# data_memory_arbiter

Figure 1. Logic cells by family (data_memory_arbiter).
Scale: 3 px per um.
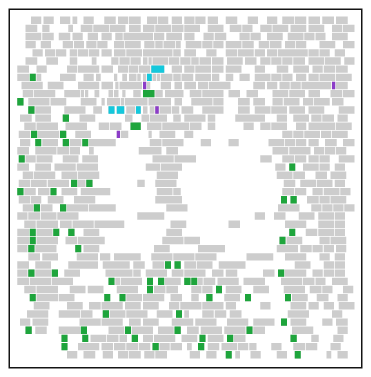

$ cat src/rtl/data_memory_arbiter.sv
// Arbiter that shares one registered-read data-memory port between the core load/store
// path and a host/DMA loader, stalling the core while its load data is in flight.
module data_memory_arbiter #(
    parameter int unsigned XLEN         = 32,
    parameter int unsigned STARVE_LIMIT = 4
) (
    input  logic            clock,
    input  logic            reset,
    input  logic            core_req,
    input  logic            core_write,
    input  logic [XLEN-1:0] core_address,
    input  logic [XLEN-1:0] core_write_data,
    output logic [XLEN-1:0] core_read_data,
    output logic            core_stall,
    input  logic            loader_req,
    output logic            loader_ready,
    input  logic            loader_write,
    input  logic [XLEN-1:0] loader_address,
    input  logic [XLEN-1:0] loader_write_data,
    output logic [XLEN-1:0] loader_read_data,
    output logic            loader_read_valid,
    output logic            mem_enable,
    output logic            mem_write,
    output logic [XLEN-1:0] mem_address,
    output logic [XLEN-1:0] mem_write_data,
    input  logic [XLEN-1:0] mem_read_data
);

    localparam int unsigned CNT_W   = 4;
    localparam logic [CNT_W-1:0] CNT_MAX = '1;

    typedef enum logic [1:0] {
        IDLE    = 2'd0,
        CORE_RD = 2'd1,
        LDR_RD  = 2'd2
    } state_t;

    state_t             state_q, state_d;
    logic [CNT_W-1:0]   starve_q, starve_d;
    logic [XLEN-1:0]    core_rd_q, ldr_rd_q;
    logic               grant_core, grant_ldr;

    // Issue decision: only in IDLE, core by default, loader once it has waited long enough.
    always_comb begin
        grant_core = 1'b0;
        grant_ldr  = 1'b0;
        if (!reset && state_q == IDLE) begin
            if (loader_req && (!core_req || starve_q >= CNT_W'(STARVE_LIMIT))) begin
                grant_ldr = 1'b1;
            end else if (core_req) begin
                grant_core = 1'b1;
            end
        end
    end

    always_comb begin
        mem_enable     = grant_core | grant_ldr;
        mem_write      = grant_ldr ? loader_write : (grant_core & core_write);
        mem_address    = grant_ldr ? loader_address : core_address;
        mem_write_data = grant_ldr ? loader_write_data : core_write_data;
        loader_ready   = grant_ldr;

        // Load return cycle releases the core; a pending loader return holds it.
        core_stall = 1'b0;
        if (!reset && core_req) begin
            unique case (state_q)
                IDLE:    core_stall = grant_ldr | (grant_core & ~core_write);
                CORE_RD: core_stall = 1'b0;
                LDR_RD:  core_stall = 1'b1;
                default: core_stall = 1'b0;
            endcase
        end

        loader_read_valid = !reset && state_q == LDR_RD;
        core_read_data    = (state_q == CORE_RD) ? mem_read_data : core_rd_q;
        loader_read_data  = (state_q == LDR_RD) ? mem_read_data : ldr_rd_q;
    end

    always_comb begin
        state_d = IDLE;
        unique case (state_q)
            IDLE: begin
                if (grant_core && !core_write) begin
                    state_d = CORE_RD;
                end else if (grant_ldr && !loader_write) begin
                    state_d = LDR_RD;
                end
            end
            CORE_RD: state_d = IDLE;
            LDR_RD:  state_d = IDLE;
            default: state_d = IDLE;
        endcase

        starve_d = starve_q;
        if (!loader_req || grant_ldr) begin
            starve_d = '0;
        end else if (starve_q != CNT_MAX) begin
            starve_d = starve_q + CNT_W'(1);
        end
    end

    always_ff @(posedge clock) begin
        if (reset) begin
            state_q   <= IDLE;
            starve_q  <= '0;
            core_rd_q <= '0;
            ldr_rd_q  <= '0;
        end else begin
            state_q  <= state_d;
            starve_q <= starve_d;
            if (state_q == CORE_RD) begin
                core_rd_q <= mem_read_data;
            end
            if (state_q == LDR_RD) begin
                ldr_rd_q <= mem_read_data;
            end
        end
    end

endmodule

$ cat config.mk
export PLATFORM = sky130hd
export DESIGN_NAME = data_memory_arbiter
export DESIGN_NICKNAME = d
export VERILOG_FILES = /design/src/rtl/data_memory_arbiter.sv
export SDC_FILE = /design/constraint.sdc
export NUM_CORES = 1
export LEC_CHECK = 0
export CORE_AREA = 2 2 115 117
export DETAILED_ROUTE_END_ITERATION = 8
export DIE_AREA = 0 0 117 119
export PLACE_DENSITY = 0.85
export SLEW_MARGIN = 0
export SYNTH_ARGS = -nofsm -noshare
export SYNTH_HDL_FRONTEND = slang
export SYNTH_SLANG_ARGS = --single-unit
$ cat constraint.sdc
create_clock -name clock -period 1.9 [get_ports clock]
set_input_delay 0.19 -clock clock [delete_from_list [all_inputs] [get_ports clock]]
set_output_delay 0.19 -clock clock [all_outputs]
set_load 0.02 [all_outputs]
# rf_wb_scoreboard

==> src/rtl/rf_pkg.sv <==
// Shared constants and types for the regfile write-back scoreboard slice.
package rf_pkg;

    localparam int unsigned NUM_REGS   = 32;
    localparam int unsigned REG_ADDR_W = 5;
    localparam int unsigned XLEN_DEF   = 32;

    typedef logic [REG_ADDR_W-1:0] reg_addr_t;

    typedef struct packed {
        logic                valid;
        reg_addr_t           addr;
        logic [XLEN_DEF-1:0] data;
    } rf_wr_req_t;

endpackage

==> src/rtl/rf_wb_arbiter.sv <==
// Regfile write-port mux (WB has absolute priority) plus LU starvation counter.
module rf_wb_arbiter
    import rf_pkg::*;
#(
    parameter int unsigned STARVE_LIMIT = 4,
    parameter int unsigned XLEN         = XLEN_DEF
) (
    input  logic                  i_clk,
    input  logic                  i_reset,
    input  logic                  i_wb_valid,
    input  logic [REG_ADDR_W-1:0] i_wb_rd_addr,
    input  logic [XLEN-1:0]       i_wb_rd_data,
    input  logic                  i_lu_valid,
    input  logic [REG_ADDR_W-1:0] i_lu_rd_addr,
    input  logic [XLEN-1:0]       i_lu_rd_data,
    output logic                  o_lu_grant,
    output logic [REG_ADDR_W-1:0] o_rd_addr,
    output logic [XLEN-1:0]       o_rd_data,
    output logic                  o_rd_wren,
    output logic                  o_throttle
);

    localparam logic [3:0] LimitCnt = 4'(STARVE_LIMIT);

    logic       wb_eff;
    logic [3:0] starve_cnt_q, starve_cnt_d;

    // A WB write to x0 is a no-op, so it does not claim the port.
    assign wb_eff = i_wb_valid && (i_wb_rd_addr != '0);

    always_comb begin
        o_lu_grant = 1'b0;
        o_rd_wren  = 1'b0;
        o_rd_addr  = '0;
        o_rd_data  = '0;
        if (wb_eff) begin
            o_rd_wren = 1'b1;
            o_rd_addr = i_wb_rd_addr;
            o_rd_data = i_wb_rd_data;
        end else if (i_lu_valid) begin
            o_lu_grant = 1'b1;
            o_rd_wren  = (i_lu_rd_addr != '0);
            o_rd_addr  = i_lu_rd_addr;
            o_rd_data  = i_lu_rd_data;
        end
    end

    always_comb begin
        starve_cnt_d = '0;
        if (i_lu_valid && !o_lu_grant) begin
            starve_cnt_d = (starve_cnt_q == LimitCnt) ? starve_cnt_q : starve_cnt_q + 4'd1;
        end
    end

    always_ff @(posedge i_clk or posedge i_reset) begin
        if (i_reset) begin
            starve_cnt_q <= '0;
        end else begin
            starve_cnt_q <= starve_cnt_d;
        end
    end

    assign o_throttle = (starve_cnt_q == LimitCnt);

endmodule

==> src/rtl/rf_wb_scoreboard.sv <==
// Pending-register scoreboard, issue hazard stall and write-port control.
// Optional macro RF_SB_CLEAR_BYPASS_EN lets a dependent issue in the LU grant cycle.
module rf_wb_scoreboard
    import rf_pkg::*;
#(
    parameter int unsigned STARVE_LIMIT = 4,
    parameter int unsigned XLEN         = XLEN_DEF
) (
    input  logic            i_clk,
    input  logic            i_reset,
    input  logic            i_issue_valid,
    input  logic [4:0]      i_issue_rs1_addr,
    input  logic [4:0]      i_issue_rs2_addr,
    input  logic            i_issue_rs1_used,
    input  logic            i_issue_rs2_used,
    input  logic [4:0]      i_issue_rd_addr,
    input  logic            i_issue_rd_wren,
    input  logic            i_issue_long,
    output logic            o_issue_stall,
    input  logic            i_wb_valid,
    input  logic [4:0]      i_wb_rd_addr,
    input  logic [XLEN-1:0] i_wb_rd_data,
    input  logic            i_lu_valid,
    input  logic [4:0]      i_lu_rd_addr,
    input  logic [XLEN-1:0] i_lu_rd_data,
    output logic            o_lu_ready,
    output logic [4:0]      o_rd_addr,
    output logic [XLEN-1:0] o_rd_data,
    output logic            o_rd_wren,
    output logic [31:0]     o_pending,
    output logic            o_err
);

    logic                lu_grant;
    logic                throttle;
    logic [NUM_REGS-1:0] pending_q, pending_d;
    logic [NUM_REGS-1:0] hazard_view;
    logic [NUM_REGS-1:0] set_mask, clr_mask;
    logic                err_q, err_d;
    logic                hazard;

    rf_wb_arbiter #(
        .STARVE_LIMIT(STARVE_LIMIT),
        .XLEN        (XLEN)
    ) u_arbiter (
        .i_clk       (i_clk),
        .i_reset     (i_reset),
        .i_wb_valid  (i_wb_valid),
        .i_wb_rd_addr(i_wb_rd_addr),
        .i_wb_rd_data(i_wb_rd_data),
        .i_lu_valid  (i_lu_valid),
        .i_lu_rd_addr(i_lu_rd_addr),
        .i_lu_rd_data(i_lu_rd_data),
        .o_lu_grant  (lu_grant),
        .o_rd_addr   (o_rd_addr),
        .o_rd_data   (o_rd_data),
        .o_rd_wren   (o_rd_wren),
        .o_throttle  (throttle)
    );

    assign o_lu_ready = lu_grant;
    assign clr_mask   = lu_grant ? (NUM_REGS'(1) << i_lu_rd_addr) : '0;

`ifdef RF_SB_CLEAR_BYPASS_EN
    // Regfile forwards the same-cycle write, so the retiring register is already safe to read.
    assign hazard_view = pending_q & ~clr_mask;
`else
    assign hazard_view = pending_q;
`endif

    assign hazard = (i_issue_rs1_used && hazard_view[i_issue_rs1_addr]) ||
                    (i_issue_rs2_used && hazard_view[i_issue_rs2_addr]) ||
                    (i_issue_rd_wren  && hazard_view[i_issue_rd_addr]);

    // The throttle holds decode regardless of hazards so the pipeline drains into a WB bubble.
    assign o_issue_stall = throttle || (i_issue_valid && hazard);

    always_comb begin
        set_mask = '0;
        if (i_issue_valid && !o_issue_stall && i_issue_long && i_issue_rd_wren &&
            (i_issue_rd_addr != '0)) begin
            set_mask = NUM_REGS'(1) << i_issue_rd_addr;
        end
        pending_d    = (pending_q & ~clr_mask) | set_mask;
        pending_d[0] = 1'b0;
        err_d        = err_q ||
                       (lu_grant && (i_lu_rd_addr != '0) && !pending_q[i_lu_rd_addr]);
    end

    always_ff @(posedge i_clk or posedge i_reset) begin
        if (i_reset) begin
            pending_q <= '0;
            err_q     <= 1'b0;
        end else begin
            pending_q <= pending_d;
            err_q     <= err_d;
        end
    end

    assign o_pending = pending_q;
    assign o_err     = err_q;

endmodule

==> config.mk <==
export PLATFORM = sky130hd
export DESIGN_NAME = rf_wb_scoreboard
export DESIGN_NICKNAME = d
export VERILOG_FILES = /design/src/rtl/rf_pkg.sv /design/src/rtl/rf_wb_arbiter.sv /design/src/rtl/rf_wb_scoreboard.sv
export SDC_FILE = /design/constraint.sdc
export NUM_CORES = 1
export LEC_CHECK = 0
export ABC_CLOCK_PERIOD_IN_PS = 6800
export CORE_MARGIN = 2
export CORE_UTILIZATION = 45
export DETAILED_ROUTE_END_ITERATION = 6
export GPL_ROUTABILITY_DRIVEN = 0
export PLACE_DENSITY = 0.85
export SLEW_MARGIN = 20
export SYNTH_ARGS = -nofsm -noshare
export SYNTH_HDL_FRONTEND = slang
export SYNTH_SLANG_ARGS = --single-unit
export TNS_END_PERCENT = 50
==> constraint.sdc <==
create_clock -name i_clk -period 6.8 [get_ports i_clk]
set_clock_uncertainty 0.1 [all_clocks]
set_input_delay 1.02 -clock i_clk [delete_from_list [all_inputs] [get_ports i_clk]]
set_output_delay 1.02 -clock i_clk [all_outputs]
set_load 0.1 [all_outputs]
Figure 2. Track usage over the die (data_memory_arbiter).
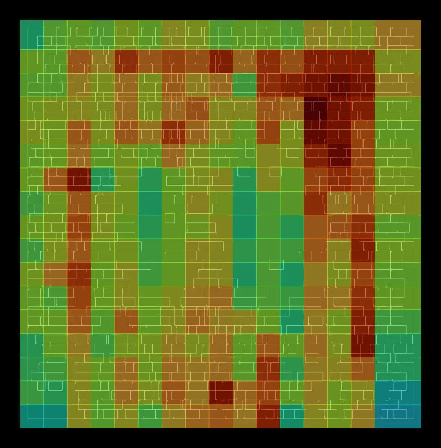
Avg WL per Cell: 23.21 um
Global Route met1 Usage: 0.2916
Overall Global Routing Usage: 0.2562

About Figure 1:
Key: aoi and oai cells = cyan [cells 5]; and/or cells = green [cells 66, most used and2_1]; inv cells = purple [cells 4, most used inv_1]

==> reports/metrics.cfg, data_memory_arbiter <==
[outcome]
status = finished, violations left
violations = negative setup slack

[yosys]
synth_area_um2 = 3787
logic_family = multiplexers
common_cells = mux2_2 (81), dfxtp_1 (70), and2_1 (64)
synth_nets = 488
adder_share = 0.003304
xor_area_frac = 0.002313
yosys.stat.seqShare = 0.3700

[clocking]
clockRootBuffer = clkbuf_16
clock-sinks = 70
htreeDepth = 3

[layout]
ff_count = 70
seq_area_um2 = 1406
fin_cells = 852
logic_gate_count = 226
drive_gt1_frac = 0.5163

[floorplan]
floorplan.core_util = 0.2942
tap_cells = 176

[grt]
antenna_found_initial = 0
grt_max_degree = 65

[setup_path]
critPathKind = flop to output port
rr_startpoint = state_q[0]$_SDFF_PP0_
path_cells = or3b_4 > nand3_4 > buf_12 > buf_12 > buf_16 > buf_6 > mux2_4 > buf_6
critPathRequiredTime_ns = 1.71

[sta]
setup_viol = 113
fmax_mhz = 444.5
finalClockSkew_ns = 0.003433
layout_setup_ws_ns = -0.3499

[detailed_routing]
m1WireLength_mm = 7.452
vias_per_cell = 4.643

[power_and_ir_drop]
p_comb_frac = 0.347
worst_ir_drop_vdd_v = 0.0003501
leakage_nw = 3.973

Figure 3. Drive-strength map (rf_wb_scoreboard).
Scale: 4 px per um.
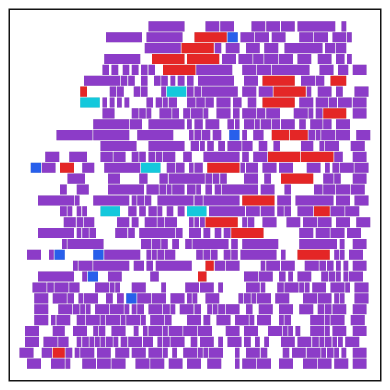
Key: x2 = red [cells 26, share 4.5%, most used mux4_2]; x1 and smaller = purple [cells 541, share 93%, most used clkdlybuf4s50_1]; x3 and x4 = blue [cells 7, share 1.2%, most used buf_4]; x6 and larger = cyan [cells 5, share 0.86%, most used clkbuf_8]

==> reports/metrics.cfg, rf_wb_scoreboard <==
[detailed_routing]
post-route-drc-count = 13
vias_per_cell = 6.040

[power_and_ir_drop]
p_comb_frac = 0.587
switching_share = 0.5198

[outcome]
status = finished, violations left
violations = design-rule violations

[layout]
buffer_area_frac = 0.3298

[yosys]
flop_cell = dfrtp_1
edf_count = 0
synth_cell_types = 50

[setup_path]
path_depth = 7
r2r_end = o_pending[23]$_DFF_PP0_
path_cells = clkdlybuf4s50_1 > or4_1 > o21ai_2 > buf_4 > and3_1 > a21o_1 > clkdlybuf4s50_1

[clocking]
hold_buffers = 0

[place]
dp.cells = 674


# key_scanner_poly

===== config.mk =====
export PLATFORM = sky130hd
export DESIGN_NAME = key_scanner_poly
export DESIGN_NICKNAME = d
export VERILOG_FILES = /design/src/rtl/key_scanner_poly.sv
export SDC_FILE = /design/constraint.sdc
export NUM_CORES = 1
export LEC_CHECK = 0
export ABC_AREA = 1
export CAP_MARGIN = 5
export CORE_MARGIN = 2
export CORE_UTILIZATION = 43
export CTS_CLUSTER_DIAMETER = 200
export DETAILED_ROUTE_END_ITERATION = 12
export PLACE_DENSITY = 0.66
export SYNTH_ARGS = -nofsm -noshare
export SYNTH_HDL_FRONTEND = slang
export SYNTH_SLANG_ARGS = --single-unit

===== constraint.sdc =====
create_clock -name clk -period 3.03 [get_ports clk]
set_clock_uncertainty 0.05 [all_clocks]
set_input_delay 0.303 -clock clk [delete_from_list [all_inputs] [get_ports clk]]
set_output_delay 0.303 -clock clk [all_outputs]
set_load 0.05 [all_outputs]

===== src/rtl/key_scanner_poly.sv =====
`default_nettype none
// ============================================================================
//  Module   : key_scanner_poly
//  Brief    : Polyphonic keyboard scanner. Synchronises and debounces each
//             key, drives a per-key half-period for the tone generators and
//             queues ASCII press/release events into a small framed FIFO.
//  Revision : 1.0
// ============================================================================
module key_scanner_poly #(
    parameter int NUM_KEYS        = 13,
    parameter int DEBOUNCE_CYCLES = 50000,
    parameter int FIFO_DEPTH      = 8,
    parameter int REL_EVENTS      = 1,
    parameter logic [NUM_KEYS-1:0][31:0] BASE_PERIOD = {
        32'd95556,  32'd101238, 32'd107258, 32'd113636, 32'd120394,
        32'd127553, 32'd135137, 32'd143173, 32'd151686, 32'd160706,
        32'd170262, 32'd180387, 32'd191113},
    parameter logic [NUM_KEYS-1:0][7:0] KEY_CODE = {
        8'h43, 8'h42, 8'h61, 8'h41, 8'h67, 8'h47, 8'h66,
        8'h46, 8'h45, 8'h64, 8'h44, 8'h63, 8'h43}
) (
    input  logic                          clk,
    input  logic                          reset,
    input  logic [NUM_KEYS-1:0]           KEYBOARD,
    input  logic [2:0]                    octave,
    output logic [NUM_KEYS-1:0][31:0]     noteFrequency,
    output logic [9:0]                    frame_data,
    output logic                          frame_valid,
    input  logic                          frame_ready,
    output logic [$clog2(FIFO_DEPTH):0]   fifo_count,
    output logic [7:0]                    LED
);

    localparam int AW = $clog2(FIFO_DEPTH);
    localparam int CW = $clog2(DEBOUNCE_CYCLES + 1);
    localparam int KW = (NUM_KEYS > 1) ? $clog2(NUM_KEYS) : 1;
    localparam logic [CW-1:0] DB_MAX     = CW'(DEBOUNCE_CYCLES);
    localparam logic [AW:0]   FIFO_FULL  = (AW+1)'(FIFO_DEPTH);
    localparam logic [9:0]    IDLE_FRAME = 10'b1_0000_0000_0;

    logic [NUM_KEYS-1:0] sync1_q, sync2_q;
    logic [NUM_KEYS-1:0] stable_q, stable_d;
    logic [CW-1:0]       cnt_q [NUM_KEYS];
    logic [CW-1:0]       cnt_d [NUM_KEYS];
    logic [NUM_KEYS-1:0] press_edge, rel_edge;
    logic [NUM_KEYS-1:0] press_q, press_d, rel_q, rel_d;
    logic                lost_q, lost_d;

    logic                sel_found;
    logic                sel_rel;
    logic [KW-1:0]       sel_idx;
    logic [7:0]          push_code;
    logic                push, pop, full;

    logic [7:0]          mem_q [FIFO_DEPTH];
    logic [AW-1:0]       wr_ptr_q, rd_ptr_q;
    logic [AW:0]         count_q;

    logic [NUM_KEYS-1:0][31:0] nf_q;
    logic                run_q, idle_q;
    logic [2:0]          oct_q;

    // Two-flop synchroniser on every raw key level.
    always_ff @(posedge clk) begin
        if (reset) begin
            sync1_q <= '0;
            sync2_q <= '0;
        end else begin
            sync1_q <= KEYBOARD;
            sync2_q <= sync1_q;
        end
    end

    // Debounce: a key must disagree with its stable level for long enough
    // before the stable level follows; any agreement restarts the count.
    always_comb begin
        stable_d = stable_q;
        for (int i = 0; i < NUM_KEYS; i++) begin
            cnt_d[i] = '0;
            if (sync2_q[i] != stable_q[i]) begin
                if (cnt_q[i] == DB_MAX) begin
                    stable_d[i] = sync2_q[i];
                end else begin
                    cnt_d[i] = cnt_q[i] + 1'b1;
                end
            end
        end
        press_edge = stable_d & ~stable_q;
        rel_edge   = (REL_EVENTS != 0) ? (~stable_d & stable_q) : '0;
    end

    // Pick the lowest-numbered key with a pending event, press first.
    always_comb begin
        sel_found = 1'b0;
        sel_rel   = 1'b0;
        sel_idx   = '0;
        for (int i = NUM_KEYS - 1; i >= 0; i--) begin
            if (press_q[i] | rel_q[i]) begin
                sel_found = 1'b1;
                sel_idx   = KW'(i);
                sel_rel   = ~press_q[i];
            end
        end
        push_code = KEY_CODE[sel_idx] | (sel_rel ? 8'h80 : 8'h00);
    end

    assign frame_valid = (count_q != '0);
    assign pop         = frame_valid & frame_ready;
    assign full        = (count_q == FIFO_FULL);
    // A full FIFO still accepts an event in the same cycle it releases one.
    assign push        = sel_found & (~full | pop);

    // Pending-event bookkeeping: retire the enqueued bit, flag overwritten
    // events, then record new edges (a new edge cancels the opposite one).
    always_comb begin
        press_d = press_q;
        rel_d   = rel_q;
        if (push) begin
            if (sel_rel) begin
                rel_d[sel_idx] = 1'b0;
            end else begin
                press_d[sel_idx] = 1'b0;
            end
        end
        lost_d  = lost_q | (|(press_edge & press_d)) | (|(rel_edge & rel_d));
        press_d = (press_d | press_edge) & ~rel_edge;
        rel_d   = (rel_d | rel_edge) & ~press_edge;
    end

    // Debounce state, pending bits and FIFO pointers.
    always_ff @(posedge clk) begin
        if (reset) begin
            stable_q <= '0;
            press_q  <= '0;
            rel_q    <= '0;
            lost_q   <= 1'b0;
            wr_ptr_q <= '0;
            rd_ptr_q <= '0;
            count_q  <= '0;
            for (int i = 0; i < NUM_KEYS; i++) begin
                cnt_q[i] <= '0;
            end
        end else begin
            stable_q <= stable_d;
            press_q  <= press_d;
            rel_q    <= rel_d;
            lost_q   <= lost_d;
            for (int i = 0; i < NUM_KEYS; i++) begin
                cnt_q[i] <= cnt_d[i];
            end
            if (push) begin
                wr_ptr_q <= wr_ptr_q + 1'b1;
            end
            if (pop) begin
                rd_ptr_q <= rd_ptr_q + 1'b1;
            end
            case ({push, pop})
                2'b10:   count_q <= count_q + 1'b1;
                2'b01:   count_q <= count_q - 1'b1;
                default: count_q <= count_q;
            endcase
        end
    end

    // FIFO storage; contents are only visible while the count is non-zero.
    always_ff @(posedge clk) begin
        if (push) begin
            mem_q[wr_ptr_q] <= push_code;
        end
    end

    // Tone periods and status register.
    always_ff @(posedge clk) begin
        if (reset) begin
            nf_q   <= '0;
            run_q  <= 1'b0;
            idle_q <= 1'b0;
            oct_q  <= 3'd0;
        end else begin
            for (int i = 0; i < NUM_KEYS; i++) begin
                nf_q[i] <= stable_q[i] ? (BASE_PERIOD[i] >> octave) : 32'd0;
            end
            run_q  <= 1'b1;
            idle_q <= ~|stable_q;
            oct_q  <= octave;
        end
    end

    assign frame_data    = frame_valid ? {1'b1, mem_q[rd_ptr_q], 1'b0} : IDLE_FRAME;
    assign fifo_count    = count_q;
    assign noteFrequency = nf_q;
    assign LED           = {run_q, idle_q, lost_q, 2'b00, oct_q};

endmodule
`default_nettype wire


# ap_ctrl_stat_probe

## src/rtl/ap_ctrl_stat_probe.sv

```systemverilog
// Handshake statistics probe for one ap_ctrl_hs/ap_ctrl_chain sub-block.
// Emits one {ready_seen, stall, interval, latency} record per completed transaction.
module ap_ctrl_stat_probe #(
  parameter int unsigned CNT_W = 16,
  parameter int unsigned DEPTH = 8
) (
  input  logic               ap_clk,
  input  logic               ap_rst,
  input  logic               mon_start,
  input  logic               mon_ready,
  input  logic               mon_done,
  input  logic               mon_continue,
  output logic               rec_valid,
  input  logic               rec_ready,
  output logic [3*CNT_W:0]   rec_data,
  output logic [CNT_W-1:0]   txn_count,
  output logic [CNT_W-1:0]   drop_count,
  output logic               overflow
);

  localparam int unsigned REC_W = 3 * CNT_W + 1;
  localparam int unsigned PTR_W = $clog2(DEPTH);
  localparam int unsigned OCC_W = PTR_W + 1;
  localparam logic [CNT_W-1:0] CNT_MAX = '1;

  typedef enum logic [1:0] {IDLE, BUSY, HOLD} state_t;

  function automatic logic [CNT_W-1:0] sat_inc(input logic [CNT_W-1:0] v);
    return (v == CNT_MAX) ? v : v + CNT_W'(1);
  endfunction

  state_t           state;
  logic [CNT_W-1:0] lat_cnt, stall_cnt, int_cnt, since_cnt;
  logic             have_start, rdy_seen;

  logic             start_acc, complete, rec_rdy;
  logic [CNT_W-1:0] rec_lat, rec_stall, rec_int, new_int;
  logic [REC_W-1:0] rec_in;

  // Record fields for a completion happening in this cycle.
  always_comb begin
    start_acc = 1'b0;
    complete  = 1'b0;
    rec_lat   = lat_cnt;
    rec_stall = stall_cnt;
    rec_int   = int_cnt;
    rec_rdy   = rdy_seen | mon_ready;
    new_int   = have_start ? sat_inc(since_cnt) : '0;
    case (state)
      IDLE: begin
        if (mon_start) begin
          start_acc = 1'b1;
          if (mon_done && mon_continue) begin
            complete  = 1'b1;
            rec_lat   = '0;
            rec_stall = '0;
            rec_int   = new_int;
            rec_rdy   = mon_ready;
          end
        end
      end
      BUSY: begin
        if (mon_done && mon_continue) begin
          complete  = 1'b1;
          rec_lat   = sat_inc(lat_cnt);
          rec_stall = '0;
          start_acc = mon_start;
        end
      end
      HOLD: begin
        if (mon_continue) begin
          complete  = 1'b1;
          start_acc = mon_start;
        end
      end
      default: ;
    endcase
    rec_in = {rec_rdy, rec_stall, rec_int, rec_lat};
  end

  // Handshake FSM and per-transaction counters.
  always_ff @(posedge ap_clk or posedge ap_rst) begin
    if (ap_rst) begin
      state      <= IDLE;
      lat_cnt    <= '0;
      stall_cnt  <= '0;
      int_cnt    <= '0;
      since_cnt  <= '0;
      have_start <= 1'b0;
      rdy_seen   <= 1'b0;
    end else begin
      if (start_acc) begin
        since_cnt  <= '0;
        have_start <= 1'b1;
        int_cnt    <= new_int;
        rdy_seen   <= mon_ready;
        lat_cnt    <= '0;
        stall_cnt  <= '0;
      end else begin
        since_cnt  <= sat_inc(since_cnt);
      end
      case (state)
        IDLE: begin
          if (mon_start) begin
            if (mon_done && !mon_continue) begin
              state     <= HOLD;
              stall_cnt <= CNT_W'(1);
            end else if (!mon_done) begin
              state <= BUSY;
            end
          end
        end
        BUSY: begin
          if (mon_done && mon_continue) begin
            state <= mon_start ? BUSY : IDLE;
          end else begin
            lat_cnt  <= sat_inc(lat_cnt);
            rdy_seen <= rdy_seen | mon_ready;
            if (mon_done) begin
              state     <= HOLD;
              stall_cnt <= CNT_W'(1);
            end
          end
        end
        HOLD: begin
          if (mon_continue) begin
            state <= mon_start ? BUSY : IDLE;
          end else begin
            rdy_seen <= rdy_seen | mon_ready;
            if (mon_done) stall_cnt <= sat_inc(stall_cnt);
          end
        end
        default: state <= IDLE;
      endcase
    end
  end

  logic [REC_W-1:0] mem [DEPTH];
  logic [PTR_W-1:0] wr_ptr, rd_ptr, rd_next;
  logic [OCC_W-1:0] occ, occ_next;
  logic             pop, full, push, drop;

  always_comb begin
    pop      = rec_valid && rec_ready;
    full     = (occ == OCC_W'(DEPTH));
    push     = complete && (!full || pop);
    drop     = complete && !push;
    rd_next  = pop ? rd_ptr + PTR_W'(1) : rd_ptr;
    occ_next = occ + OCC_W'(push) - OCC_W'(pop);
  end

  always_ff @(posedge ap_clk) begin
    if (push) mem[wr_ptr] <= rec_in;
  end

  // Head register bypasses the array when the new record lands at the head.
  always_ff @(posedge ap_clk or posedge ap_rst) begin
    if (ap_rst) begin
      wr_ptr     <= '0;
      rd_ptr     <= '0;
      occ        <= '0;
      rec_valid  <= 1'b0;
      rec_data   <= '0;
      txn_count  <= '0;
      drop_count <= '0;
      overflow   <= 1'b0;
    end else begin
      if (push) wr_ptr <= wr_ptr + PTR_W'(1);
      rd_ptr    <= rd_next;
      occ       <= occ_next;
      rec_valid <= (occ_next != '0);
      if (occ_next != '0) begin
        rec_data <= (push && (wr_ptr == rd_next)) ? rec_in : mem[rd_next];
      end
      if (complete) txn_count <= sat_inc(txn_count);
      if (drop) begin
        drop_count <= sat_inc(drop_count);
        overflow   <= 1'b1;
      end
    end
  end

endmodule

```

## config.mk

```make
export PLATFORM = sky130hd
export DESIGN_NAME = ap_ctrl_stat_probe
export DESIGN_NICKNAME = d
export VERILOG_FILES = /design/src/rtl/ap_ctrl_stat_probe.sv
export SDC_FILE = /design/constraint.sdc
export NUM_CORES = 1
export LEC_CHECK = 0
export CORE_MARGIN = 2
export CORE_UTILIZATION = 27
export DETAILED_ROUTE_END_ITERATION = 8
export GPL_TIMING_DRIVEN = 0
export SLEW_MARGIN = 20
export SYNTH_ARGS = -nofsm -noshare
export SYNTH_HDL_FRONTEND = slang
export SYNTH_SLANG_ARGS = --single-unit
```

## constraint.sdc

```tcl
create_clock -name ap_clk -period 7.9 [get_ports ap_clk]
set_input_delay 1.975 -clock ap_clk [delete_from_list [all_inputs] [get_ports ap_clk]]
set_output_delay 1.975 -clock ap_clk [all_outputs]
set_load 0.02 [all_outputs]
```

# chip8_sprite_draw

$ cat src/rtl/chip8_sprite_draw.sv
// chip8_sprite_draw
//   Executes the CHIP-8 DXYN draw. It reads N sprite bytes from sprite memory
//   starting at I and XORs each one into the 64x32 1bpp framebuffer. The
//   result is the VF collision flag. A row whose start column is not
//   byte-aligned touches two framebuffer bytes: the L byte, then the R byte.
//
// Parameters
//   CLIP_EDGES     1: pixels past the right or bottom edge are dropped
//                  0: pixels wrap mod 64 horizontally and mod 32 vertically
//
// Ports
//   clk_in, rst_in         clock and asynchronous active-low reset
//   start_in               one-cycle command strobe, sampled only in IDLE
//   x_in, y_in, n_in, i_in start column, start row, height in rows, sprite base address
//   busy_out, done_out     busy during the command; done is a one-cycle completion pulse
//   collision_out          VF result, held until the next accepted start
//   mem_addr_out           sprite byte address
//   mem_data_in            sprite byte (1-cycle read latency)
//   fb_addr_out            framebuffer byte address = row*8 + col/8
//   fb_rd_data_in          framebuffer read data (1-cycle read latency)
//   fb_wr_en_out           framebuffer write strobe
//   fb_wr_data_out         framebuffer write data
module chip8_sprite_draw #(
  parameter bit CLIP_EDGES = 1'b1
) (
  input  logic        clk_in,
  input  logic        rst_in,
  input  logic        start_in,
  input  logic [5:0]  x_in,
  input  logic [4:0]  y_in,
  input  logic [3:0]  n_in,
  input  logic [11:0] i_in,
  output logic        busy_out,
  output logic        done_out,
  output logic        collision_out,
  output logic [11:0] mem_addr_out,
  input  logic [7:0]  mem_data_in,
  output logic [7:0]  fb_addr_out,
  input  logic [7:0]  fb_rd_data_in,
  output logic        fb_wr_en_out,
  output logic [7:0]  fb_wr_data_out
);

  typedef enum logic [3:0] {
    S_IDLE, S_FETCH, S_MEM_WAIT, S_RD_L, S_WAIT_L, S_WR_L,
    S_RD_R, S_WAIT_R, S_WR_R, S_DONE
  } state_t;

  state_t      state_q, state_d;
  logic [5:0]  x_q, x_d;
  logic [4:0]  y_q, y_d;
  logic [3:0]  n_q, n_d;
  logic [11:0] i_q, i_d;
  logic [3:0]  row_q, row_d;
  logic [15:0] sh_q, sh_d;
  logic        busy_q, busy_d;
  logic        done_q, done_d;
  logic        coll_q, coll_d;
  logic [11:0] mem_addr_q, mem_addr_d;
  logic [7:0]  fb_addr_q, fb_addr_d;
  logic        fb_wr_en_q, fb_wr_en_d;
  logic [7:0]  fb_wr_data_q, fb_wr_data_d;

  logic [4:0]  ry;
  logic [4:0]  row_inc;
  logic [2:0]  col_r;
  logic        has_right;
  logic        last_row;
  logic        clipped;
  logic        advance;

  // The screen row truncates to 5 bits, which gives the vertical wrap.
  // With clipping, rows past the bottom edge are never reached.
  assign ry       = y_q + 5'(row_q);
  assign row_inc  = {1'b0, row_q} + 5'd1;
  assign col_r    = x_q[5:3] + 3'd1;
  assign last_row = (row_inc == {1'b0, n_q});
  assign clipped  = CLIP_EDGES && (({1'b0, y_q} + {1'b0, row_inc}) > 6'd31);
  // The R byte is needed only when the sprite straddles a byte boundary.
  // With clipping, an R byte past column 7 is dropped.
  assign has_right = (x_q[2:0] != 3'd0) && !(CLIP_EDGES && (x_q[5:3] == 3'd7));

  // Next-state and next-output logic. Outputs are registered. The XOR
  // result and collision are formed while the old framebuffer byte is on
  // fb_rd_data_in, and they appear during the write state.
  always_comb begin
    state_d      = state_q;
    x_d          = x_q;
    y_d          = y_q;
    n_d          = n_q;
    i_d          = i_q;
    row_d        = row_q;
    sh_d         = sh_q;
    busy_d       = busy_q;
    done_d       = 1'b0;
    coll_d       = coll_q;
    mem_addr_d   = mem_addr_q;
    fb_addr_d    = fb_addr_q;
    fb_wr_en_d   = 1'b0;
    fb_wr_data_d = fb_wr_data_q;
    advance      = 1'b0;

    case (state_q)
      S_IDLE: begin
        if (start_in) begin
          x_d    = x_in;
          y_d    = y_in;
          n_d    = n_in;
          i_d    = i_in;
          row_d  = 4'd0;
          coll_d = 1'b0;
          if (n_in == 4'd0) begin
            state_d = S_DONE;
            done_d  = 1'b1;
            busy_d  = 1'b0;
          end else begin
            state_d    = S_FETCH;
            busy_d     = 1'b1;
            mem_addr_d = i_in;
          end
        end
      end
      S_FETCH:    state_d = S_MEM_WAIT;
      S_MEM_WAIT: begin
        sh_d      = {mem_data_in, 8'h00} >> x_q[2:0];
        fb_addr_d = {ry, x_q[5:3]};
        state_d   = S_RD_L;
      end
      S_RD_L:     state_d = S_WAIT_L;
      S_WAIT_L: begin
        fb_wr_en_d   = 1'b1;
        fb_wr_data_d = fb_rd_data_in ^ sh_q[15:8];
        coll_d       = coll_q | (|(fb_rd_data_in & sh_q[15:8]));
        state_d      = S_WR_L;
      end
      S_WR_L: begin
        if (has_right) begin
          fb_addr_d = {ry, col_r};
          state_d   = S_RD_R;
        end else begin
          advance = 1'b1;
        end
      end
      S_RD_R:     state_d = S_WAIT_R;
      S_WAIT_R: begin
        fb_wr_en_d   = 1'b1;
        fb_wr_data_d = fb_rd_data_in ^ sh_q[7:0];
        coll_d       = coll_q | (|(fb_rd_data_in & sh_q[7:0]));
        state_d      = S_WR_R;
      end
      S_WR_R:     advance = 1'b1;
      S_DONE:     state_d = S_IDLE;
      default:    state_d = S_IDLE;
    endcase

    // Row advance. With clipping, stop once the next row is past the bottom edge.
    if (advance) begin
      if (last_row || clipped) begin
        state_d = S_DONE;
        done_d  = 1'b1;
        busy_d  = 1'b0;
      end else begin
        row_d      = row_inc[3:0];
        mem_addr_d = i_q + 12'(row_inc);
        state_d    = S_FETCH;
      end
    end
  end

  // State and output registers.
  always_ff @(posedge clk_in or negedge rst_in) begin
    if (!rst_in) begin
      state_q      <= S_IDLE;
      x_q          <= '0;
      y_q          <= '0;
      n_q          <= '0;
      i_q          <= '0;
      row_q        <= '0;
      sh_q         <= '0;
      busy_q       <= 1'b0;
      done_q       <= 1'b0;
      coll_q       <= 1'b0;
      mem_addr_q   <= '0;
      fb_addr_q    <= '0;
      fb_wr_en_q   <= 1'b0;
      fb_wr_data_q <= '0;
    end else begin
      state_q      <= state_d;
      x_q          <= x_d;
      y_q          <= y_d;
      n_q          <= n_d;
      i_q          <= i_d;
      row_q        <= row_d;
      sh_q         <= sh_d;
      busy_q       <= busy_d;
      done_q       <= done_d;
      coll_q       <= coll_d;
      mem_addr_q   <= mem_addr_d;
      fb_addr_q    <= fb_addr_d;
      fb_wr_en_q   <= fb_wr_en_d;
      fb_wr_data_q <= fb_wr_data_d;
    end
  end

  assign busy_out       = busy_q;
  assign done_out       = done_q;
  assign collision_out  = coll_q;
  assign mem_addr_out   = mem_addr_q;
  assign fb_addr_out    = fb_addr_q;
  assign fb_wr_en_out   = fb_wr_en_q;
  assign fb_wr_data_out = fb_wr_data_q;

endmodule

$ cat config.mk
export PLATFORM = sky130hd
export DESIGN_NAME = chip8_sprite_draw
export DESIGN_NICKNAME = d
export VERILOG_FILES = /design/src/rtl/chip8_sprite_draw.sv
export SDC_FILE = /design/constraint.sdc
export NUM_CORES = 1
export LEC_CHECK = 0
export ABC_AREA = 1
export ABC_CLOCK_PERIOD_IN_PS = 4250
export CAP_MARGIN = 20
export CELL_PAD_IN_SITES_DETAIL_PLACEMENT = 1
export CELL_PAD_IN_SITES_GLOBAL_PLACEMENT = 2
export CORE_MARGIN = 4
export CORE_UTILIZATION = 33
export DETAILED_ROUTE_END_ITERATION = 10
export PLACE_DENSITY_LB_ADDON = 0.3
export SLEW_MARGIN = 20
export SYNTH_ARGS = -nofsm -noshare
export SYNTH_HDL_FRONTEND = slang
export SYNTH_SLANG_ARGS = --single-unit
export TNS_END_PERCENT = 100
$ cat constraint.sdc
create_clock -name clk_in -period 4.25 [get_ports clk_in]
set_input_delay 0.85 -clock clk_in [delete_from_list [all_inputs] [get_ports clk_in]]
set_output_delay 0.85 -clock clk_in [all_outputs]
set_load 0.1 [all_outputs]
Figure 4. Drive-strength map (key_scanner_poly).
Scale: 1.5 px per um.
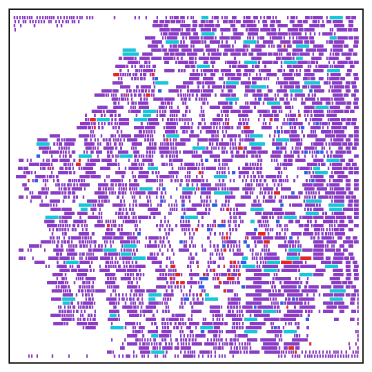
Key: x3 and x4 = blue [cells 49, share 1.5%, most used buf_4]; x6 and larger = cyan [cells 83, share 2.6%, most used clkbuf_16]; x2 = red [cells 57, share 1.8%]; x1 and smaller = purple [cells 2,992, share 94%, most used dfxtp_1]

==> reports/metrics.cfg, key_scanner_poly <==
[clocking]
clk_pin_slew_ns = 0.06
clockRootBuffer = clkbuf_16
numCtsBuffers = 57
cts_resized = 10

[yosys]
most_common_cell = dfxtp_1
common_cells = dfxtp_1 (517), nor2_1 (470), inv_1 (383)

[power_and_ir_drop]
p_switching_w = 0.004542
comb-power_w = 0.00184

[outcome]
status = finished clean

[layout]
fin_cells = 3869
n_all_buffers = 295
logic_area_um2 = 8885
logic_gate_count = 1825

[sta]
whs_ns = 0.1576
setup_viol = 0

[floorplan]
chipArea_um2 = 55150

[setup_path]
rr_startpoint = rel_q[11]$_SDFF_PP0_
max_stage_delay_ns = 0.78
cp_max_fo = 8

[worst_hold_path]
min_to = sync1_q[3]$_SDFF_PP0_

[grt]
grt_pass1_vias = 17447

[flow_run]
maxCapViolCount = 0

[place]
dp.cells = 3760

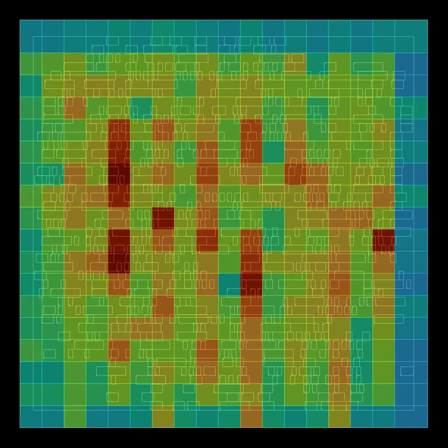
Figure 5: chip8_sprite_draw, track usage over the die.
Avg WL per Cell: 15.67 um
GR peak layer: met2
grt met2 use: 0.3063

==> reports/metrics.cfg, chip8_sprite_draw <==
[detailed_routing]
dr.max_layer_used = met4
ant_nets = 0
num_vias = 4251

[yosys]
logic_family = simple AND/OR/NAND/NOR gates
yosys.stat.seqShare = 0.4348
synth_cell_types = 42
netlist.top_cell.by_area = dfrtp_1

[setup_path]
critPathRequiredTime_ns = 3.40
r2r_end = mem_addr_out[7]$_DFF_PN0_
cp_max_fo = 2
reg2reg_depth = 12

[layout]
largest_register = sh_q
logic_area_um2 = 2283
area_growth_pct = 24.76

[clocking]
clockBufferDepth = 2
clock-sinks = 82
cts_tree = built
numCtsBuffers = 9

[power_and_ir_drop]
power_density_nw_per_um2 = 894.9
p_int_w = 0.002422
total_power_w = 0.005269
leakage_nw = 2.809

[grt]
grtUsageMet1 = 0.2141
grt_pass1_vias = 4503

[floorplan]
core-area_um2 = 13930
rows = 43

[sta]
fin_crit_sh = 0.6446

[outcome]
status = finished clean

[worst_hold_path]
min_to = i_q[0]$_DFFE_PN0P_

Figure 6. Track usage over the die (ap_ctrl_stat_probe).
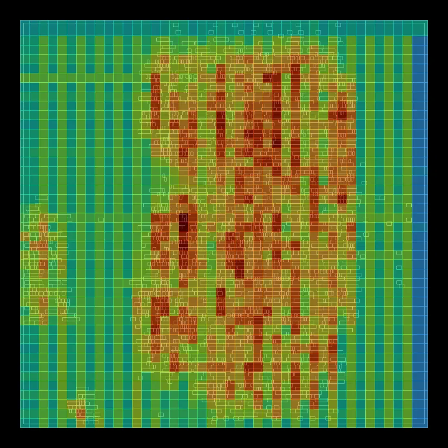
grt met2 use: 0.2551
met3 global-route usage: 0.02860
GR peak layer: met2
Util after Layout: 0.3261
Overall Global Routing Usage: 0.1512

Figure 7. Cell classes on the final placement (ap_ctrl_stat_probe).
Scale: 1 px per um. Fill, decap, tap and diode cells in gray.
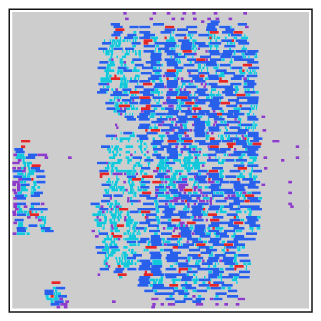
Key: remaining buffers and delay cells = purple [cells 254]; registers = blue [cells 553]; clock drivers and dummy loads = red [cells 105]; remaining logic cells = cyan [cells 1,210]

==> reports/metrics.cfg, ap_ctrl_stat_probe <==
[layout]
clkCellAreaFrac = 0.06224
antennaDiodeCount = 1
lay_top_cells = edfxtp_1 (392), nand2_1 (337), dfrtp_1 (161), clkdlybuf4s50_1 (87), a32oi_1 (78)
fin_cells = 3288
n_fill_cell = 8600
largest_register = mem
drive_gt1_frac = 0.1211
area_growth_pct = 20.25
largest_register_ffs = 392
dominant_cells = registers
logic_area_um2 = 7526

[sta]
finalClockSkew_ns = 0.02813
report.final.hold_viol_count = 0
slew_headroom = 0.2100
min_period_ns = 7.118
setup_tns_ns = 0
layout_setup_ws_ns = 0.7820

[yosys]
flop_cell = edfxtp_1
ys_area_um2 = 23860
common_cells = edfxtp_1 (392), nand2_1 (337), dfrtp_1 (161)
adder_share = 0.009231
synth.area.mux_share = 0.03766
compound_area_frac = 0.1128

[place]
place_area_um2 = 26890

[power_and_ir_drop]
p_int_w = 0.006377

[grt]
grt_pass1_wl_mm = 104.5
grt_overflow = 0

[setup_path]
cp.arrival_ns = 7.65
max_stage_delay_ns = 0.72
cp_common_cell = inv_1
endpoint = rec_data[7]$_DFFE_PP0P_
r2r_end = rec_data[7]$_DFFE_PP0P_
cp-start-kind = primary input
path_depth = 16

[detailed_routing]
dr_wl_met3_mm = 5.270
num_vias = 16730
dr.max_layer_used = met4

[flow_run]
warnings = 29

[outcome]
status = finished clean

[floorplan]
die.size.y_um = 301.2
rows = 109

[worst_hold_path]
hold_start = overflow$_DFFE_PP0P_

[clocking]
htreeDepth = 2


## Gallery

The metal 3 layer.
panel A
Scale: 4 px per um.
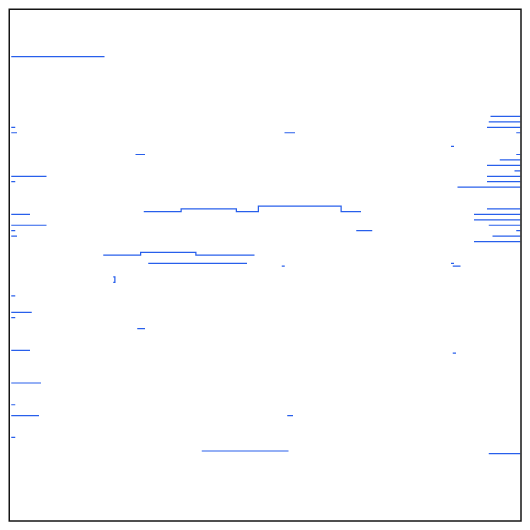
panel B
Scale: 1.5 px per um.
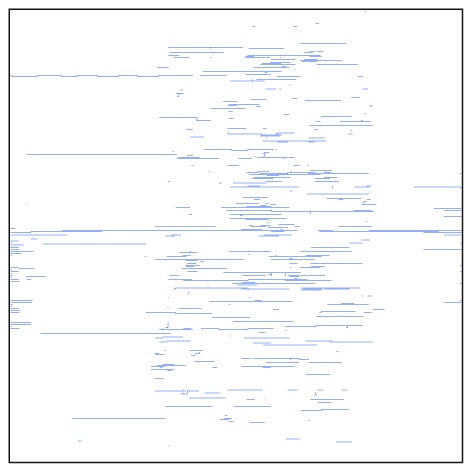
panel C
Scale: 2 px per um.
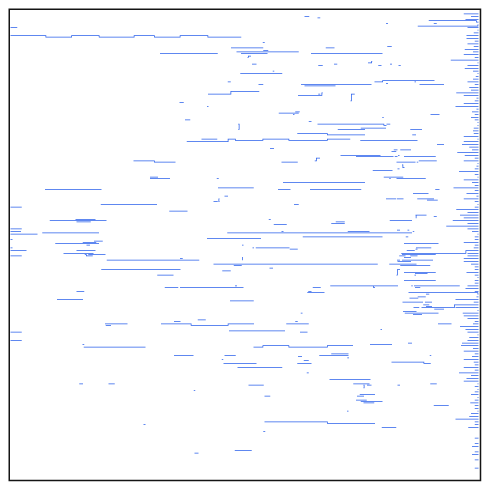
| picture | from |
|---|---|
| panel A | chip8_sprite_draw |
| panel C | key_scanner_poly |
| panel B | ap_ctrl_stat_probe |
- largest die: panel B

Key to panel B:
The layer holds 7.5% of the routed length. The layer carries 5,270 um of wire.


# dram_fill_write_arbiter

## config.mk

```make
export PLATFORM = sky130hd
export DESIGN_NAME = dram_fill_write_arbiter
export DESIGN_NICKNAME = d
export VERILOG_FILES = /design/src/rtl/dram_arb_pkg.sv /design/src/rtl/dram_fill_write_arbiter_rr_pick.sv /design/src/rtl/dram_fill_write_arbiter.sv
export SDC_FILE = /design/constraint.sdc
export NUM_CORES = 1
export LEC_CHECK = 0
export ABC_AREA = 0
export ABC_CLOCK_PERIOD_IN_PS = 3900
export CORE_AREA = 2 2 154 156
export DETAILED_ROUTE_END_ITERATION = 8
export DIE_AREA = 0 0 156 158
export PLACE_DENSITY = 0.58
export SYNTH_ARGS = -nofsm -noshare
export SYNTH_HDL_FRONTEND = slang
export SYNTH_SLANG_ARGS = --single-unit
```

## constraint.sdc

```tcl
create_clock -name clk -period 3.9 [get_ports clk]
set_clock_uncertainty 0.15 [all_clocks]
set_input_delay 0.39 -clock clk [delete_from_list [all_inputs] [get_ports clk]]
set_output_delay 0.39 -clock clk [all_outputs]
set_load 0.03 [all_outputs]
```

## src/rtl/dram_arb_pkg.sv

```systemverilog
// Shared types and constants for the DRAM-cache write-port arbiter.
// Optional statistics block is enabled with DRAM_ARB_STAT_EN.
`ifndef AXI_ADDR_WIDTH
`define AXI_ADDR_WIDTH 32
`endif
`ifndef AXI_DATA_WIDTH
`define AXI_DATA_WIDTH 64
`endif

package dram_arb_pkg;

  localparam int ARB_ADDR_W = `AXI_ADDR_WIDTH;
  localparam int ARB_DATA_W = `AXI_DATA_WIDTH;

  typedef struct packed {
    logic [ARB_ADDR_W-1:0] addr;
    logic [ARB_DATA_W-1:0] data;
  } arb_payload_t;

  localparam int REQ_FILL   = 0;
  localparam int REQ_WHIT   = 1;
  localparam int REQ_WALLOC = 2;

  localparam logic [0:0] S_IDLE = 1'b0;
  localparam logic [0:0] S_HOLD = 1'b1;

endpackage

```

## src/rtl/dram_fill_write_arbiter_rr_pick.sv

```systemverilog
// Circular find-first over a valid mask, starting at ptr.
// Purely combinational; shared with the write-back scheduler.
module rr_pick #(
  parameter int N  = 4,
  parameter int IW = $clog2(N)
) (
  input  logic [N-1:0]  valid,
  input  logic [IW-1:0] ptr,
  output logic [N-1:0]  grant,
  output logic [IW-1:0] idx,
  output logic          found
);

  always_comb begin
    int j;
    grant = '0;
    idx   = '0;
    found = 1'b0;
    j     = 0;
    for (int k = 0; k < N; k++) begin
      j = int'(ptr) + k;
      if (j >= N) j = j - N;
      if (!found && valid[IW'(j)]) begin
        found          = 1'b1;
        grant[IW'(j)]  = 1'b1;
        idx            = IW'(j);
      end
    end
  end

endmodule

```

## src/rtl/dram_fill_write_arbiter.sv

```systemverilog
// DRAM-cache write-port arbiter: fill priority, RR, aging override.
// Define DRAM_ARB_STAT_EN to add per-requester grant/stall counters.
module dram_fill_write_arbiter
  import dram_arb_pkg::*;
#(
  parameter int ADDR_WIDTH   = ARB_ADDR_W,
  parameter int DATA_WIDTH   = ARB_DATA_W,
  parameter int WDATA_WIDTH  = ADDR_WIDTH + DATA_WIDTH,
  parameter int NUM_REQ      = 3,
  parameter int STARVE_LIMIT = 4,
  localparam int IW          = $clog2(NUM_REQ)
) (
  input  logic                         clk,
  input  logic                         rst_n,
  input  logic [NUM_REQ-1:0]           req_valid_i,
  output logic [NUM_REQ-1:0]           req_ready_o,
  input  logic [NUM_REQ*WDATA_WIDTH-1:0] req_wdata_i,
  output logic                         mem_valid_o,
  input  logic                         mem_ready_i,
  output logic [WDATA_WIDTH-1:0]       mem_wdata_o,
`ifdef DRAM_ARB_STAT_EN
  input  logic [IW-1:0]                stat_sel_i,
  output logic [31:0]                  stat_grant_o,
  output logic [31:0]                  stat_stall_o,
`endif
  output logic [IW-1:0]                mem_src_o
);

  localparam logic [3:0]    LIM      = 4'(STARVE_LIMIT);
  localparam logic [IW-1:0] LAST     = IW'(NUM_REQ - 1);
  localparam logic [IW-1:0] FIRST_RR = IW'(REQ_WHIT);
  localparam logic [IW-1:0] FILL_IDX = IW'(REQ_FILL);

  logic [0:0]         state;
  logic [IW-1:0]      rr_ptr;
  logic [3:0]         age [NUM_REQ];
  logic               acc;
  logic               starve_found;
  logic               rr_found;
  logic               win_found;
  logic               grant_en;
  logic [IW-1:0]      starve_idx;
  logic [IW-1:0]      rr_idx;
  logic [IW-1:0]      win_idx;
  logic [NUM_REQ-1:0] rr_mask;
  logic [NUM_REQ-1:0] rr_grant;
  logic [NUM_REQ-1:0] win_oh;
  logic [WDATA_WIDTH-1:0] win_data;

  assign acc         = (state == S_IDLE) || mem_ready_i;
  assign mem_valid_o = (state == S_HOLD);
  assign rr_mask     = req_valid_i & ~NUM_REQ'(1 << REQ_FILL);

  rr_pick #(
    .N  (NUM_REQ),
    .IW (IW)
  ) u_rr_pick (
    .valid (rr_mask),
    .ptr   (rr_ptr),
    .grant (rr_grant),
    .idx   (rr_idx),
    .found (rr_found)
  );

  // Descending scan so the lowest starved index wins.
  always_comb begin
    starve_found = 1'b0;
    starve_idx   = '0;
    for (int i = NUM_REQ - 1; i >= 1; i--) begin
      if (req_valid_i[i] && age[i] == LIM) begin
        starve_found = 1'b1;
        starve_idx   = IW'(i);
      end
    end
  end

  always_comb begin
    win_idx = rr_idx;
    win_oh  = rr_grant;
    priority case (1'b1)
      starve_found: begin
        win_idx = starve_idx;
        win_oh  = NUM_REQ'(1) << starve_idx;
      end
      req_valid_i[REQ_FILL]: begin
        win_idx = FILL_IDX;
        win_oh  = NUM_REQ'(1 << REQ_FILL);
      end
      default: ;
    endcase
  end

  assign win_found   = starve_found | req_valid_i[REQ_FILL] | rr_found;
  assign grant_en    = rst_n & acc & win_found;
  assign req_ready_o = grant_en ? win_oh : '0;
  assign win_data    = req_wdata_i[win_idx*WDATA_WIDTH +: WDATA_WIDTH];

  always_ff @(posedge clk) begin
    if (!rst_n) begin
      state       <= S_IDLE;
      mem_wdata_o <= '0;
      mem_src_o   <= '0;
      rr_ptr      <= FIRST_RR;
      for (int i = 0; i < NUM_REQ; i++) age[i] <= '0;
    end else if (grant_en) begin
      state       <= S_HOLD;
      mem_wdata_o <= win_data;
      mem_src_o   <= win_idx;
      if (win_idx != FILL_IDX)
        rr_ptr <= (win_idx == LAST) ? FIRST_RR : win_idx + 1'b1;
      for (int i = 1; i < NUM_REQ; i++) begin
        if (IW'(i) == win_idx || !req_valid_i[i])
          age[i] <= '0;
        else if (age[i] != LIM)
          age[i] <= age[i] + 4'd1;
      end
    end else if (acc) begin
      state <= S_IDLE;
    end
  end

`ifdef DRAM_ARB_STAT_EN
  logic [31:0] stat_grant [NUM_REQ];
  logic [31:0] stat_stall [NUM_REQ];

  always_ff @(posedge clk) begin
    if (!rst_n) begin
      for (int i = 0; i < NUM_REQ; i++) begin
        stat_grant[i] <= '0;
        stat_stall[i] <= '0;
      end
    end else begin
      for (int i = 0; i < NUM_REQ; i++) begin
        if (req_ready_o[i])
          stat_grant[i] <= stat_grant[i] + 32'd1;
        if (req_valid_i[i] && !req_ready_o[i])
          stat_stall[i] <= stat_stall[i] + 32'd1;
      end
    end
  end

  assign stat_grant_o = (int'(stat_sel_i) < NUM_REQ) ?
                        stat_grant[stat_sel_i] : '0;
  assign stat_stall_o = (int'(stat_sel_i) < NUM_REQ) ?
                        stat_stall[stat_sel_i] : '0;
`endif

endmodule

```

# sram_timing_ctrl

## config.mk

```make
export PLATFORM = sky130hd
export DESIGN_NAME = sram_timing_ctrl
export DESIGN_NICKNAME = d
export VERILOG_FILES = /design/src/rtl/sram_timing_ctrl.sv
export SDC_FILE = /design/constraint.sdc
export NUM_CORES = 1
export LEC_CHECK = 0
export CORE_MARGIN = 2
export CORE_UTILIZATION = 38
export DETAILED_ROUTE_END_ITERATION = 8
export SYNTH_ARGS = -nofsm -noshare
export SYNTH_HDL_FRONTEND = slang
export SYNTH_SLANG_ARGS = --single-unit
```

## constraint.sdc

```tcl
create_clock -name clk -period 3.8 [get_ports clk]
set_input_delay 0.38 -clock clk [delete_from_list [all_inputs] [get_ports clk]]
set_output_delay 0.38 -clock clk [all_outputs]
set_load 0.1 [all_outputs]
```

## src/rtl/sram_timing_ctrl.sv

```systemverilog
// sram_timing_ctrl: programmable precharge/wordline/sense phase sequencer for one SRAM access
//   clk                    rising-edge clock
//   rst                    asynchronous active-low reset
//   start                  access request, sampled only in IDLE
//   pc/wl/sae_cycles       phase lengths in cycles (0 behaves as 1)
//   pc_b, wl_en, sae       phase drivers (pc_b active-low)
//   busy, done             access in flight / one-cycle end-of-access pulse
//   abort, aborted         present only with SRAM_TIMING_ABORT_EN defined
module sram_timing_ctrl #(
  parameter int WIDTH = 12
) (
  input  logic             clk,
  input  logic             rst,
  input  logic             start,
  input  logic [WIDTH-1:0] pc_cycles,
  input  logic [WIDTH-1:0] wl_cycles,
  input  logic [WIDTH-1:0] sae_cycles,
`ifdef SRAM_TIMING_ABORT_EN
  input  logic             abort,
  output logic             aborted,
`endif
  output logic             pc_b,
  output logic             wl_en,
  output logic             sae,
  output logic             busy,
  output logic             done
);
  localparam logic [2:0] S_IDLE  = 3'd0;
  localparam logic [2:0] S_PRE   = 3'd1;
  localparam logic [2:0] S_WL    = 3'd2;
  localparam logic [2:0] S_SENSE = 3'd3;
  localparam logic [2:0] S_DONE  = 3'd4;
  logic [2:0]       r_state, w_next;
  logic [WIDTH-1:0] r_cnt, w_cnt, r_wl, r_sae, w_wl, w_sae;
  logic             r_pc_b, r_wl_en, r_sae_en, r_busy, r_done;
  // counter load value: a zero length still gives one cycle
  function automatic logic [WIDTH-1:0] eff_m1(input logic [WIDTH-1:0] x);
    return (x == '0) ? '0 : x - WIDTH'(1);
  endfunction
`ifdef SRAM_TIMING_ABORT_EN
  logic w_abort, r_aborted;
  assign w_abort = abort && (r_state == S_PRE || r_state == S_WL || r_state == S_SENSE);
  assign aborted = r_aborted;
`endif
  always_comb begin
    w_next = r_state;
    w_cnt  = r_cnt;
    w_wl   = r_wl;
    w_sae  = r_sae;
    case (r_state)
      S_IDLE: if (start) begin
        w_next = S_PRE;
        w_cnt  = eff_m1(pc_cycles);
        w_wl   = wl_cycles;
        w_sae  = sae_cycles;
      end
      S_PRE, S_WL, S_SENSE: if (r_cnt != '0) w_cnt = r_cnt - WIDTH'(1);
      else begin
        w_next = (r_state == S_PRE) ? S_WL : (r_state == S_WL) ? S_SENSE : S_DONE;
        w_cnt  = (r_state == S_PRE) ? eff_m1(r_wl) : (r_state == S_WL) ? eff_m1(r_sae) : '0;
      end
      default: w_next = S_IDLE;
    endcase
`ifdef SRAM_TIMING_ABORT_EN
    // abort wins over counter expiry
    if (w_abort) begin
      w_next = S_IDLE;
      w_cnt  = '0;
    end
`endif
  end
  // outputs are registered from the next state so they line up with r_state
  always_ff @(posedge clk or negedge rst) begin
    if (!rst) begin
      r_state  <= S_IDLE;
      r_cnt    <= '0;
      r_wl     <= '0;
      r_sae    <= '0;
      r_pc_b   <= 1'b1;
      r_wl_en  <= 1'b0;
      r_sae_en <= 1'b0;
      r_busy   <= 1'b0;
      r_done   <= 1'b0;
    end else begin
      r_state  <= w_next;
      r_cnt    <= w_cnt;
      r_wl     <= w_wl;
      r_sae    <= w_sae;
      r_pc_b   <= w_next != S_PRE;
      r_wl_en  <= w_next == S_WL;
      r_sae_en <= w_next == S_SENSE;
      r_busy   <= w_next != S_IDLE;
      r_done   <= w_next == S_DONE;
    end
  end
`ifdef SRAM_TIMING_ABORT_EN
  always_ff @(posedge clk or negedge rst) begin
    if (!rst) r_aborted <= 1'b0;
    else r_aborted <= w_abort;
  end
`endif
  assign pc_b  = r_pc_b;
  assign wl_en = r_wl_en;
  assign sae   = r_sae_en;
  assign busy  = r_busy;
  assign done  = r_done;
endmodule

```

# conv_output_collector_flat

File: src/rtl/conv_output_collector_pkg.sv
// Shared definitions for the convolver output collector.
//   - default map geometry (N/K/S) and helpers deriving the output side M and
//     the buffer address width AW
//   - accumulator (33-bit) and activation (16-bit) widths
//   - collector FSM state type
package conv_pkg;

  localparam int N_DEF = 10;
  localparam int K_DEF = 3;
  localparam int S_DEF = 1;

  localparam int ACC_W = 33;
  localparam int ACT_W = 16;

  typedef enum logic [1:0] {
    IDLE,
    COLLECT,
    WAIT_END,
    DONE
  } state_t;

  // Output map side for an NxN input, KxK kernel and stride S.
  function automatic int calc_m(input int n, input int k, input int s);
    return (n - k) / s + 1;
  endfunction

  // Address width covering M*M entries (at least one bit).
  function automatic int calc_aw(input int m);
    return (m * m > 1) ? $clog2(m * m) : 1;
  endfunction

endpackage

File: src/rtl/conv_output_collector_if.sv
// Stream + read-port bundle between the convolver side / next layer (master)
// and the output collector (slave).
//   ce, start, conv_op, valid_conv, end_conv : capture stream and control
//   rd_en, rd_addr, rd_data, rd_valid         : registered read port
//   busy, done, sat_flag, err_short, err_long : status
interface conv_output_collector_if #(
  parameter int AW = 6
);
  import conv_pkg::*;

  logic             ce;
  logic             start;
  logic [ACC_W-1:0] conv_op;
  logic             valid_conv;
  logic             end_conv;
  logic             rd_en;
  logic [AW-1:0]    rd_addr;
  logic [ACT_W-1:0] rd_data;
  logic             rd_valid;
  logic             busy;
  logic             done;
  logic             sat_flag;
  logic             err_short;
  logic             err_long;

  modport master (
    output ce, start, conv_op, valid_conv, end_conv, rd_en, rd_addr,
    input  rd_data, rd_valid, busy, done, sat_flag, err_short, err_long
  );

  modport slave (
    input  ce, start, conv_op, valid_conv, end_conv, rd_en, rd_addr,
    output rd_data, rd_valid, busy, done, sat_flag, err_short, err_long
  );

endinterface

File: src/rtl/conv_output_collector_fm_buffer_ram.sv
// Output feature-map buffer: simple dual-port RAM, one write port and one
// registered read port. The array has no reset.
//   clk          : clock
//   we/waddr/wdata : write port
//   re/raddr/rdata : read port, rdata valid the cycle after re
module fm_buffer_ram #(
  parameter int DEPTH = 64,
  parameter int AW    = 6,
  parameter int DW    = 16
) (
  input  logic          clk,
  input  logic          we,
  input  logic [AW-1:0] waddr,
  input  logic [DW-1:0] wdata,
  input  logic          re,
  input  logic [AW-1:0] raddr,
  output logic [DW-1:0] rdata
);

  logic [DW-1:0] mem [DEPTH];

  always_ff @(posedge clk) begin
    if (we) mem[waddr] <= wdata;
    if (re) rdata <= mem[raddr];
  end

endmodule

File: src/rtl/conv_output_collector.sv
// Consumer end of the convolver output stream. Captures conv_op when
// valid_conv & ce in COLLECT, rounds/saturates the Q16.16 sum to a Q8.8
// activation, and writes it one cycle later in raster order into an MxM
// buffer. After M*M captures and end_conv, the map is readable in DONE.
//   clk, global_rst_n : clock, asynchronous active-low reset
//   bus (slave)       : stream, control, read port and status
module conv_output_collector
  import conv_pkg::*;
#(
  parameter int N          = N_DEF,
  parameter int K          = K_DEF,
  parameter int S          = S_DEF,
  parameter int FRAC_SHIFT = 8
) (
  input logic                   clk,
  input logic                   global_rst_n,
  conv_output_collector_if.slave bus
);

  localparam int M  = calc_m(N, K, S);
  localparam int MM = M * M;
  localparam int AW = calc_aw(M);
  localparam int CW = AW + 1;      // counter must reach MM itself
  localparam int XW = ACC_W + 1;   // rounding headroom

  localparam logic signed [XW-1:0] RND_BIAS = XW'(1) << (FRAC_SHIFT - 1);
  localparam logic signed [XW-1:0] SAT_MAX  = XW'((1 << (ACT_W - 1)) - 1);
  localparam logic signed [XW-1:0] SAT_MIN  = ~SAT_MAX;

  state_t           state_q, state_d;
  logic [CW-1:0]    wr_cnt_q;
  logic [ACC_W-1:0] cap_data_q;
  logic [AW-1:0]    cap_addr_q;
  logic             cap_vld_q;
  logic             sat_q, err_short_q, err_long_q;
  logic             rd_valid_q, rd_oor_q;
  logic [ACT_W-1:0] ram_q;

  logic capture, arm, late, early_end, rd_go, rd_in_range;

  assign capture     = (state_q == COLLECT) && bus.valid_conv && bus.ce;
  assign arm         = ((state_q == IDLE) || (state_q == DONE)) && bus.start;
  assign late        = ((state_q == WAIT_END) || (state_q == DONE)) &&
                       bus.valid_conv && bus.ce;
  // end_conv is a level that may still be high from the previous frame, so
  // it only counts once this frame has captured something.
  assign early_end   = (state_q == COLLECT) && bus.end_conv &&
                       (wr_cnt_q != '0) && (wr_cnt_q < CW'(MM));
  // start in the same DONE cycle takes priority and drops the read.
  assign rd_go       = (state_q == DONE) && bus.rd_en && !bus.start;
  assign rd_in_range = CW'(bus.rd_addr) < CW'(MM);

  // Round-half-up, arithmetic shift, clamp to the signed activation range.
  logic signed [XW-1:0] rnd_sum, rnd_shift;
  logic [ACT_W-1:0]     rnd_act;
  logic                 rnd_sat;

  always_comb begin
    rnd_sum   = $signed({cap_data_q[ACC_W-1], cap_data_q}) + RND_BIAS;
    rnd_shift = rnd_sum >>> FRAC_SHIFT;
    rnd_act   = rnd_shift[ACT_W-1:0];
    rnd_sat   = 1'b0;
    if (rnd_shift > SAT_MAX) begin
      rnd_act = SAT_MAX[ACT_W-1:0];
      rnd_sat = 1'b1;
    end else if (rnd_shift < SAT_MIN) begin
      rnd_act = SAT_MIN[ACT_W-1:0];
      rnd_sat = 1'b1;
    end
  end

  always_ff @(posedge clk or negedge global_rst_n) begin
    if (!global_rst_n) state_q <= IDLE;
    else               state_q <= state_d;
  end

  always_comb begin
    state_d = state_q;
    case (state_q)
      IDLE:     if (bus.start) state_d = COLLECT;
      COLLECT:  if (capture && (wr_cnt_q == CW'(MM - 1))) state_d = WAIT_END;
      // Leave only after the last captured sample has been written.
      WAIT_END: if (!cap_vld_q && bus.end_conv) state_d = DONE;
      DONE:     if (bus.start) state_d = COLLECT;
      default:  state_d = IDLE;
    endcase
  end

  always_ff @(posedge clk or negedge global_rst_n) begin
    if (!global_rst_n) begin
      wr_cnt_q    <= '0;
      cap_data_q  <= '0;
      cap_addr_q  <= '0;
      cap_vld_q   <= 1'b0;
      sat_q       <= 1'b0;
      err_short_q <= 1'b0;
      err_long_q  <= 1'b0;
      rd_valid_q  <= 1'b0;
      rd_oor_q    <= 1'b0;
    end else begin
      cap_vld_q <= capture;
      if (capture) begin
        cap_data_q <= bus.conv_op;
        cap_addr_q <= wr_cnt_q[AW-1:0];
      end
      if (arm) begin
        wr_cnt_q    <= '0;
        sat_q       <= 1'b0;
        err_short_q <= 1'b0;
        err_long_q  <= 1'b0;
      end else begin
        if (capture)             wr_cnt_q    <= wr_cnt_q + CW'(1);
        if (cap_vld_q && rnd_sat) sat_q      <= 1'b1;
        if (early_end)           err_short_q <= 1'b1;
        if (late)                err_long_q  <= 1'b1;
      end
      rd_valid_q <= rd_go;
      rd_oor_q   <= rd_go && !rd_in_range;
    end
  end

  fm_buffer_ram #(
    .DEPTH (MM),
    .AW    (AW),
    .DW    (ACT_W)
  ) u_ram (
    .clk   (clk),
    .we    (cap_vld_q),
    .waddr (cap_addr_q),
    .wdata (rnd_act),
    .re    (rd_go && rd_in_range),
    .raddr (bus.rd_addr),
    .rdata (ram_q)
  );

  assign bus.rd_data   = (rd_valid_q && !rd_oor_q) ? ram_q : '0;
  assign bus.rd_valid  = rd_valid_q;
  assign bus.busy      = (state_q == COLLECT) || (state_q == WAIT_END);
  assign bus.done      = (state_q == DONE);
  assign bus.sat_flag  = sat_q;
  assign bus.err_short = err_short_q;
  assign bus.err_long  = err_long_q;

endmodule

File: src/flat_wrapper.sv
// flat-port wrapper written by rule: the top's interface ports become plain ports
module conv_output_collector_flat import conv_pkg::*;
#(
  parameter int N          = N_DEF,
  parameter int K          = K_DEF,
  parameter int S          = S_DEF,
  parameter int FRAC_SHIFT = 8
)
  (clk, global_rst_n, bus_ce, bus_start, bus_conv_op, bus_valid_conv, bus_end_conv, bus_rd_en, bus_rd_addr, bus_rd_data, bus_rd_valid, bus_busy, bus_done, bus_sat_flag, bus_err_short, bus_err_long);
  conv_output_collector_if bus_i ();
  input logic clk;
  input logic global_rst_n;
  input wire logic [$bits(bus_i.ce)-1:0] bus_ce;
  input wire logic [$bits(bus_i.start)-1:0] bus_start;
  input wire logic [$bits(bus_i.conv_op)-1:0] bus_conv_op;
  input wire logic [$bits(bus_i.valid_conv)-1:0] bus_valid_conv;
  input wire logic [$bits(bus_i.end_conv)-1:0] bus_end_conv;
  input wire logic [$bits(bus_i.rd_en)-1:0] bus_rd_en;
  input wire logic [$bits(bus_i.rd_addr)-1:0] bus_rd_addr;
  output wire logic [$bits(bus_i.rd_data)-1:0] bus_rd_data;
  output wire logic [$bits(bus_i.rd_valid)-1:0] bus_rd_valid;
  output wire logic [$bits(bus_i.busy)-1:0] bus_busy;
  output wire logic [$bits(bus_i.done)-1:0] bus_done;
  output wire logic [$bits(bus_i.sat_flag)-1:0] bus_sat_flag;
  output wire logic [$bits(bus_i.err_short)-1:0] bus_err_short;
  output wire logic [$bits(bus_i.err_long)-1:0] bus_err_long;
  assign bus_i.ce = bus_ce;
  assign bus_i.start = bus_start;
  assign bus_i.conv_op = bus_conv_op;
  assign bus_i.valid_conv = bus_valid_conv;
  assign bus_i.end_conv = bus_end_conv;
  assign bus_i.rd_en = bus_rd_en;
  assign bus_i.rd_addr = bus_rd_addr;
  assign bus_rd_data = bus_i.rd_data;
  assign bus_rd_valid = bus_i.rd_valid;
  assign bus_busy = bus_i.busy;
  assign bus_done = bus_i.done;
  assign bus_sat_flag = bus_i.sat_flag;
  assign bus_err_short = bus_i.err_short;
  assign bus_err_long = bus_i.err_long;
  conv_output_collector #(.N(N), .K(K), .S(S), .FRAC_SHIFT(FRAC_SHIFT)) u_core (.clk(clk), .global_rst_n(global_rst_n), .bus(bus_i));
endmodule
File: config.mk
export PLATFORM = sky130hd
export DESIGN_NAME = conv_output_collector_flat
export DESIGN_NICKNAME = d
export VERILOG_FILES = /design/src/rtl/conv_output_collector_pkg.sv /design/src/rtl/conv_output_collector_if.sv /design/src/rtl/conv_output_collector_fm_buffer_ram.sv /design/src/rtl/conv_output_collector.sv /design/src/flat_wrapper.sv
export SDC_FILE = /design/constraint.sdc
export NUM_CORES = 1
export LEC_CHECK = 0
export ABC_AREA = 1
export CORE_MARGIN = 2
export CORE_UTILIZATION = 43
export DETAILED_ROUTE_END_ITERATION = 8
export PLACE_DENSITY_LB_ADDON = 0.25
export SLEW_MARGIN = 20
export SYNTH_ARGS = -nofsm -noshare
export SYNTH_HDL_FRONTEND = slang
export SYNTH_SLANG_ARGS = --single-unit
File: constraint.sdc
create_clock -name clk -period 5.2 [get_ports clk]
set_input_delay 1.04 -clock clk [delete_from_list [all_inputs] [get_ports clk]]
set_output_delay 1.04 -clock clk [all_outputs]
set_load 0.01 [all_outputs]
# mem_lsu

`config.mk`:
```
export PLATFORM = sky130hd
export DESIGN_NAME = mem_lsu
export DESIGN_NICKNAME = d
export VERILOG_FILES = /design/src/rtl/mem_lsu.sv
export SDC_FILE = /design/constraint.sdc
export NUM_CORES = 1
export LEC_CHECK = 0
export CAP_MARGIN = 20
export CORE_MARGIN = 10
export CORE_UTILIZATION = 30
export CTS_CLUSTER_DIAMETER = 150
export DETAILED_ROUTE_END_ITERATION = 8
export PLACE_DENSITY_LB_ADDON = 0.2
export SYNTH_ARGS = -nofsm -noshare
export SYNTH_HDL_FRONTEND = slang
export SYNTH_SLANG_ARGS = --single-unit
```
`constraint.sdc`:
```
create_clock -name clk -period 10.9 [get_ports clk]
set_input_delay 1.635 -clock clk [delete_from_list [all_inputs] [get_ports clk]]
set_output_delay 1.635 -clock clk [all_outputs]
set_load 0.01 [all_outputs]
```
`src/rtl/mem_lsu.sv`:
```
// Load/store unit: sequences one word/byte load or store onto the data-memory port,
// with read-modify-write for byte stores and a one-cycle done pulse.
module mem_lsu #(
    parameter int unsigned RD_LAT = 1
) (
    input  logic        clk,
    input  logic        reset,
    input  logic        ls_valid,
    input  logic        ls_store,
    input  logic        ls_byte,
    input  logic [31:0] ls_addr,
    input  logic [31:0] ls_wdata,
    output logic        ls_ready,
    output logic        ls_done,
    output logic [31:0] ls_rdata,
    output logic        ls_misalign,
    output logic        stall,
    output logic [31:0] addr_data,
    output logic [31:0] write_data,
    output logic        we,
    input  logic [31:0] read_data
);

    typedef enum logic [1:0] {IDLE, READ, WRITE, RESP} state_t;

    localparam logic [3:0] LastCnt = 4'(RD_LAT - 1);

    state_t      state_q;
    logic [3:0]  cnt_q;
    logic        store_q;
    logic        byte_q;
    logic        mis_pend_q;
    logic [1:0]  lane_q;
    logic [7:0]  wbyte_q;
    logic        we_q;
    logic [31:0] addr_q;
    logic [31:0] wdata_q;
    logic [31:0] rdata_q;
    logic        done_q;
    logic        misalign_q;

    logic [31:0] merged_d;
    logic [7:0]  lane_byte_d;

    always_comb begin
        merged_d                          = read_data;
        merged_d[{lane_q, 3'b000} +: 8]   = wbyte_q;
        lane_byte_d                       = read_data[{lane_q, 3'b000} +: 8];
    end

    always_ff @(posedge clk or posedge reset) begin
        if (reset) begin
            state_q    <= IDLE;
            cnt_q      <= '0;
            store_q    <= 1'b0;
            byte_q     <= 1'b0;
            mis_pend_q <= 1'b0;
            lane_q     <= '0;
            wbyte_q    <= '0;
            we_q       <= 1'b0;
            addr_q     <= '0;
            wdata_q    <= '0;
            rdata_q    <= '0;
            done_q     <= 1'b0;
            misalign_q <= 1'b0;
        end else begin
            case (state_q)
                IDLE: begin
                    if (ls_valid) begin
                        store_q    <= ls_store;
                        byte_q     <= ls_byte;
                        lane_q     <= ls_addr[1:0];
                        wbyte_q    <= ls_wdata[7:0];
                        mis_pend_q <= !ls_byte && (ls_addr[1:0] != 2'b00);
                        addr_q     <= {ls_addr[31:2], 2'b00};
                        if (ls_store && !ls_byte) begin
                            we_q    <= 1'b1;
                            wdata_q <= ls_wdata;
                            state_q <= WRITE;
                        end else begin
                            cnt_q   <= '0;
                            state_q <= READ;
                        end
                    end
                end
                READ: begin
                    if (cnt_q == LastCnt) begin
                        cnt_q <= '0;
                        // Byte stores merge the freshly read word; loads finish here.
                        if (store_q) begin
                            we_q    <= 1'b1;
                            wdata_q <= merged_d;
                            state_q <= WRITE;
                        end else begin
                            rdata_q    <= byte_q ? {24'b0, lane_byte_d} : read_data;
                            done_q     <= 1'b1;
                            misalign_q <= mis_pend_q;
                            state_q    <= RESP;
                        end
                    end else begin
                        cnt_q <= cnt_q + 4'd1;
                    end
                end
                WRITE: begin
                    we_q       <= 1'b0;
                    done_q     <= 1'b1;
                    misalign_q <= mis_pend_q;
                    state_q    <= RESP;
                end
                RESP: begin
                    done_q     <= 1'b0;
                    misalign_q <= 1'b0;
                    state_q    <= IDLE;
                end
                default: state_q <= IDLE;
            endcase
        end
    end

    assign ls_ready    = (state_q == IDLE);
    assign stall       = ((state_q == IDLE) && ls_valid) || (state_q == READ) || (state_q == WRITE);
    assign ls_done     = done_q;
    assign ls_rdata    = rdata_q;
    assign ls_misalign = misalign_q;
    assign addr_data   = addr_q;
    assign write_data  = wdata_q;
    assign we          = we_q;

endmodule

```
Figure 8. Track usage over the die (dram_fill_write_arbiter).
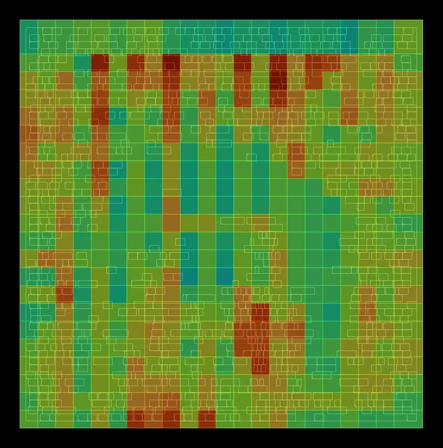
Avg WL per Cell: 19.78 um
Util after Layout: 0.4482
Global Route met1 Usage: 0.2183

==> reports/metrics.cfg, dram_fill_write_arbiter <==
[outcome]
status = finished clean

[yosys]
adder_share = 0.01759
ys_ff = 109
area_leaders = dfxtp_1 (36%), a221o_1 (17%), a22o_1 (15%)
synth_area_um2 = 5689
synth.area.mux_share = 0
synth_nets = 863
synth_cell_types = 53
logic_family = AND-OR/OR-AND gates

[layout]
inverters = 13
logic_area_um2 = 3115
seq_area_um2 = 2262
reg_top3 = mem_wdata_o (96), age (8)
n_all_buffers = 417
fin_cells = 1227
area_growth_pct = 81.59
n_fill_cell = 2250
drive_gt1_frac = 0.05342
antennaDiodeCount = 1
clockBufferCount = 11
final_area_um2 = 10330
logic_gate_count = 381

[grt]
grt_use_met3 = 0.05803
met2_usage = 0.3167
grt_pass1_wl_mm = 35.05

[detailed_routing]
post-route-drc-count = 0
dr_wl_met3_mm = 2.330
ant_nets = 0
wl_met2_mm = 11.49

[place]
place.gp.congestion = 0.8113
port_buffers = 395
post-place-ws_ns = 0.3432

[sta]
whs_ns = 0.3110
fin_crit_sh = 0.9452

[setup_path]
worst-path-buf-inv = 3
max_stage_delay_ns = 0.70

[power_and_ir_drop]
maxPowerGroup = combinational logic
switching_share = 0.3595
p_comb_frac = 0.458
total_power_w = 0.004618
comb-power_w = 0.00212

[clocking]
htreeDepth = 3
clockRootBuffer = clkbuf_16
clock-sinks = 109

[floorplan]
pin_count = 396

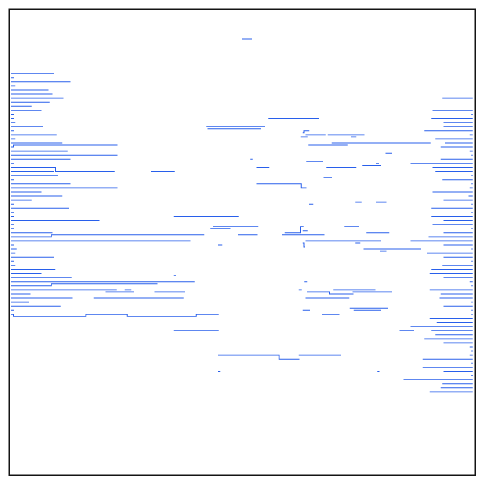
Figure 9: mem_lsu, the metal 3 layer.
Scale: 3 px per um.
The layer holds 11% of the routed length. The wires run mostly horizontal. 171 nets have wire on it. The layer carries 2,070 um of wire. The longest straight run is 60.9 um.

==> reports/metrics.cfg, mem_lsu <==
[place]
port_buffers = 199

[layout]
seq-cell-share = 0.3512
ff_count = 116

[flow_run]
maxCapViolCount = 0

[outcome]
status = finished clean

[power_and_ir_drop]
powerClk_w = 0.000609
maxPowerGroup = combinational logic

[worst_hold_path]
min_to = ls_rdata[17]$_DFFE_PP0P_

[yosys]
most_common_cell = dfrtp_1
edf_count = 0
synth.area.mux_share = 0.09589

[floorplan]
dieWidth_um = 154.8
chipArea_um2 = 23970

[grt]
track_usage = 0.1603
grt_max_degree = 65
grtUsageMet1 = 0.1866

[setup_path]
worst-path-buf-inv = 2
path_cells = clkdlybuf4s50_1 > nand2_2 > nand2_1 > clkdlybuf4s50_1
r2r_end = write_data[5]$_DFFE_PP0P_
endpoint = stall
reg2reg_depth = 7

[detailed_routing]
wl_met2_mm = 9.006
num_vias = 4761

[clocking]
clock-sinks = 116

Figure 10. Drive-strength map (sram_timing_ctrl).
Scale: 4 px per um.
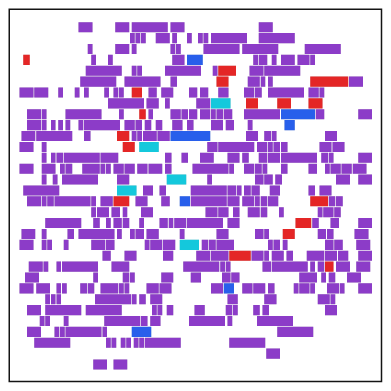
Key: x2 = red [cells 17, share 4.3%, most used or3b_2]; x1 and smaller = purple [cells 367, share 93%, most used nand2_1]; x6 and larger = cyan [cells 5, share 1.3%, most used clkbuf_8]; x3 and x4 = blue [cells 7, share 1.8%, most used buf_4]

Figure 11. Logic cells by family (sram_timing_ctrl).
Scale: 4 px per um.
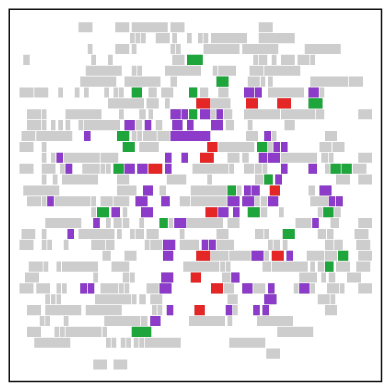
Key: and/or cells = green [cells 22, most used or4_1]; non-inverting ao/oa cells = red [cells 13, most used a21o_1]; aoi and oai cells = purple [cells 69, most used o21ai_0]

==> reports/metrics.cfg, sram_timing_ctrl <==
[outcome]
status = finished clean

[sta]
setup_tns_ns = 0

[power_and_ir_drop]
pg_seq_w = 0.000595
comb-power_w = 0.000239
leakage_nw = 1.448
p_int_w = 0.0007773
switching_share = 0.3139

[clocking]
htreeDepth = 2
cts_resized = 0
clock-sinks = 44
post_cts_buffers = 0

[grt]
grt_pass1_vias = 2490
grtUsageMet1 = 0.2590

[detailed_routing]
vias_per_cell = 5.367
ant_nets = 0

[yosys]
synth.area.mux_share = 0.01423
syn_area_per_cell_um2 = 8.353
common_cells = nand2_1 (77), dfrtp_1 (43), o21ai_0 (24)

[setup_path]
crit_slowest_cell = nand4_1
cp-end-kind = flop

[flow_run]
maxCapViolCount = 0
warnings = 30

[place]
dp.cells = 490

[layout]
n_fill_cell = 786
seq-cell-share = 0.3068
clockBufferCount = 6

[floorplan]
die.size.y_um = 92.71
tap_cells = 102

Figure 12. Cell classes on the final placement (conv_output_collector_flat).
Scale: 1 px per um. Fill, decap, tap and diode cells in gray.
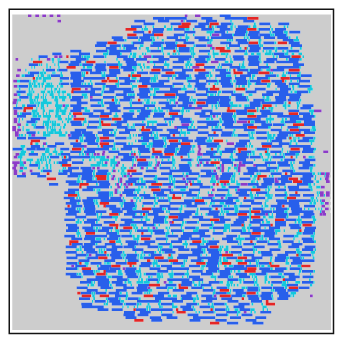
Key: registers = blue [cells 1,086]; remaining buffers and delay cells = purple [cells 175]; remaining logic cells = cyan [cells 2,144]; clock drivers and dummy loads = red [cells 208]

==> reports/metrics.cfg, conv_output_collector_flat <==
[outcome]
status = finished clean

[yosys]
ys_area_um2 = 43660
most_common_cell = edfxtp_1
synth.area.mux_share = 0
logic_family = AND-OR/OR-AND gates
netlist.top_cell.by_area = edfxtp_1

[layout]
logic_area_um2 = 10130
largest_register_ffs = 1024
lay_top_cells = edfxtp_1 (1,040), nor2_1 (719), o21ai_0 (621), o22ai_1 (269), nand2_1 (204)
logic_gate_count = 2078
largest_register = u_core.u_ram.mem
inverters = 66
drive_gt1_frac = 0.09300

[grt]
antenna_found_initial = 1
met2_usage = 0.3305
top_usage_layer = met2
grtUsageMet1 = 0.3226

[detailed_routing]
m1WireLength_mm = 50.21
num_vias = 28078
drt-total-wl_mm = 113.1
vias_per_cell = 5.649

[place]
dp.cells = 4762
place_area_um2 = 46080

[setup_path]
endpoint = u_core.u_ram.mem[16][9]$_DFFE_PP_
cp.arrival_ns = 3.90

[sta]
setup_viol = 0
layout_setup_ws_ns = 1.707

[floorplan]
die.size.y_um = 322.6
tap_cells = 1357

[power_and_ir_drop]
powerClk_w = 0.00809
maxPowerGroup = registers
switching_share = 0.2710


# tx_word_serializer

Figure 13. The metal 3 layer (tx_word_serializer).
Scale: 6 px per um.
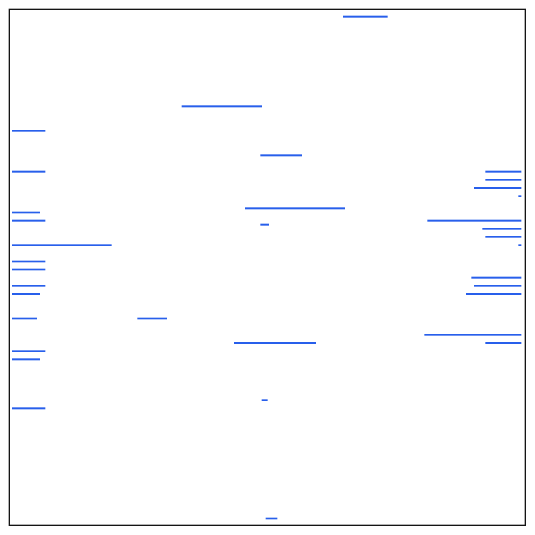

`src/rtl/phy_pkg.sv`:
```
// Shared definitions for the transmit-side physical layer: K-code
// constants, serializer state encodings, word-size codes and helpers.
package phy_pkg;

   // Comma and filler K-characters as seen by the 8b/10b encoder
   localparam logic [7:0] K28_5 = 8'hBC;
   localparam logic [7:0] K23_7 = 8'hF7;

   // Serializer FSM encodings
   localparam logic [1:0] ST_ELEC_IDLE = 2'd0;
   localparam logic [1:0] ST_FILL      = 2'd1;
   localparam logic [1:0] ST_SEND      = 2'd2;

   // dataS codes: the word carries 2**dataS bytes
   localparam int SZ8  = 0;
   localparam int SZ16 = 1;
   localparam int SZ32 = 2;

   // One serial symbol: the byte plus its K flag
   typedef struct packed {
      logic       k;
      logic [7:0] data;
   } serByte_t;

   // Width of a counter holding 0 .. maxBytes-1, never narrower than one bit
   function automatic int remWidth(input int maxBytes);
      return (maxBytes > 1) ? $clog2(maxBytes) : 1;
   endfunction

endpackage

```
`src/rtl/ser_shift_reg.sv`:
```
// Byte-wide shift register with per-byte K flags. A word is loaded in
// parallel, then shifted down one byte per enabled clock so byte 0 is
// always at the head. rem counts the bytes still to follow the head.
module ser_shift_reg
   import phy_pkg::*;
#(
   parameter int MAX_BYTES = 4,
   parameter int RW        = 2
) (
   input  logic                   clkTx,
   input  logic                   rst,
   input  logic                   load,
   input  logic                   shift,
   input  logic [8*MAX_BYTES-1:0] loadData,
   input  logic [MAX_BYTES-1:0]   loadK,
   input  logic [RW-1:0]          loadRem,
   output logic [7:0]             headByte,
   output logic                   headK,
   output logic [RW-1:0]          rem
);

   logic [8*MAX_BYTES-1:0] dataReg;
   logic [MAX_BYTES-1:0]   kReg;

   // Load a fresh word, or move the next byte to the head and count it off
   always_ff @(posedge clkTx or negedge rst) begin
      if (!rst) begin
         dataReg <= '0;
         kReg    <= '0;
         rem     <= '0;
      end else if (load) begin
         dataReg <= loadData;
         kReg    <= loadK;
         rem     <= loadRem;
      end else if (shift) begin
         dataReg <= dataReg >> 8;
         kReg    <= kReg >> 1;
         rem     <= rem - RW'(1);
      end
   end

   assign headByte = dataReg[7:0];
   assign headK    = kReg[0];

endmodule

```
`src/rtl/tx_word_serializer.sv`:
```
// Transmit word serializer: accepts 1..MAX_BYTES-byte words over a
// valid/ready handshake and emits one byte per clock toward the 8b/10b
// encoder, inserting filler K-characters when idle and honouring
// electrical idle requests at word boundaries.
module tx_word_serializer
   import phy_pkg::*;
#(
   parameter int         MAX_BYTES = 4,
   parameter int         SW        = 2,
   parameter logic [7:0] FILL_BYTE = K23_7
) (
   input  logic                   clkTx,
   input  logic                   rst,
   input  logic                   TxElecIdle,
   input  logic [SW-1:0]          dataS,
   input  logic [8*MAX_BYTES-1:0] dataIn,
   input  logic [MAX_BYTES-1:0]   K,
   input  logic                   in_valid,
   output logic                   in_ready,
   output logic [7:0]             dataOut,
   output logic                   k_out,
   output logic                   out_valid,
   output logic                   elec_idle_out,
   output logic                   err_width
);

   localparam int RW       = remWidth(MAX_BYTES);
   localparam int MAX_CODE = $clog2(MAX_BYTES);

   logic [1:0]    state;
   logic [1:0]    stateNext;
   logic [RW-1:0] rem;
   logic          remZero;
   logic [7:0]    headByte;
   logic          headK;
   logic          accept;
   logic          legalSize;
   logic          loadWord;
   logic          shiftWord;
   logic [31:0]   wordBytes;
   logic [RW-1:0] loadRem;

   // A word may only be taken when the previous one has its last byte on
   // the line (or nothing is being sent) and no idle is requested.
   assign remZero   = (rem == '0);
   assign in_ready  = !TxElecIdle &&
                      ((state == ST_FILL) || ((state == ST_SEND) && remZero));
   assign accept    = in_valid && in_ready;
   assign legalSize = (32'(dataS) <= 32'(MAX_CODE));
   assign loadWord  = accept && legalSize;
   assign shiftWord = (state == ST_SEND) && !remZero;
   assign wordBytes = 32'd1 << dataS;
   assign loadRem   = RW'(wordBytes - 32'd1);

   ser_shift_reg #(
      .MAX_BYTES (MAX_BYTES),
      .RW        (RW)
   ) uShift (
      .clkTx    (clkTx),
      .rst      (rst),
      .load     (loadWord),
      .shift    (shiftWord),
      .loadData (dataIn),
      .loadK    (K),
      .loadRem  (loadRem),
      .headByte (headByte),
      .headK    (headK),
      .rem      (rem)
   );

   // Next-state decision; idle requests only take effect between words
   always_comb begin
      stateNext = state;
      case (state)
         ST_ELEC_IDLE: begin
            if (!TxElecIdle) stateNext = ST_FILL;
         end
         ST_FILL: begin
            if (loadWord)        stateNext = ST_SEND;
            else if (TxElecIdle) stateNext = ST_ELEC_IDLE;
         end
         ST_SEND: begin
            if (remZero) begin
               if (loadWord)        stateNext = ST_SEND;
               else if (TxElecIdle) stateNext = ST_ELEC_IDLE;
               else                 stateNext = ST_FILL;
            end
         end
         default: stateNext = ST_ELEC_IDLE;
      endcase
   end

   // State register; reset drops straight into electrical idle
   always_ff @(posedge clkTx or negedge rst) begin
      if (!rst) state <= ST_ELEC_IDLE;
      else      state <= stateNext;
   end

   // Flag a dropped word of unsupported width for exactly one cycle
   always_ff @(posedge clkTx or negedge rst) begin
      if (!rst) err_width <= 1'b0;
      else      err_width <= accept && !legalSize;
   end

   // Line outputs are decoded purely from registered state, never from inputs
   always_comb begin
      dataOut = 8'h00;
      k_out   = 1'b0;
      case (state)
         ST_SEND: begin
            dataOut = headByte;
            k_out   = headK;
         end
         ST_FILL: begin
            dataOut = FILL_BYTE;
            k_out   = 1'b1;
         end
         default: begin
            dataOut = 8'h00;
            k_out   = 1'b0;
         end
      endcase
   end

   assign out_valid     = (state == ST_SEND);
   assign elec_idle_out = (state == ST_ELEC_IDLE);

endmodule

```
`config.mk`:
```
export PLATFORM = sky130hd
export DESIGN_NAME = tx_word_serializer
export DESIGN_NICKNAME = d
export VERILOG_FILES = /design/src/rtl/phy_pkg.sv /design/src/rtl/ser_shift_reg.sv /design/src/rtl/tx_word_serializer.sv
export SDC_FILE = /design/constraint.sdc
export NUM_CORES = 1
export LEC_CHECK = 0
export CAP_MARGIN = 20
export CORE_MARGIN = 4
export CORE_UTILIZATION = 40
export CTS_CLUSTER_DIAMETER = 40
export CTS_CLUSTER_SIZE = 25
export DETAILED_ROUTE_END_ITERATION = 16
export PLACE_DENSITY_LB_ADDON = 0.3
export SETUP_SLACK_MARGIN = 0.02
export SYNTH_ARGS = -nofsm -noshare
export SYNTH_HDL_FRONTEND = slang
export SYNTH_SLANG_ARGS = --single-unit
```
`constraint.sdc`:
```
create_clock -name clkTx -period 3.2 [get_ports clkTx]
set_clock_uncertainty 0.15 [all_clocks]
set_input_delay 0.8 -clock clkTx [delete_from_list [all_inputs] [get_ports clkTx]]
set_output_delay 0.8 -clock clkTx [all_outputs]
set_load 0.02 [all_outputs]
```
# sm_operand_collector_flat

--- src/rtl/sm_operand_collector_if.sv ---
// Operand collector handshake bundle: instruction in, RF read port, operands out.
// slave = collector side, master = producer/consumer/RF side.
interface sm_operand_collector_if #(
  parameter int NUM_THREADS     = 256,
  parameter int REGS_PER_THREAD = 16,
  parameter int REG_WIDTH       = 32,
  parameter int TAG_W           = 8
);
  localparam int TID_W  = $clog2(NUM_THREADS);
  localparam int RIDX_W = $clog2(REGS_PER_THREAD);
  localparam int ADDR_W = $clog2(NUM_THREADS * REGS_PER_THREAD);

  logic              in_valid;
  logic              in_ready;
  logic [TID_W-1:0]  in_tid;
  logic [RIDX_W-1:0] in_src0;
  logic [RIDX_W-1:0] in_src1;
  logic [RIDX_W-1:0] in_src2;
  logic [1:0]        in_nsrc;
  logic [TAG_W-1:0]  in_tag;

  logic [ADDR_W-1:0]    rf_rd_addr;
  logic                 rf_rd_en;
  logic [REG_WIDTH-1:0] rf_rd_data;

  logic                 out_valid;
  logic                 out_ready;
  logic [TID_W-1:0]     out_tid;
  logic [TAG_W-1:0]     out_tag;
  logic [REG_WIDTH-1:0] out_op0;
  logic [REG_WIDTH-1:0] out_op1;
  logic [REG_WIDTH-1:0] out_op2;

  modport slave (
    input  in_valid, in_tid, in_src0, in_src1,
    input  in_src2, in_nsrc, in_tag,
    output in_ready,
    output rf_rd_addr, rf_rd_en,
    input  rf_rd_data,
    output out_valid, out_tid, out_tag,
    output out_op0, out_op1, out_op2,
    input  out_ready
  );

  modport master (
    output in_valid, in_tid, in_src0, in_src1,
    output in_src2, in_nsrc, in_tag,
    input  in_ready,
    input  rf_rd_addr, rf_rd_en,
    output rf_rd_data,
    input  out_valid, out_tid, out_tag,
    input  out_op0, out_op1, out_op2,
    output out_ready
  );
endinterface

--- src/rtl/sm_operand_collector.sv ---
// Operand collector: one instr in flight, pipelined RF reads, operand bundle out.
// Define ZERO_REG_EN to make source register 0 read as constant zero.
module sm_operand_collector #(
  parameter int NUM_THREADS     = 256,
  parameter int REGS_PER_THREAD = 16,
  parameter int REG_WIDTH       = 32,
  parameter int TAG_W           = 8
) (
  input logic clk,
  input logic rst,
  sm_operand_collector_if.slave bus
);
  localparam int TID_W  = $clog2(NUM_THREADS);
  localparam int RIDX_W = $clog2(REGS_PER_THREAD);
  localparam int ADDR_W = $clog2(NUM_THREADS * REGS_PER_THREAD);

`ifdef ZERO_REG_EN
  localparam bit ZERO_EN = 1'b1;
`else
  localparam bit ZERO_EN = 1'b0;
`endif

  typedef enum logic [1:0] {
    IDLE, READ, DRAIN, HOLD
  } state_t;

  state_t state, state_nx;

  logic [TID_W-1:0]     tid_q;
  logic [RIDX_W-1:0]    src0_q, src1_q, src2_q;
  logic [1:0]           nsrc_q;
  logic [1:0]           cnt_q;
  logic [TAG_W-1:0]     tag_q;
  logic [REG_WIDTH-1:0] op0_q, op1_q, op2_q;

  logic       cap_vld_q;
  logic       cap_zero_q;
  logic [1:0] cap_idx_q;

  logic              accept;
  logic              last_rd;
  logic              out_fire;
  logic [RIDX_W-1:0] cur_src;
  logic [ADDR_W-1:0] rd_addr;

  assign accept   = bus.in_valid && bus.in_ready;
  assign out_fire = bus.out_valid && bus.out_ready;
  assign last_rd  = (cnt_q == nsrc_q - 2'd1);

  always_comb begin
    cur_src = src2_q;
    unique case (1'b1)
      (cnt_q == 2'd0): cur_src = src0_q;
      (cnt_q == 2'd1): cur_src = src1_q;
      default:         cur_src = src2_q;
    endcase
  end

  assign rd_addr = ADDR_W'(tid_q) * ADDR_W'(REGS_PER_THREAD)
                 + ADDR_W'(cur_src);

  always_ff @(posedge clk) begin
    if (rst) state <= IDLE;
    else     state <= state_nx;
  end

  always_comb begin
    state_nx = state;
    unique case (state)
      IDLE:
        if (accept)
          state_nx = (bus.in_nsrc == 2'd0) ? HOLD : READ;
      READ:
        if (last_rd) state_nx = DRAIN;
      DRAIN:
        state_nx = HOLD;
      HOLD:
        if (out_fire) state_nx = IDLE;
      default:
        state_nx = IDLE;
    endcase
  end

  always_comb begin
    bus.in_ready   = (state == IDLE);
    bus.out_valid  = (state == HOLD);
    bus.rf_rd_en   = (state == READ);
    bus.rf_rd_addr = '0;
    if (state == READ) bus.rf_rd_addr = rd_addr;
  end

  // Capture stage trails the request by one cycle to match the RF read latency.
  always_ff @(posedge clk) begin
    if (rst) begin
      tid_q      <= '0;
      src0_q     <= '0;
      src1_q     <= '0;
      src2_q     <= '0;
      nsrc_q     <= '0;
      cnt_q      <= '0;
      tag_q      <= '0;
      op0_q      <= '0;
      op1_q      <= '0;
      op2_q      <= '0;
      cap_vld_q  <= 1'b0;
      cap_zero_q <= 1'b0;
      cap_idx_q  <= '0;
    end else begin
      cap_vld_q  <= (state == READ);
      cap_idx_q  <= cnt_q;
      cap_zero_q <= ZERO_EN && (cur_src == '0);

      if (accept) begin
        tid_q  <= bus.in_tid;
        src0_q <= bus.in_src0;
        src1_q <= bus.in_src1;
        src2_q <= bus.in_src2;
        nsrc_q <= bus.in_nsrc;
        tag_q  <= bus.in_tag;
        cnt_q  <= '0;
        op0_q  <= '0;
        op1_q  <= '0;
        op2_q  <= '0;
      end else if (state == READ) begin
        cnt_q <= cnt_q + 2'd1;
      end

      if (cap_vld_q) begin
        unique case (1'b1)
          (cap_idx_q == 2'd0):
            op0_q <= cap_zero_q ? '0 : bus.rf_rd_data;
          (cap_idx_q == 2'd1):
            op1_q <= cap_zero_q ? '0 : bus.rf_rd_data;
          default:
            op2_q <= cap_zero_q ? '0 : bus.rf_rd_data;
        endcase
      end
    end
  end

  assign bus.out_tid = tid_q;
  assign bus.out_tag = tag_q;
  assign bus.out_op0 = op0_q;
  assign bus.out_op1 = op1_q;
  assign bus.out_op2 = op2_q;

endmodule

--- src/flat_wrapper.sv ---
// flat-port wrapper written by rule: the top's interface ports become plain ports
module sm_operand_collector_flat 
#(
  parameter int NUM_THREADS     = 256,
  parameter int REGS_PER_THREAD = 16,
  parameter int REG_WIDTH       = 32,
  parameter int TAG_W           = 8
)
  (clk, rst, bus_in_valid, bus_in_tid, bus_in_src0, bus_in_src1, bus_in_src2, bus_in_nsrc, bus_in_tag, bus_in_ready, bus_rf_rd_addr, bus_rf_rd_en, bus_rf_rd_data, bus_out_valid, bus_out_tid, bus_out_tag, bus_out_op0, bus_out_op1, bus_out_op2, bus_out_ready);
  sm_operand_collector_if #(.NUM_THREADS(NUM_THREADS), .REGS_PER_THREAD(REGS_PER_THREAD), .REG_WIDTH(REG_WIDTH), .TAG_W(TAG_W)) bus_i ();
  input logic clk;
  input logic rst;
  input wire logic [$bits(bus_i.in_valid)-1:0] bus_in_valid;
  input wire logic [$bits(bus_i.in_tid)-1:0] bus_in_tid;
  input wire logic [$bits(bus_i.in_src0)-1:0] bus_in_src0;
  input wire logic [$bits(bus_i.in_src1)-1:0] bus_in_src1;
  input wire logic [$bits(bus_i.in_src2)-1:0] bus_in_src2;
  input wire logic [$bits(bus_i.in_nsrc)-1:0] bus_in_nsrc;
  input wire logic [$bits(bus_i.in_tag)-1:0] bus_in_tag;
  output wire logic [$bits(bus_i.in_ready)-1:0] bus_in_ready;
  output wire logic [$bits(bus_i.rf_rd_addr)-1:0] bus_rf_rd_addr;
  output wire logic [$bits(bus_i.rf_rd_en)-1:0] bus_rf_rd_en;
  input wire logic [$bits(bus_i.rf_rd_data)-1:0] bus_rf_rd_data;
  output wire logic [$bits(bus_i.out_valid)-1:0] bus_out_valid;
  output wire logic [$bits(bus_i.out_tid)-1:0] bus_out_tid;
  output wire logic [$bits(bus_i.out_tag)-1:0] bus_out_tag;
  output wire logic [$bits(bus_i.out_op0)-1:0] bus_out_op0;
  output wire logic [$bits(bus_i.out_op1)-1:0] bus_out_op1;
  output wire logic [$bits(bus_i.out_op2)-1:0] bus_out_op2;
  input wire logic [$bits(bus_i.out_ready)-1:0] bus_out_ready;
  assign bus_i.in_valid = bus_in_valid;
  assign bus_i.in_tid = bus_in_tid;
  assign bus_i.in_src0 = bus_in_src0;
  assign bus_i.in_src1 = bus_in_src1;
  assign bus_i.in_src2 = bus_in_src2;
  assign bus_i.in_nsrc = bus_in_nsrc;
  assign bus_i.in_tag = bus_in_tag;
  assign bus_in_ready = bus_i.in_ready;
  assign bus_rf_rd_addr = bus_i.rf_rd_addr;
  assign bus_rf_rd_en = bus_i.rf_rd_en;
  assign bus_i.rf_rd_data = bus_rf_rd_data;
  assign bus_out_valid = bus_i.out_valid;
  assign bus_out_tid = bus_i.out_tid;
  assign bus_out_tag = bus_i.out_tag;
  assign bus_out_op0 = bus_i.out_op0;
  assign bus_out_op1 = bus_i.out_op1;
  assign bus_out_op2 = bus_i.out_op2;
  assign bus_i.out_ready = bus_out_ready;
  sm_operand_collector #(.NUM_THREADS(NUM_THREADS), .REGS_PER_THREAD(REGS_PER_THREAD), .REG_WIDTH(REG_WIDTH), .TAG_W(TAG_W)) u_core (.clk(clk), .rst(rst), .bus(bus_i));
endmodule
--- config.mk ---
export PLATFORM = sky130hd
export DESIGN_NAME = sm_operand_collector_flat
export DESIGN_NICKNAME = d
export VERILOG_FILES = /design/src/rtl/sm_operand_collector_if.sv /design/src/rtl/sm_operand_collector.sv /design/src/flat_wrapper.sv
export SDC_FILE = /design/constraint.sdc
export NUM_CORES = 1
export LEC_CHECK = 0
export CORE_ASPECT_RATIO = 0.8
export CORE_MARGIN = 2
export CORE_UTILIZATION = 40
export DETAILED_ROUTE_END_ITERATION = 12
export PLACE_DENSITY_LB_ADDON = 0.15
export SLEW_MARGIN = 20
export SYNTH_ARGS = -nofsm -noshare
export SYNTH_HDL_FRONTEND = slang
export SYNTH_SLANG_ARGS = --single-unit
--- constraint.sdc ---
create_clock -name clk -period 3.3 [get_ports clk]
set_clock_uncertainty 0.05 [all_clocks]
set_input_delay 0.66 -clock clk [delete_from_list [all_inputs] [get_ports clk]]
set_output_delay 0.66 -clock clk [all_outputs]
set_load 0.01 [all_outputs]
# imem_loader_flat

$ cat src/rtl/imem_loader_pkg.sv
`default_nettype none
// ============================================================================
// Package : imem_loader_pkg -- shared FSM encoding and stream framing constants
// Rev     : 1.0
// ============================================================================
package imem_loader_pkg;

    typedef enum logic [2:0] {
        ST_LEN0  = 3'd0,
        ST_LEN1  = 3'd1,
        ST_DATA  = 3'd2,
        ST_WRITE = 3'd3,
        ST_CHK   = 3'd4,
        ST_RUN   = 3'd5,
        ST_ERR   = 3'd6
    } loader_state_t;

    localparam int c_HDR_BYTES = 2;

    function automatic int bytesPerWord(input int dataW);
        return dataW / 8;
    endfunction

endpackage
`default_nettype wire

$ cat src/rtl/imem_loader_if.sv
`default_nettype none
// ============================================================================
// Interface : imem_loader_if -- byte-stream handshake plus IRAM write port
// Rev       : 1.0
// ============================================================================
interface imem_loader_if #(
    parameter int DATA_W = 32,
    parameter int ADDR_W = 8
);
    logic [7:0]        rx_data;
    logic              rx_valid;
    logic              rx_ready;
    logic [ADDR_W-1:0] mem_addr;
    logic [DATA_W-1:0] mem_din;
    logic              mem_wren;

    modport master (
        output rx_data, rx_valid,
        input  rx_ready, mem_addr, mem_din, mem_wren
    );

    modport slave (
        input  rx_data, rx_valid,
        output rx_ready, mem_addr, mem_din, mem_wren
    );
endinterface
`default_nettype wire

$ cat src/rtl/imem_loader_byte_packer.sv
`default_nettype none
// ============================================================================
// Module : imem_loader_byte_packer -- little-endian byte lanes into one word
// Rev    : 1.0
// ============================================================================
module imem_loader_byte_packer
    import imem_loader_pkg::*;
#(
    parameter int DATA_W = 32
) (
    input  logic              clk,
    input  logic              rst_n,
    input  logic              i_clr,
    input  logic              i_byteEn,
    input  logic [7:0]        i_byte,
    output logic [DATA_W-1:0] o_word,
    output logic              o_wordDone
);

    localparam int c_BPW    = bytesPerWord(DATA_W);
    localparam int c_LANE_W = (c_BPW > 1) ? $clog2(c_BPW) : 1;
    localparam logic [c_LANE_W-1:0] c_LAST_LANE = c_LANE_W'(c_BPW - 1);

    logic [c_LANE_W-1:0] r_lane;
    logic [DATA_W-1:0]   r_word;

    // Combinational: the current transfer fills the top lane.
    assign o_wordDone = i_byteEn && (r_lane == c_LAST_LANE);
    assign o_word     = r_word;

    always_ff @(posedge clk or negedge rst_n) begin
        if (!rst_n) begin
            r_lane <= '0;
            r_word <= '0;
        end else if (i_clr) begin
            r_lane <= '0;
        end else if (i_byteEn) begin
            r_word[8*r_lane +: 8] <= i_byte;
            r_lane <= o_wordDone ? '0 : r_lane + c_LANE_W'(1);
        end
    end

endmodule
`default_nettype wire

$ cat src/rtl/imem_loader.sv
`default_nettype none
// ============================================================================
// Module : imem_loader -- holds the core in clear while streaming a program
//          into IRAM. Optional trailing XOR checksum: LOADER_CHECKSUM_EN.
// Rev    : 1.0
// ============================================================================
module imem_loader
    import imem_loader_pkg::*;
#(
    parameter int DATA_W = 32,
    parameter int ADDR_W = 8,
    parameter int DEPTH  = 256
) (
    input  logic         clock,
    input  logic         clear,
    input  logic         start,
    imem_loader_if.slave bus,
    output logic         core_clear,
    output logic         busy,
    output logic         error,
    output logic [15:0]  words_loaded
);

    localparam logic [16:0] c_DEPTH_LEN = 17'(DEPTH);
`ifdef LOADER_CHECKSUM_EN
    localparam loader_state_t c_DONE_STATE = ST_CHK;
`else
    localparam loader_state_t c_DONE_STATE = ST_RUN;
`endif

    loader_state_t     r_state;
    loader_state_t     w_stateNext;
    logic [15:0]       r_length;
    logic [15:0]       r_wordsLoaded;
    logic [ADDR_W-1:0] r_addr;
    logic              r_rxReady;
    logic              r_memWren;
    logic              r_coreClear;
    logic              r_busy;
    logic              r_error;
`ifdef LOADER_CHECKSUM_EN
    logic [7:0]        r_chk;
`endif

    logic              w_xfer;
    logic              w_restart;
    logic              w_lastWord;
    logic [15:0]       w_lenFull;
    logic              w_packDone;
    logic [DATA_W-1:0] w_packWord;

    assign w_xfer     = bus.rx_valid && r_rxReady;
    assign w_restart  = start && ((r_state == ST_RUN) || (r_state == ST_ERR));
    assign w_lastWord = (r_wordsLoaded + 16'd1) == r_length;
    assign w_lenFull  = {bus.rx_data, r_length[7:0]};

    imem_loader_byte_packer #(
        .DATA_W (DATA_W)
    ) u_packer (
        .clk        (clock),
        .rst_n      (clear),
        .i_clr      (r_state == ST_LEN1),
        .i_byteEn   (w_xfer && (r_state == ST_DATA)),
        .i_byte     (bus.rx_data),
        .o_word     (w_packWord),
        .o_wordDone (w_packDone)
    );

    always_comb begin
        w_stateNext = r_state;
        case (r_state)
            ST_LEN0:  if (w_xfer) w_stateNext = ST_LEN1;
            ST_LEN1: begin
                if (w_xfer) begin
                    if ({1'b0, w_lenFull} > c_DEPTH_LEN) w_stateNext = ST_ERR;
                    else if (w_lenFull == 16'd0)         w_stateNext = c_DONE_STATE;
                    else                                 w_stateNext = ST_DATA;
                end
            end
            ST_DATA:  if (w_packDone) w_stateNext = ST_WRITE;
            ST_WRITE: w_stateNext = w_lastWord ? c_DONE_STATE : ST_DATA;
`ifdef LOADER_CHECKSUM_EN
            ST_CHK:   if (w_xfer) w_stateNext = (bus.rx_data == r_chk) ? ST_RUN : ST_ERR;
`endif
            ST_RUN:   if (start) w_stateNext = ST_LEN0;
            ST_ERR:   if (start) w_stateNext = ST_LEN0;
            default:  w_stateNext = ST_LEN0;
        endcase
    end

    // Status outputs are registered from the next state so they change on the
    // same edge as the FSM.
    always_ff @(posedge clock or negedge clear) begin
        if (!clear) begin
            r_state       <= ST_LEN0;
            r_rxReady     <= 1'b0;
            r_memWren     <= 1'b0;
            r_coreClear   <= 1'b0;
            r_busy        <= 1'b1;
            r_error       <= 1'b0;
            r_length      <= '0;
            r_wordsLoaded <= '0;
            r_addr        <= '0;
        end else begin
            r_state     <= w_stateNext;
            r_rxReady   <= w_stateNext inside {ST_LEN0, ST_LEN1, ST_DATA, ST_CHK};
            r_busy      <= w_stateNext inside {ST_LEN0, ST_LEN1, ST_DATA, ST_WRITE, ST_CHK};
            r_memWren   <= (w_stateNext == ST_WRITE);
            r_coreClear <= (w_stateNext == ST_RUN);
            r_error     <= (w_stateNext == ST_ERR);
            case (r_state)
                ST_LEN0:  if (w_xfer) r_length[7:0]  <= bus.rx_data;
                ST_LEN1:  if (w_xfer) r_length[15:8] <= bus.rx_data;
                ST_WRITE: begin
                    r_wordsLoaded <= r_wordsLoaded + 16'd1;
                    // Address stays on the final word so it never wraps.
                    if (!w_lastWord) r_addr <= r_addr + ADDR_W'(1);
                end
                default: begin
                    if (w_restart) begin
                        r_length      <= '0;
                        r_wordsLoaded <= '0;
                        r_addr        <= '0;
                    end
                end
            endcase
        end
    end

`ifdef LOADER_CHECKSUM_EN
    always_ff @(posedge clock or negedge clear) begin
        if (!clear)         r_chk <= '0;
        else if (w_restart) r_chk <= '0;
        else if (w_xfer)    r_chk <= r_chk ^ bus.rx_data;
    end
`endif

    assign bus.rx_ready  = r_rxReady;
    assign bus.mem_wren  = r_memWren;
    assign bus.mem_addr  = r_addr;
    assign bus.mem_din   = w_packWord;
    assign core_clear    = r_coreClear;
    assign busy          = r_busy;
    assign error         = r_error;
    assign words_loaded  = r_wordsLoaded;

endmodule
`default_nettype wire

$ cat src/flat_wrapper.sv
// flat-port wrapper written by rule: the top's interface ports become plain ports
module imem_loader_flat import imem_loader_pkg::*;
#(
    parameter int DATA_W = 32,
    parameter int ADDR_W = 8,
    parameter int DEPTH  = 256
)
  (clock, clear, start, core_clear, busy, error, words_loaded, bus_rx_data, bus_rx_valid, bus_rx_ready, bus_mem_addr, bus_mem_din, bus_mem_wren);
  imem_loader_if #(.DATA_W(DATA_W), .ADDR_W(ADDR_W)) bus_i ();
  input  logic clock;
  input  logic clear;
  input  logic start;
  output logic core_clear;
  output logic busy;
  output logic error;
  output logic [15:0] words_loaded;
  input wire logic [$bits(bus_i.rx_data)-1:0] bus_rx_data;
  input wire logic [$bits(bus_i.rx_valid)-1:0] bus_rx_valid;
  output wire logic [$bits(bus_i.rx_ready)-1:0] bus_rx_ready;
  output wire logic [$bits(bus_i.mem_addr)-1:0] bus_mem_addr;
  output wire logic [$bits(bus_i.mem_din)-1:0] bus_mem_din;
  output wire logic [$bits(bus_i.mem_wren)-1:0] bus_mem_wren;
  assign bus_i.rx_data = bus_rx_data;
  assign bus_i.rx_valid = bus_rx_valid;
  assign bus_rx_ready = bus_i.rx_ready;
  assign bus_mem_addr = bus_i.mem_addr;
  assign bus_mem_din = bus_i.mem_din;
  assign bus_mem_wren = bus_i.mem_wren;
  imem_loader #(.DATA_W(DATA_W), .ADDR_W(ADDR_W), .DEPTH(DEPTH)) u_core (.clock(clock), .clear(clear), .start(start), .bus(bus_i), .core_clear(core_clear), .busy(busy), .error(error), .words_loaded(words_loaded));
endmodule
$ cat config.mk
export PLATFORM = sky130hd
export DESIGN_NAME = imem_loader_flat
export DESIGN_NICKNAME = d
export VERILOG_FILES = /design/src/rtl/imem_loader_pkg.sv /design/src/rtl/imem_loader_if.sv /design/src/rtl/imem_loader_byte_packer.sv /design/src/rtl/imem_loader.sv /design/src/flat_wrapper.sv
export SDC_FILE = /design/constraint.sdc
export NUM_CORES = 1
export LEC_CHECK = 0
export ABC_AREA = 1
export CORE_UTILIZATION = 54
export CTS_CLUSTER_DIAMETER = 40
export DETAILED_ROUTE_END_ITERATION = 8
export DONT_BUFFER_PORTS = 1
export HOLD_SLACK_MARGIN = 0.1
export PLACE_DENSITY = 0.67
export SLEW_MARGIN = 5
export SYNTH_ARGS = -nofsm -noshare
export SYNTH_HDL_FRONTEND = slang
export SYNTH_HIERARCHICAL = 1
export SYNTH_SLANG_ARGS = --single-unit
$ cat constraint.sdc
create_clock -name clock -period 3.4 [get_ports clock]
set_input_delay 0.68 -clock clock [delete_from_list [all_inputs] [get_ports clock]]
set_output_delay 0.68 -clock clock [all_outputs]
set_load 0.005 [all_outputs]
Figure 14. Track usage over the die (tx_word_serializer).
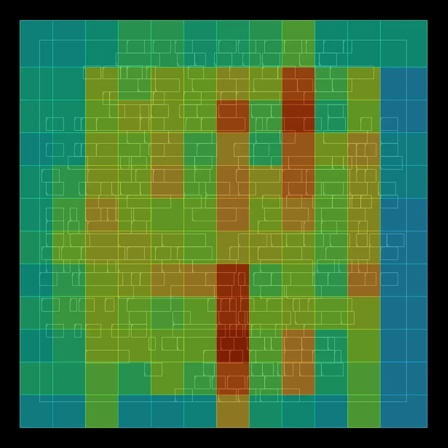
Util after Layout: 0.5327
grt met2 use: 0.1893
GR peak layer: met2
Avg WL per Cell: 13.16 um

Figure 15. Logic cells by family (tx_word_serializer).
Scale: 4 px per um.
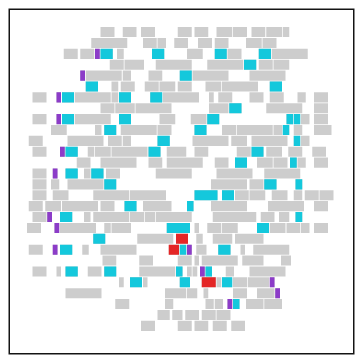
Key: inv cells = purple [cells 14, most used inv_1]; aoi and oai cells = cyan [cells 52, most used a21oi_2]; non-inverting ao/oa cells = red [cells 3]

## Picture notes: Figure 13
30 nets have wire on it. The longest straight run is 16.3 um. The layer holds 5.1% of the routed length. The wires run mostly horizontal.

==> reports/metrics.cfg, tx_word_serializer <==
[setup_path]
path_depth = 6
max_stage_delay_ns = 0.61
crit_slowest_cell = clkdlybuf4s50_1

[outcome]
status = finished clean

[layout]
antennaDiodeCount = 0
clkCellAreaFrac = 0.03711
clockBufferCount = 7
drive_gt1_frac = 0.3037
layout_top_cell = clkdlybuf4s50_1
reg_top3 = uShift.dataReg (32), uShift.kReg (4)

[power_and_ir_drop]
total_power_w = 0.002527
powerClk_w = 0.000428
seq_power_share = 0.361

[yosys]
adder_share = 0.02069
yosys_cells = 215
xor_area_frac = 0
yosys.stat.seqShare = 0.4242
synth_cell_types = 31

[floorplan]
chipArea_um2 = 7355

[detailed_routing]
post-route-drc-count = 0
vias_per_cell = 4.733

[sta]
worst_slew_pin_slew_ns = 0.9207

Figure 16. Drive-strength map (imem_loader_flat).
Scale: 4 px per um.
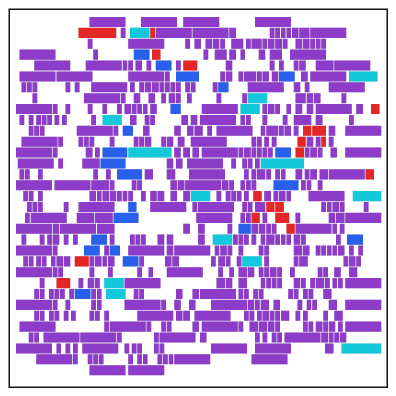
Key: x6 and larger = cyan [cells 14, share 2.3%, most used clkbuf_8]; x2 = red [cells 19, share 3.1%]; x1 and smaller = purple [cells 558, share 91%, most used nand2_1]; x3 and x4 = blue [cells 21, share 3.4%]

==> reports/metrics.cfg, imem_loader_flat <==
[power_and_ir_drop]
maxPowerGroup = registers
leakage_nw = 2.484
clkPwrFrac = 0.211
comb-power_w = 0.00141
p_switching_w = 0.001561

[clocking]
cts_tree = built
hold_buffers = 1
clock-sinks = 82
clockBufferDepth = 2

[layout]
layout_top_cell = nand2_1
n_fill_cell = 767
final_area_um2 = 4902
n_all_buffers = 4
drive_gt1_frac = 0.08824

[yosys]
adder_share = 0.01911
ys_ff = 82
yosys_cells = 605
yosys_warnings = 6
synth.area.mux_share = 0
common_cells = nand2_1 (209), dfrtp_1 (81), nand3_1 (73)

[grt]
grt_max_degree = 82
grtUsageMet1 = 0.3448
antenna_found_initial = 0

[place]
dp_hpwl_mm = 7.830
place_area_um2 = 4663
port_buffers = 0

[outcome]
status = finished clean

[floorplan]
rows = 33
tap_cells = 105
floorplan.core_util = 0.5578

[detailed_routing]
wl_per_cell_um = 15.20

[setup_path]
path_cells = ha_1 > nand3_1 > o21ai_0 > nand2_1 > nand2_1 > nand2_1 > nor2_1 > nand2_1 > nor2_1 > nand3_2 > nand2_4 > nand2_4 > nand2_2 > inv_2
path_depth = 14
endpoint = u_core/error$_DFF_PN0_
cp-start-kind = flop
reg2reg_slack_ns = 1.16

[flow_run]
maxCapViolCount = 0
warnings = 30

[sta]
fmax_mhz = 447.0
slew_headroom = 0.4022
report.final.hold_viol_count = 0

[worst_hold_path]
min_path_type = primary input to asynchronous set/reset pin

Figure 17. Drive-strength map (sm_operand_collector_flat).
Scale: 3 px per um.
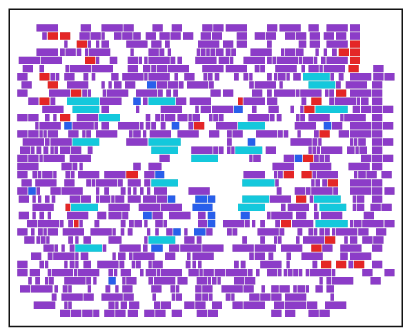
Key: x2 = red [cells 34, share 4.4%, most used nand3_2]; x3 and x4 = blue [cells 22, share 2.8%, most used buf_4]; x1 and smaller = purple [cells 699, share 90%, most used clkdlybuf4s50_1]; x6 and larger = cyan [cells 23, share 3.0%, most used clkbuf_16]

==> reports/metrics.cfg, sm_operand_collector_flat <==
[floorplan]
dieWidth_um = 130.5

[grt]
grt_max_degree = 76
track_usage = 0.2175

[sta]
setup_viol = 0
setup_tns_ns = 0

[yosys]
most_common_cell = dfxtp_1
synth_area_um2 = 5122
yosys.stat.seqShare = 0.5198
adder_share = 0.01710
flop_cell = dfxtp_1
netlist.top_cell.by_area = dfxtp_1

[outcome]
status = finished clean

[layout]
ff_count = 133
sh_comb_area = 0.2821
antennaDiodeCount = 0

[setup_path]
cp-end-kind = output port

[power_and_ir_drop]
leakage_nw = 2.669
comb-power_w = 0.00117
pg_seq_w = 0.00182

[flow_run]
maxCapViolCount = 0

[clocking]
clockBufferDepth = 2



==> notes/layouts.md <==
Pictures saved along the way, in no particular order.

Cell classes on the final placement.
picture 1
Scale: 4 px per um. Fill, decap, tap and diode cells in gray.
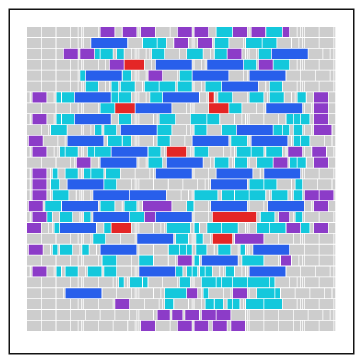
picture 2
Scale: 3 px per um. Fill, decap, tap and diode cells in gray.
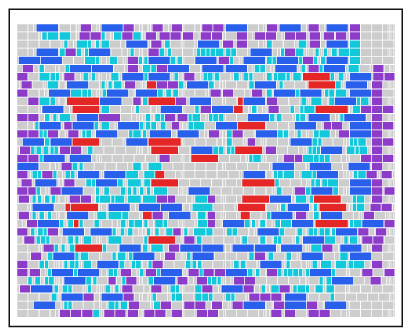
picture 3
Scale: 4 px per um. Fill, decap, tap and diode cells in gray.
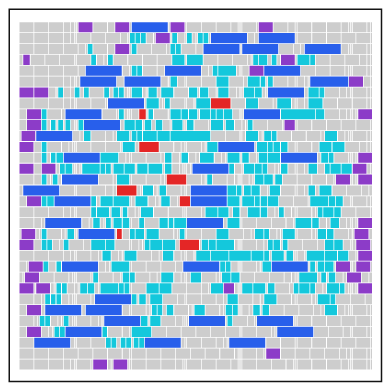
picture 4
Scale: 3 px per um. Fill, decap, tap and diode cells in gray.
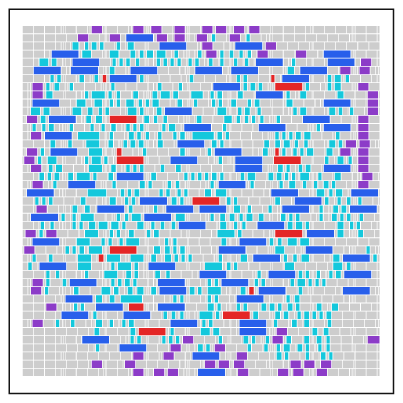
picture 5
Scale: 4 px per um. Fill, decap, tap and diode cells in gray.
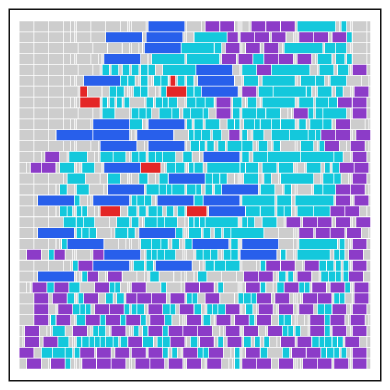
picture 6
Scale: 3 px per um. Fill, decap, tap and diode cells in gray.
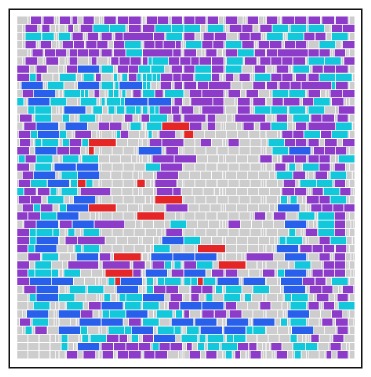
- sram_timing_ctrl = picture 3
- data_memory_arbiter = picture 6
- chip8_sprite_draw = picture 4
- sm_operand_collector_flat = picture 2
- rf_wb_scoreboard = picture 5
- tx_word_serializer = picture 1
- fewest cells: picture 1
- smallest die: picture 1

Key to picture 1:
Key: clock drivers and dummy loads = red [cells 8]; registers = blue [cells 41]; remaining logic cells = cyan [cells 160]; remaining buffers and delay cells = purple [cells 61]


==> screenshots <==
Cell classes on the final placement.
shot_01.png
Scale: 1.5 px per um. Fill, decap, tap and diode cells in gray.
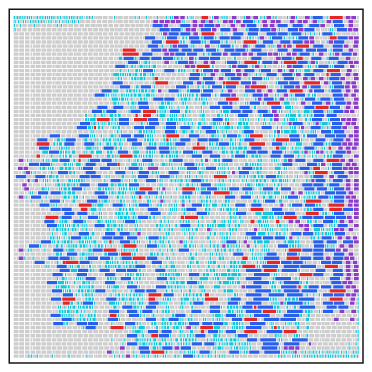
shot_02.png
Scale: 4 px per um. Fill, decap, tap and diode cells in gray.
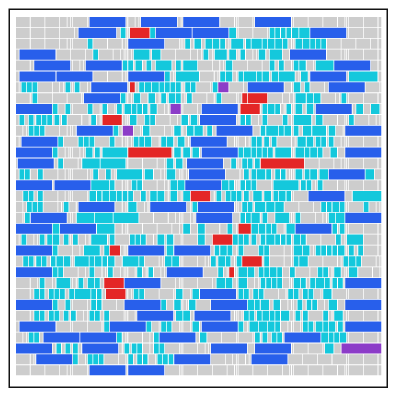
shot_03.png
Scale: 2 px per um. Fill, decap, tap and diode cells in gray.
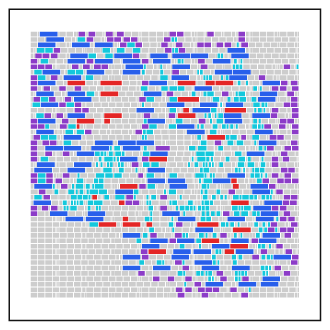
shot_04.png
Scale: 2 px per um. Fill, decap, tap and diode cells in gray.
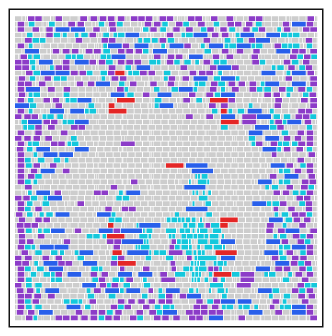
The one with the largest die is shot_01.png.
The one with the fewest sequential cells is shot_02.png.
| from | picture |
|---|---|
| key_scanner_poly | shot_01.png |
| mem_lsu | shot_03.png |
| imem_loader_flat | shot_02.png |
| dram_fill_write_arbiter | shot_04.png |

Key to shot_03.png:
Key: remaining buffers and delay cells = purple [cells 202]; remaining logic cells = cyan [cells 363]; clock drivers and dummy loads = red [cells 32]; registers = blue [cells 116]

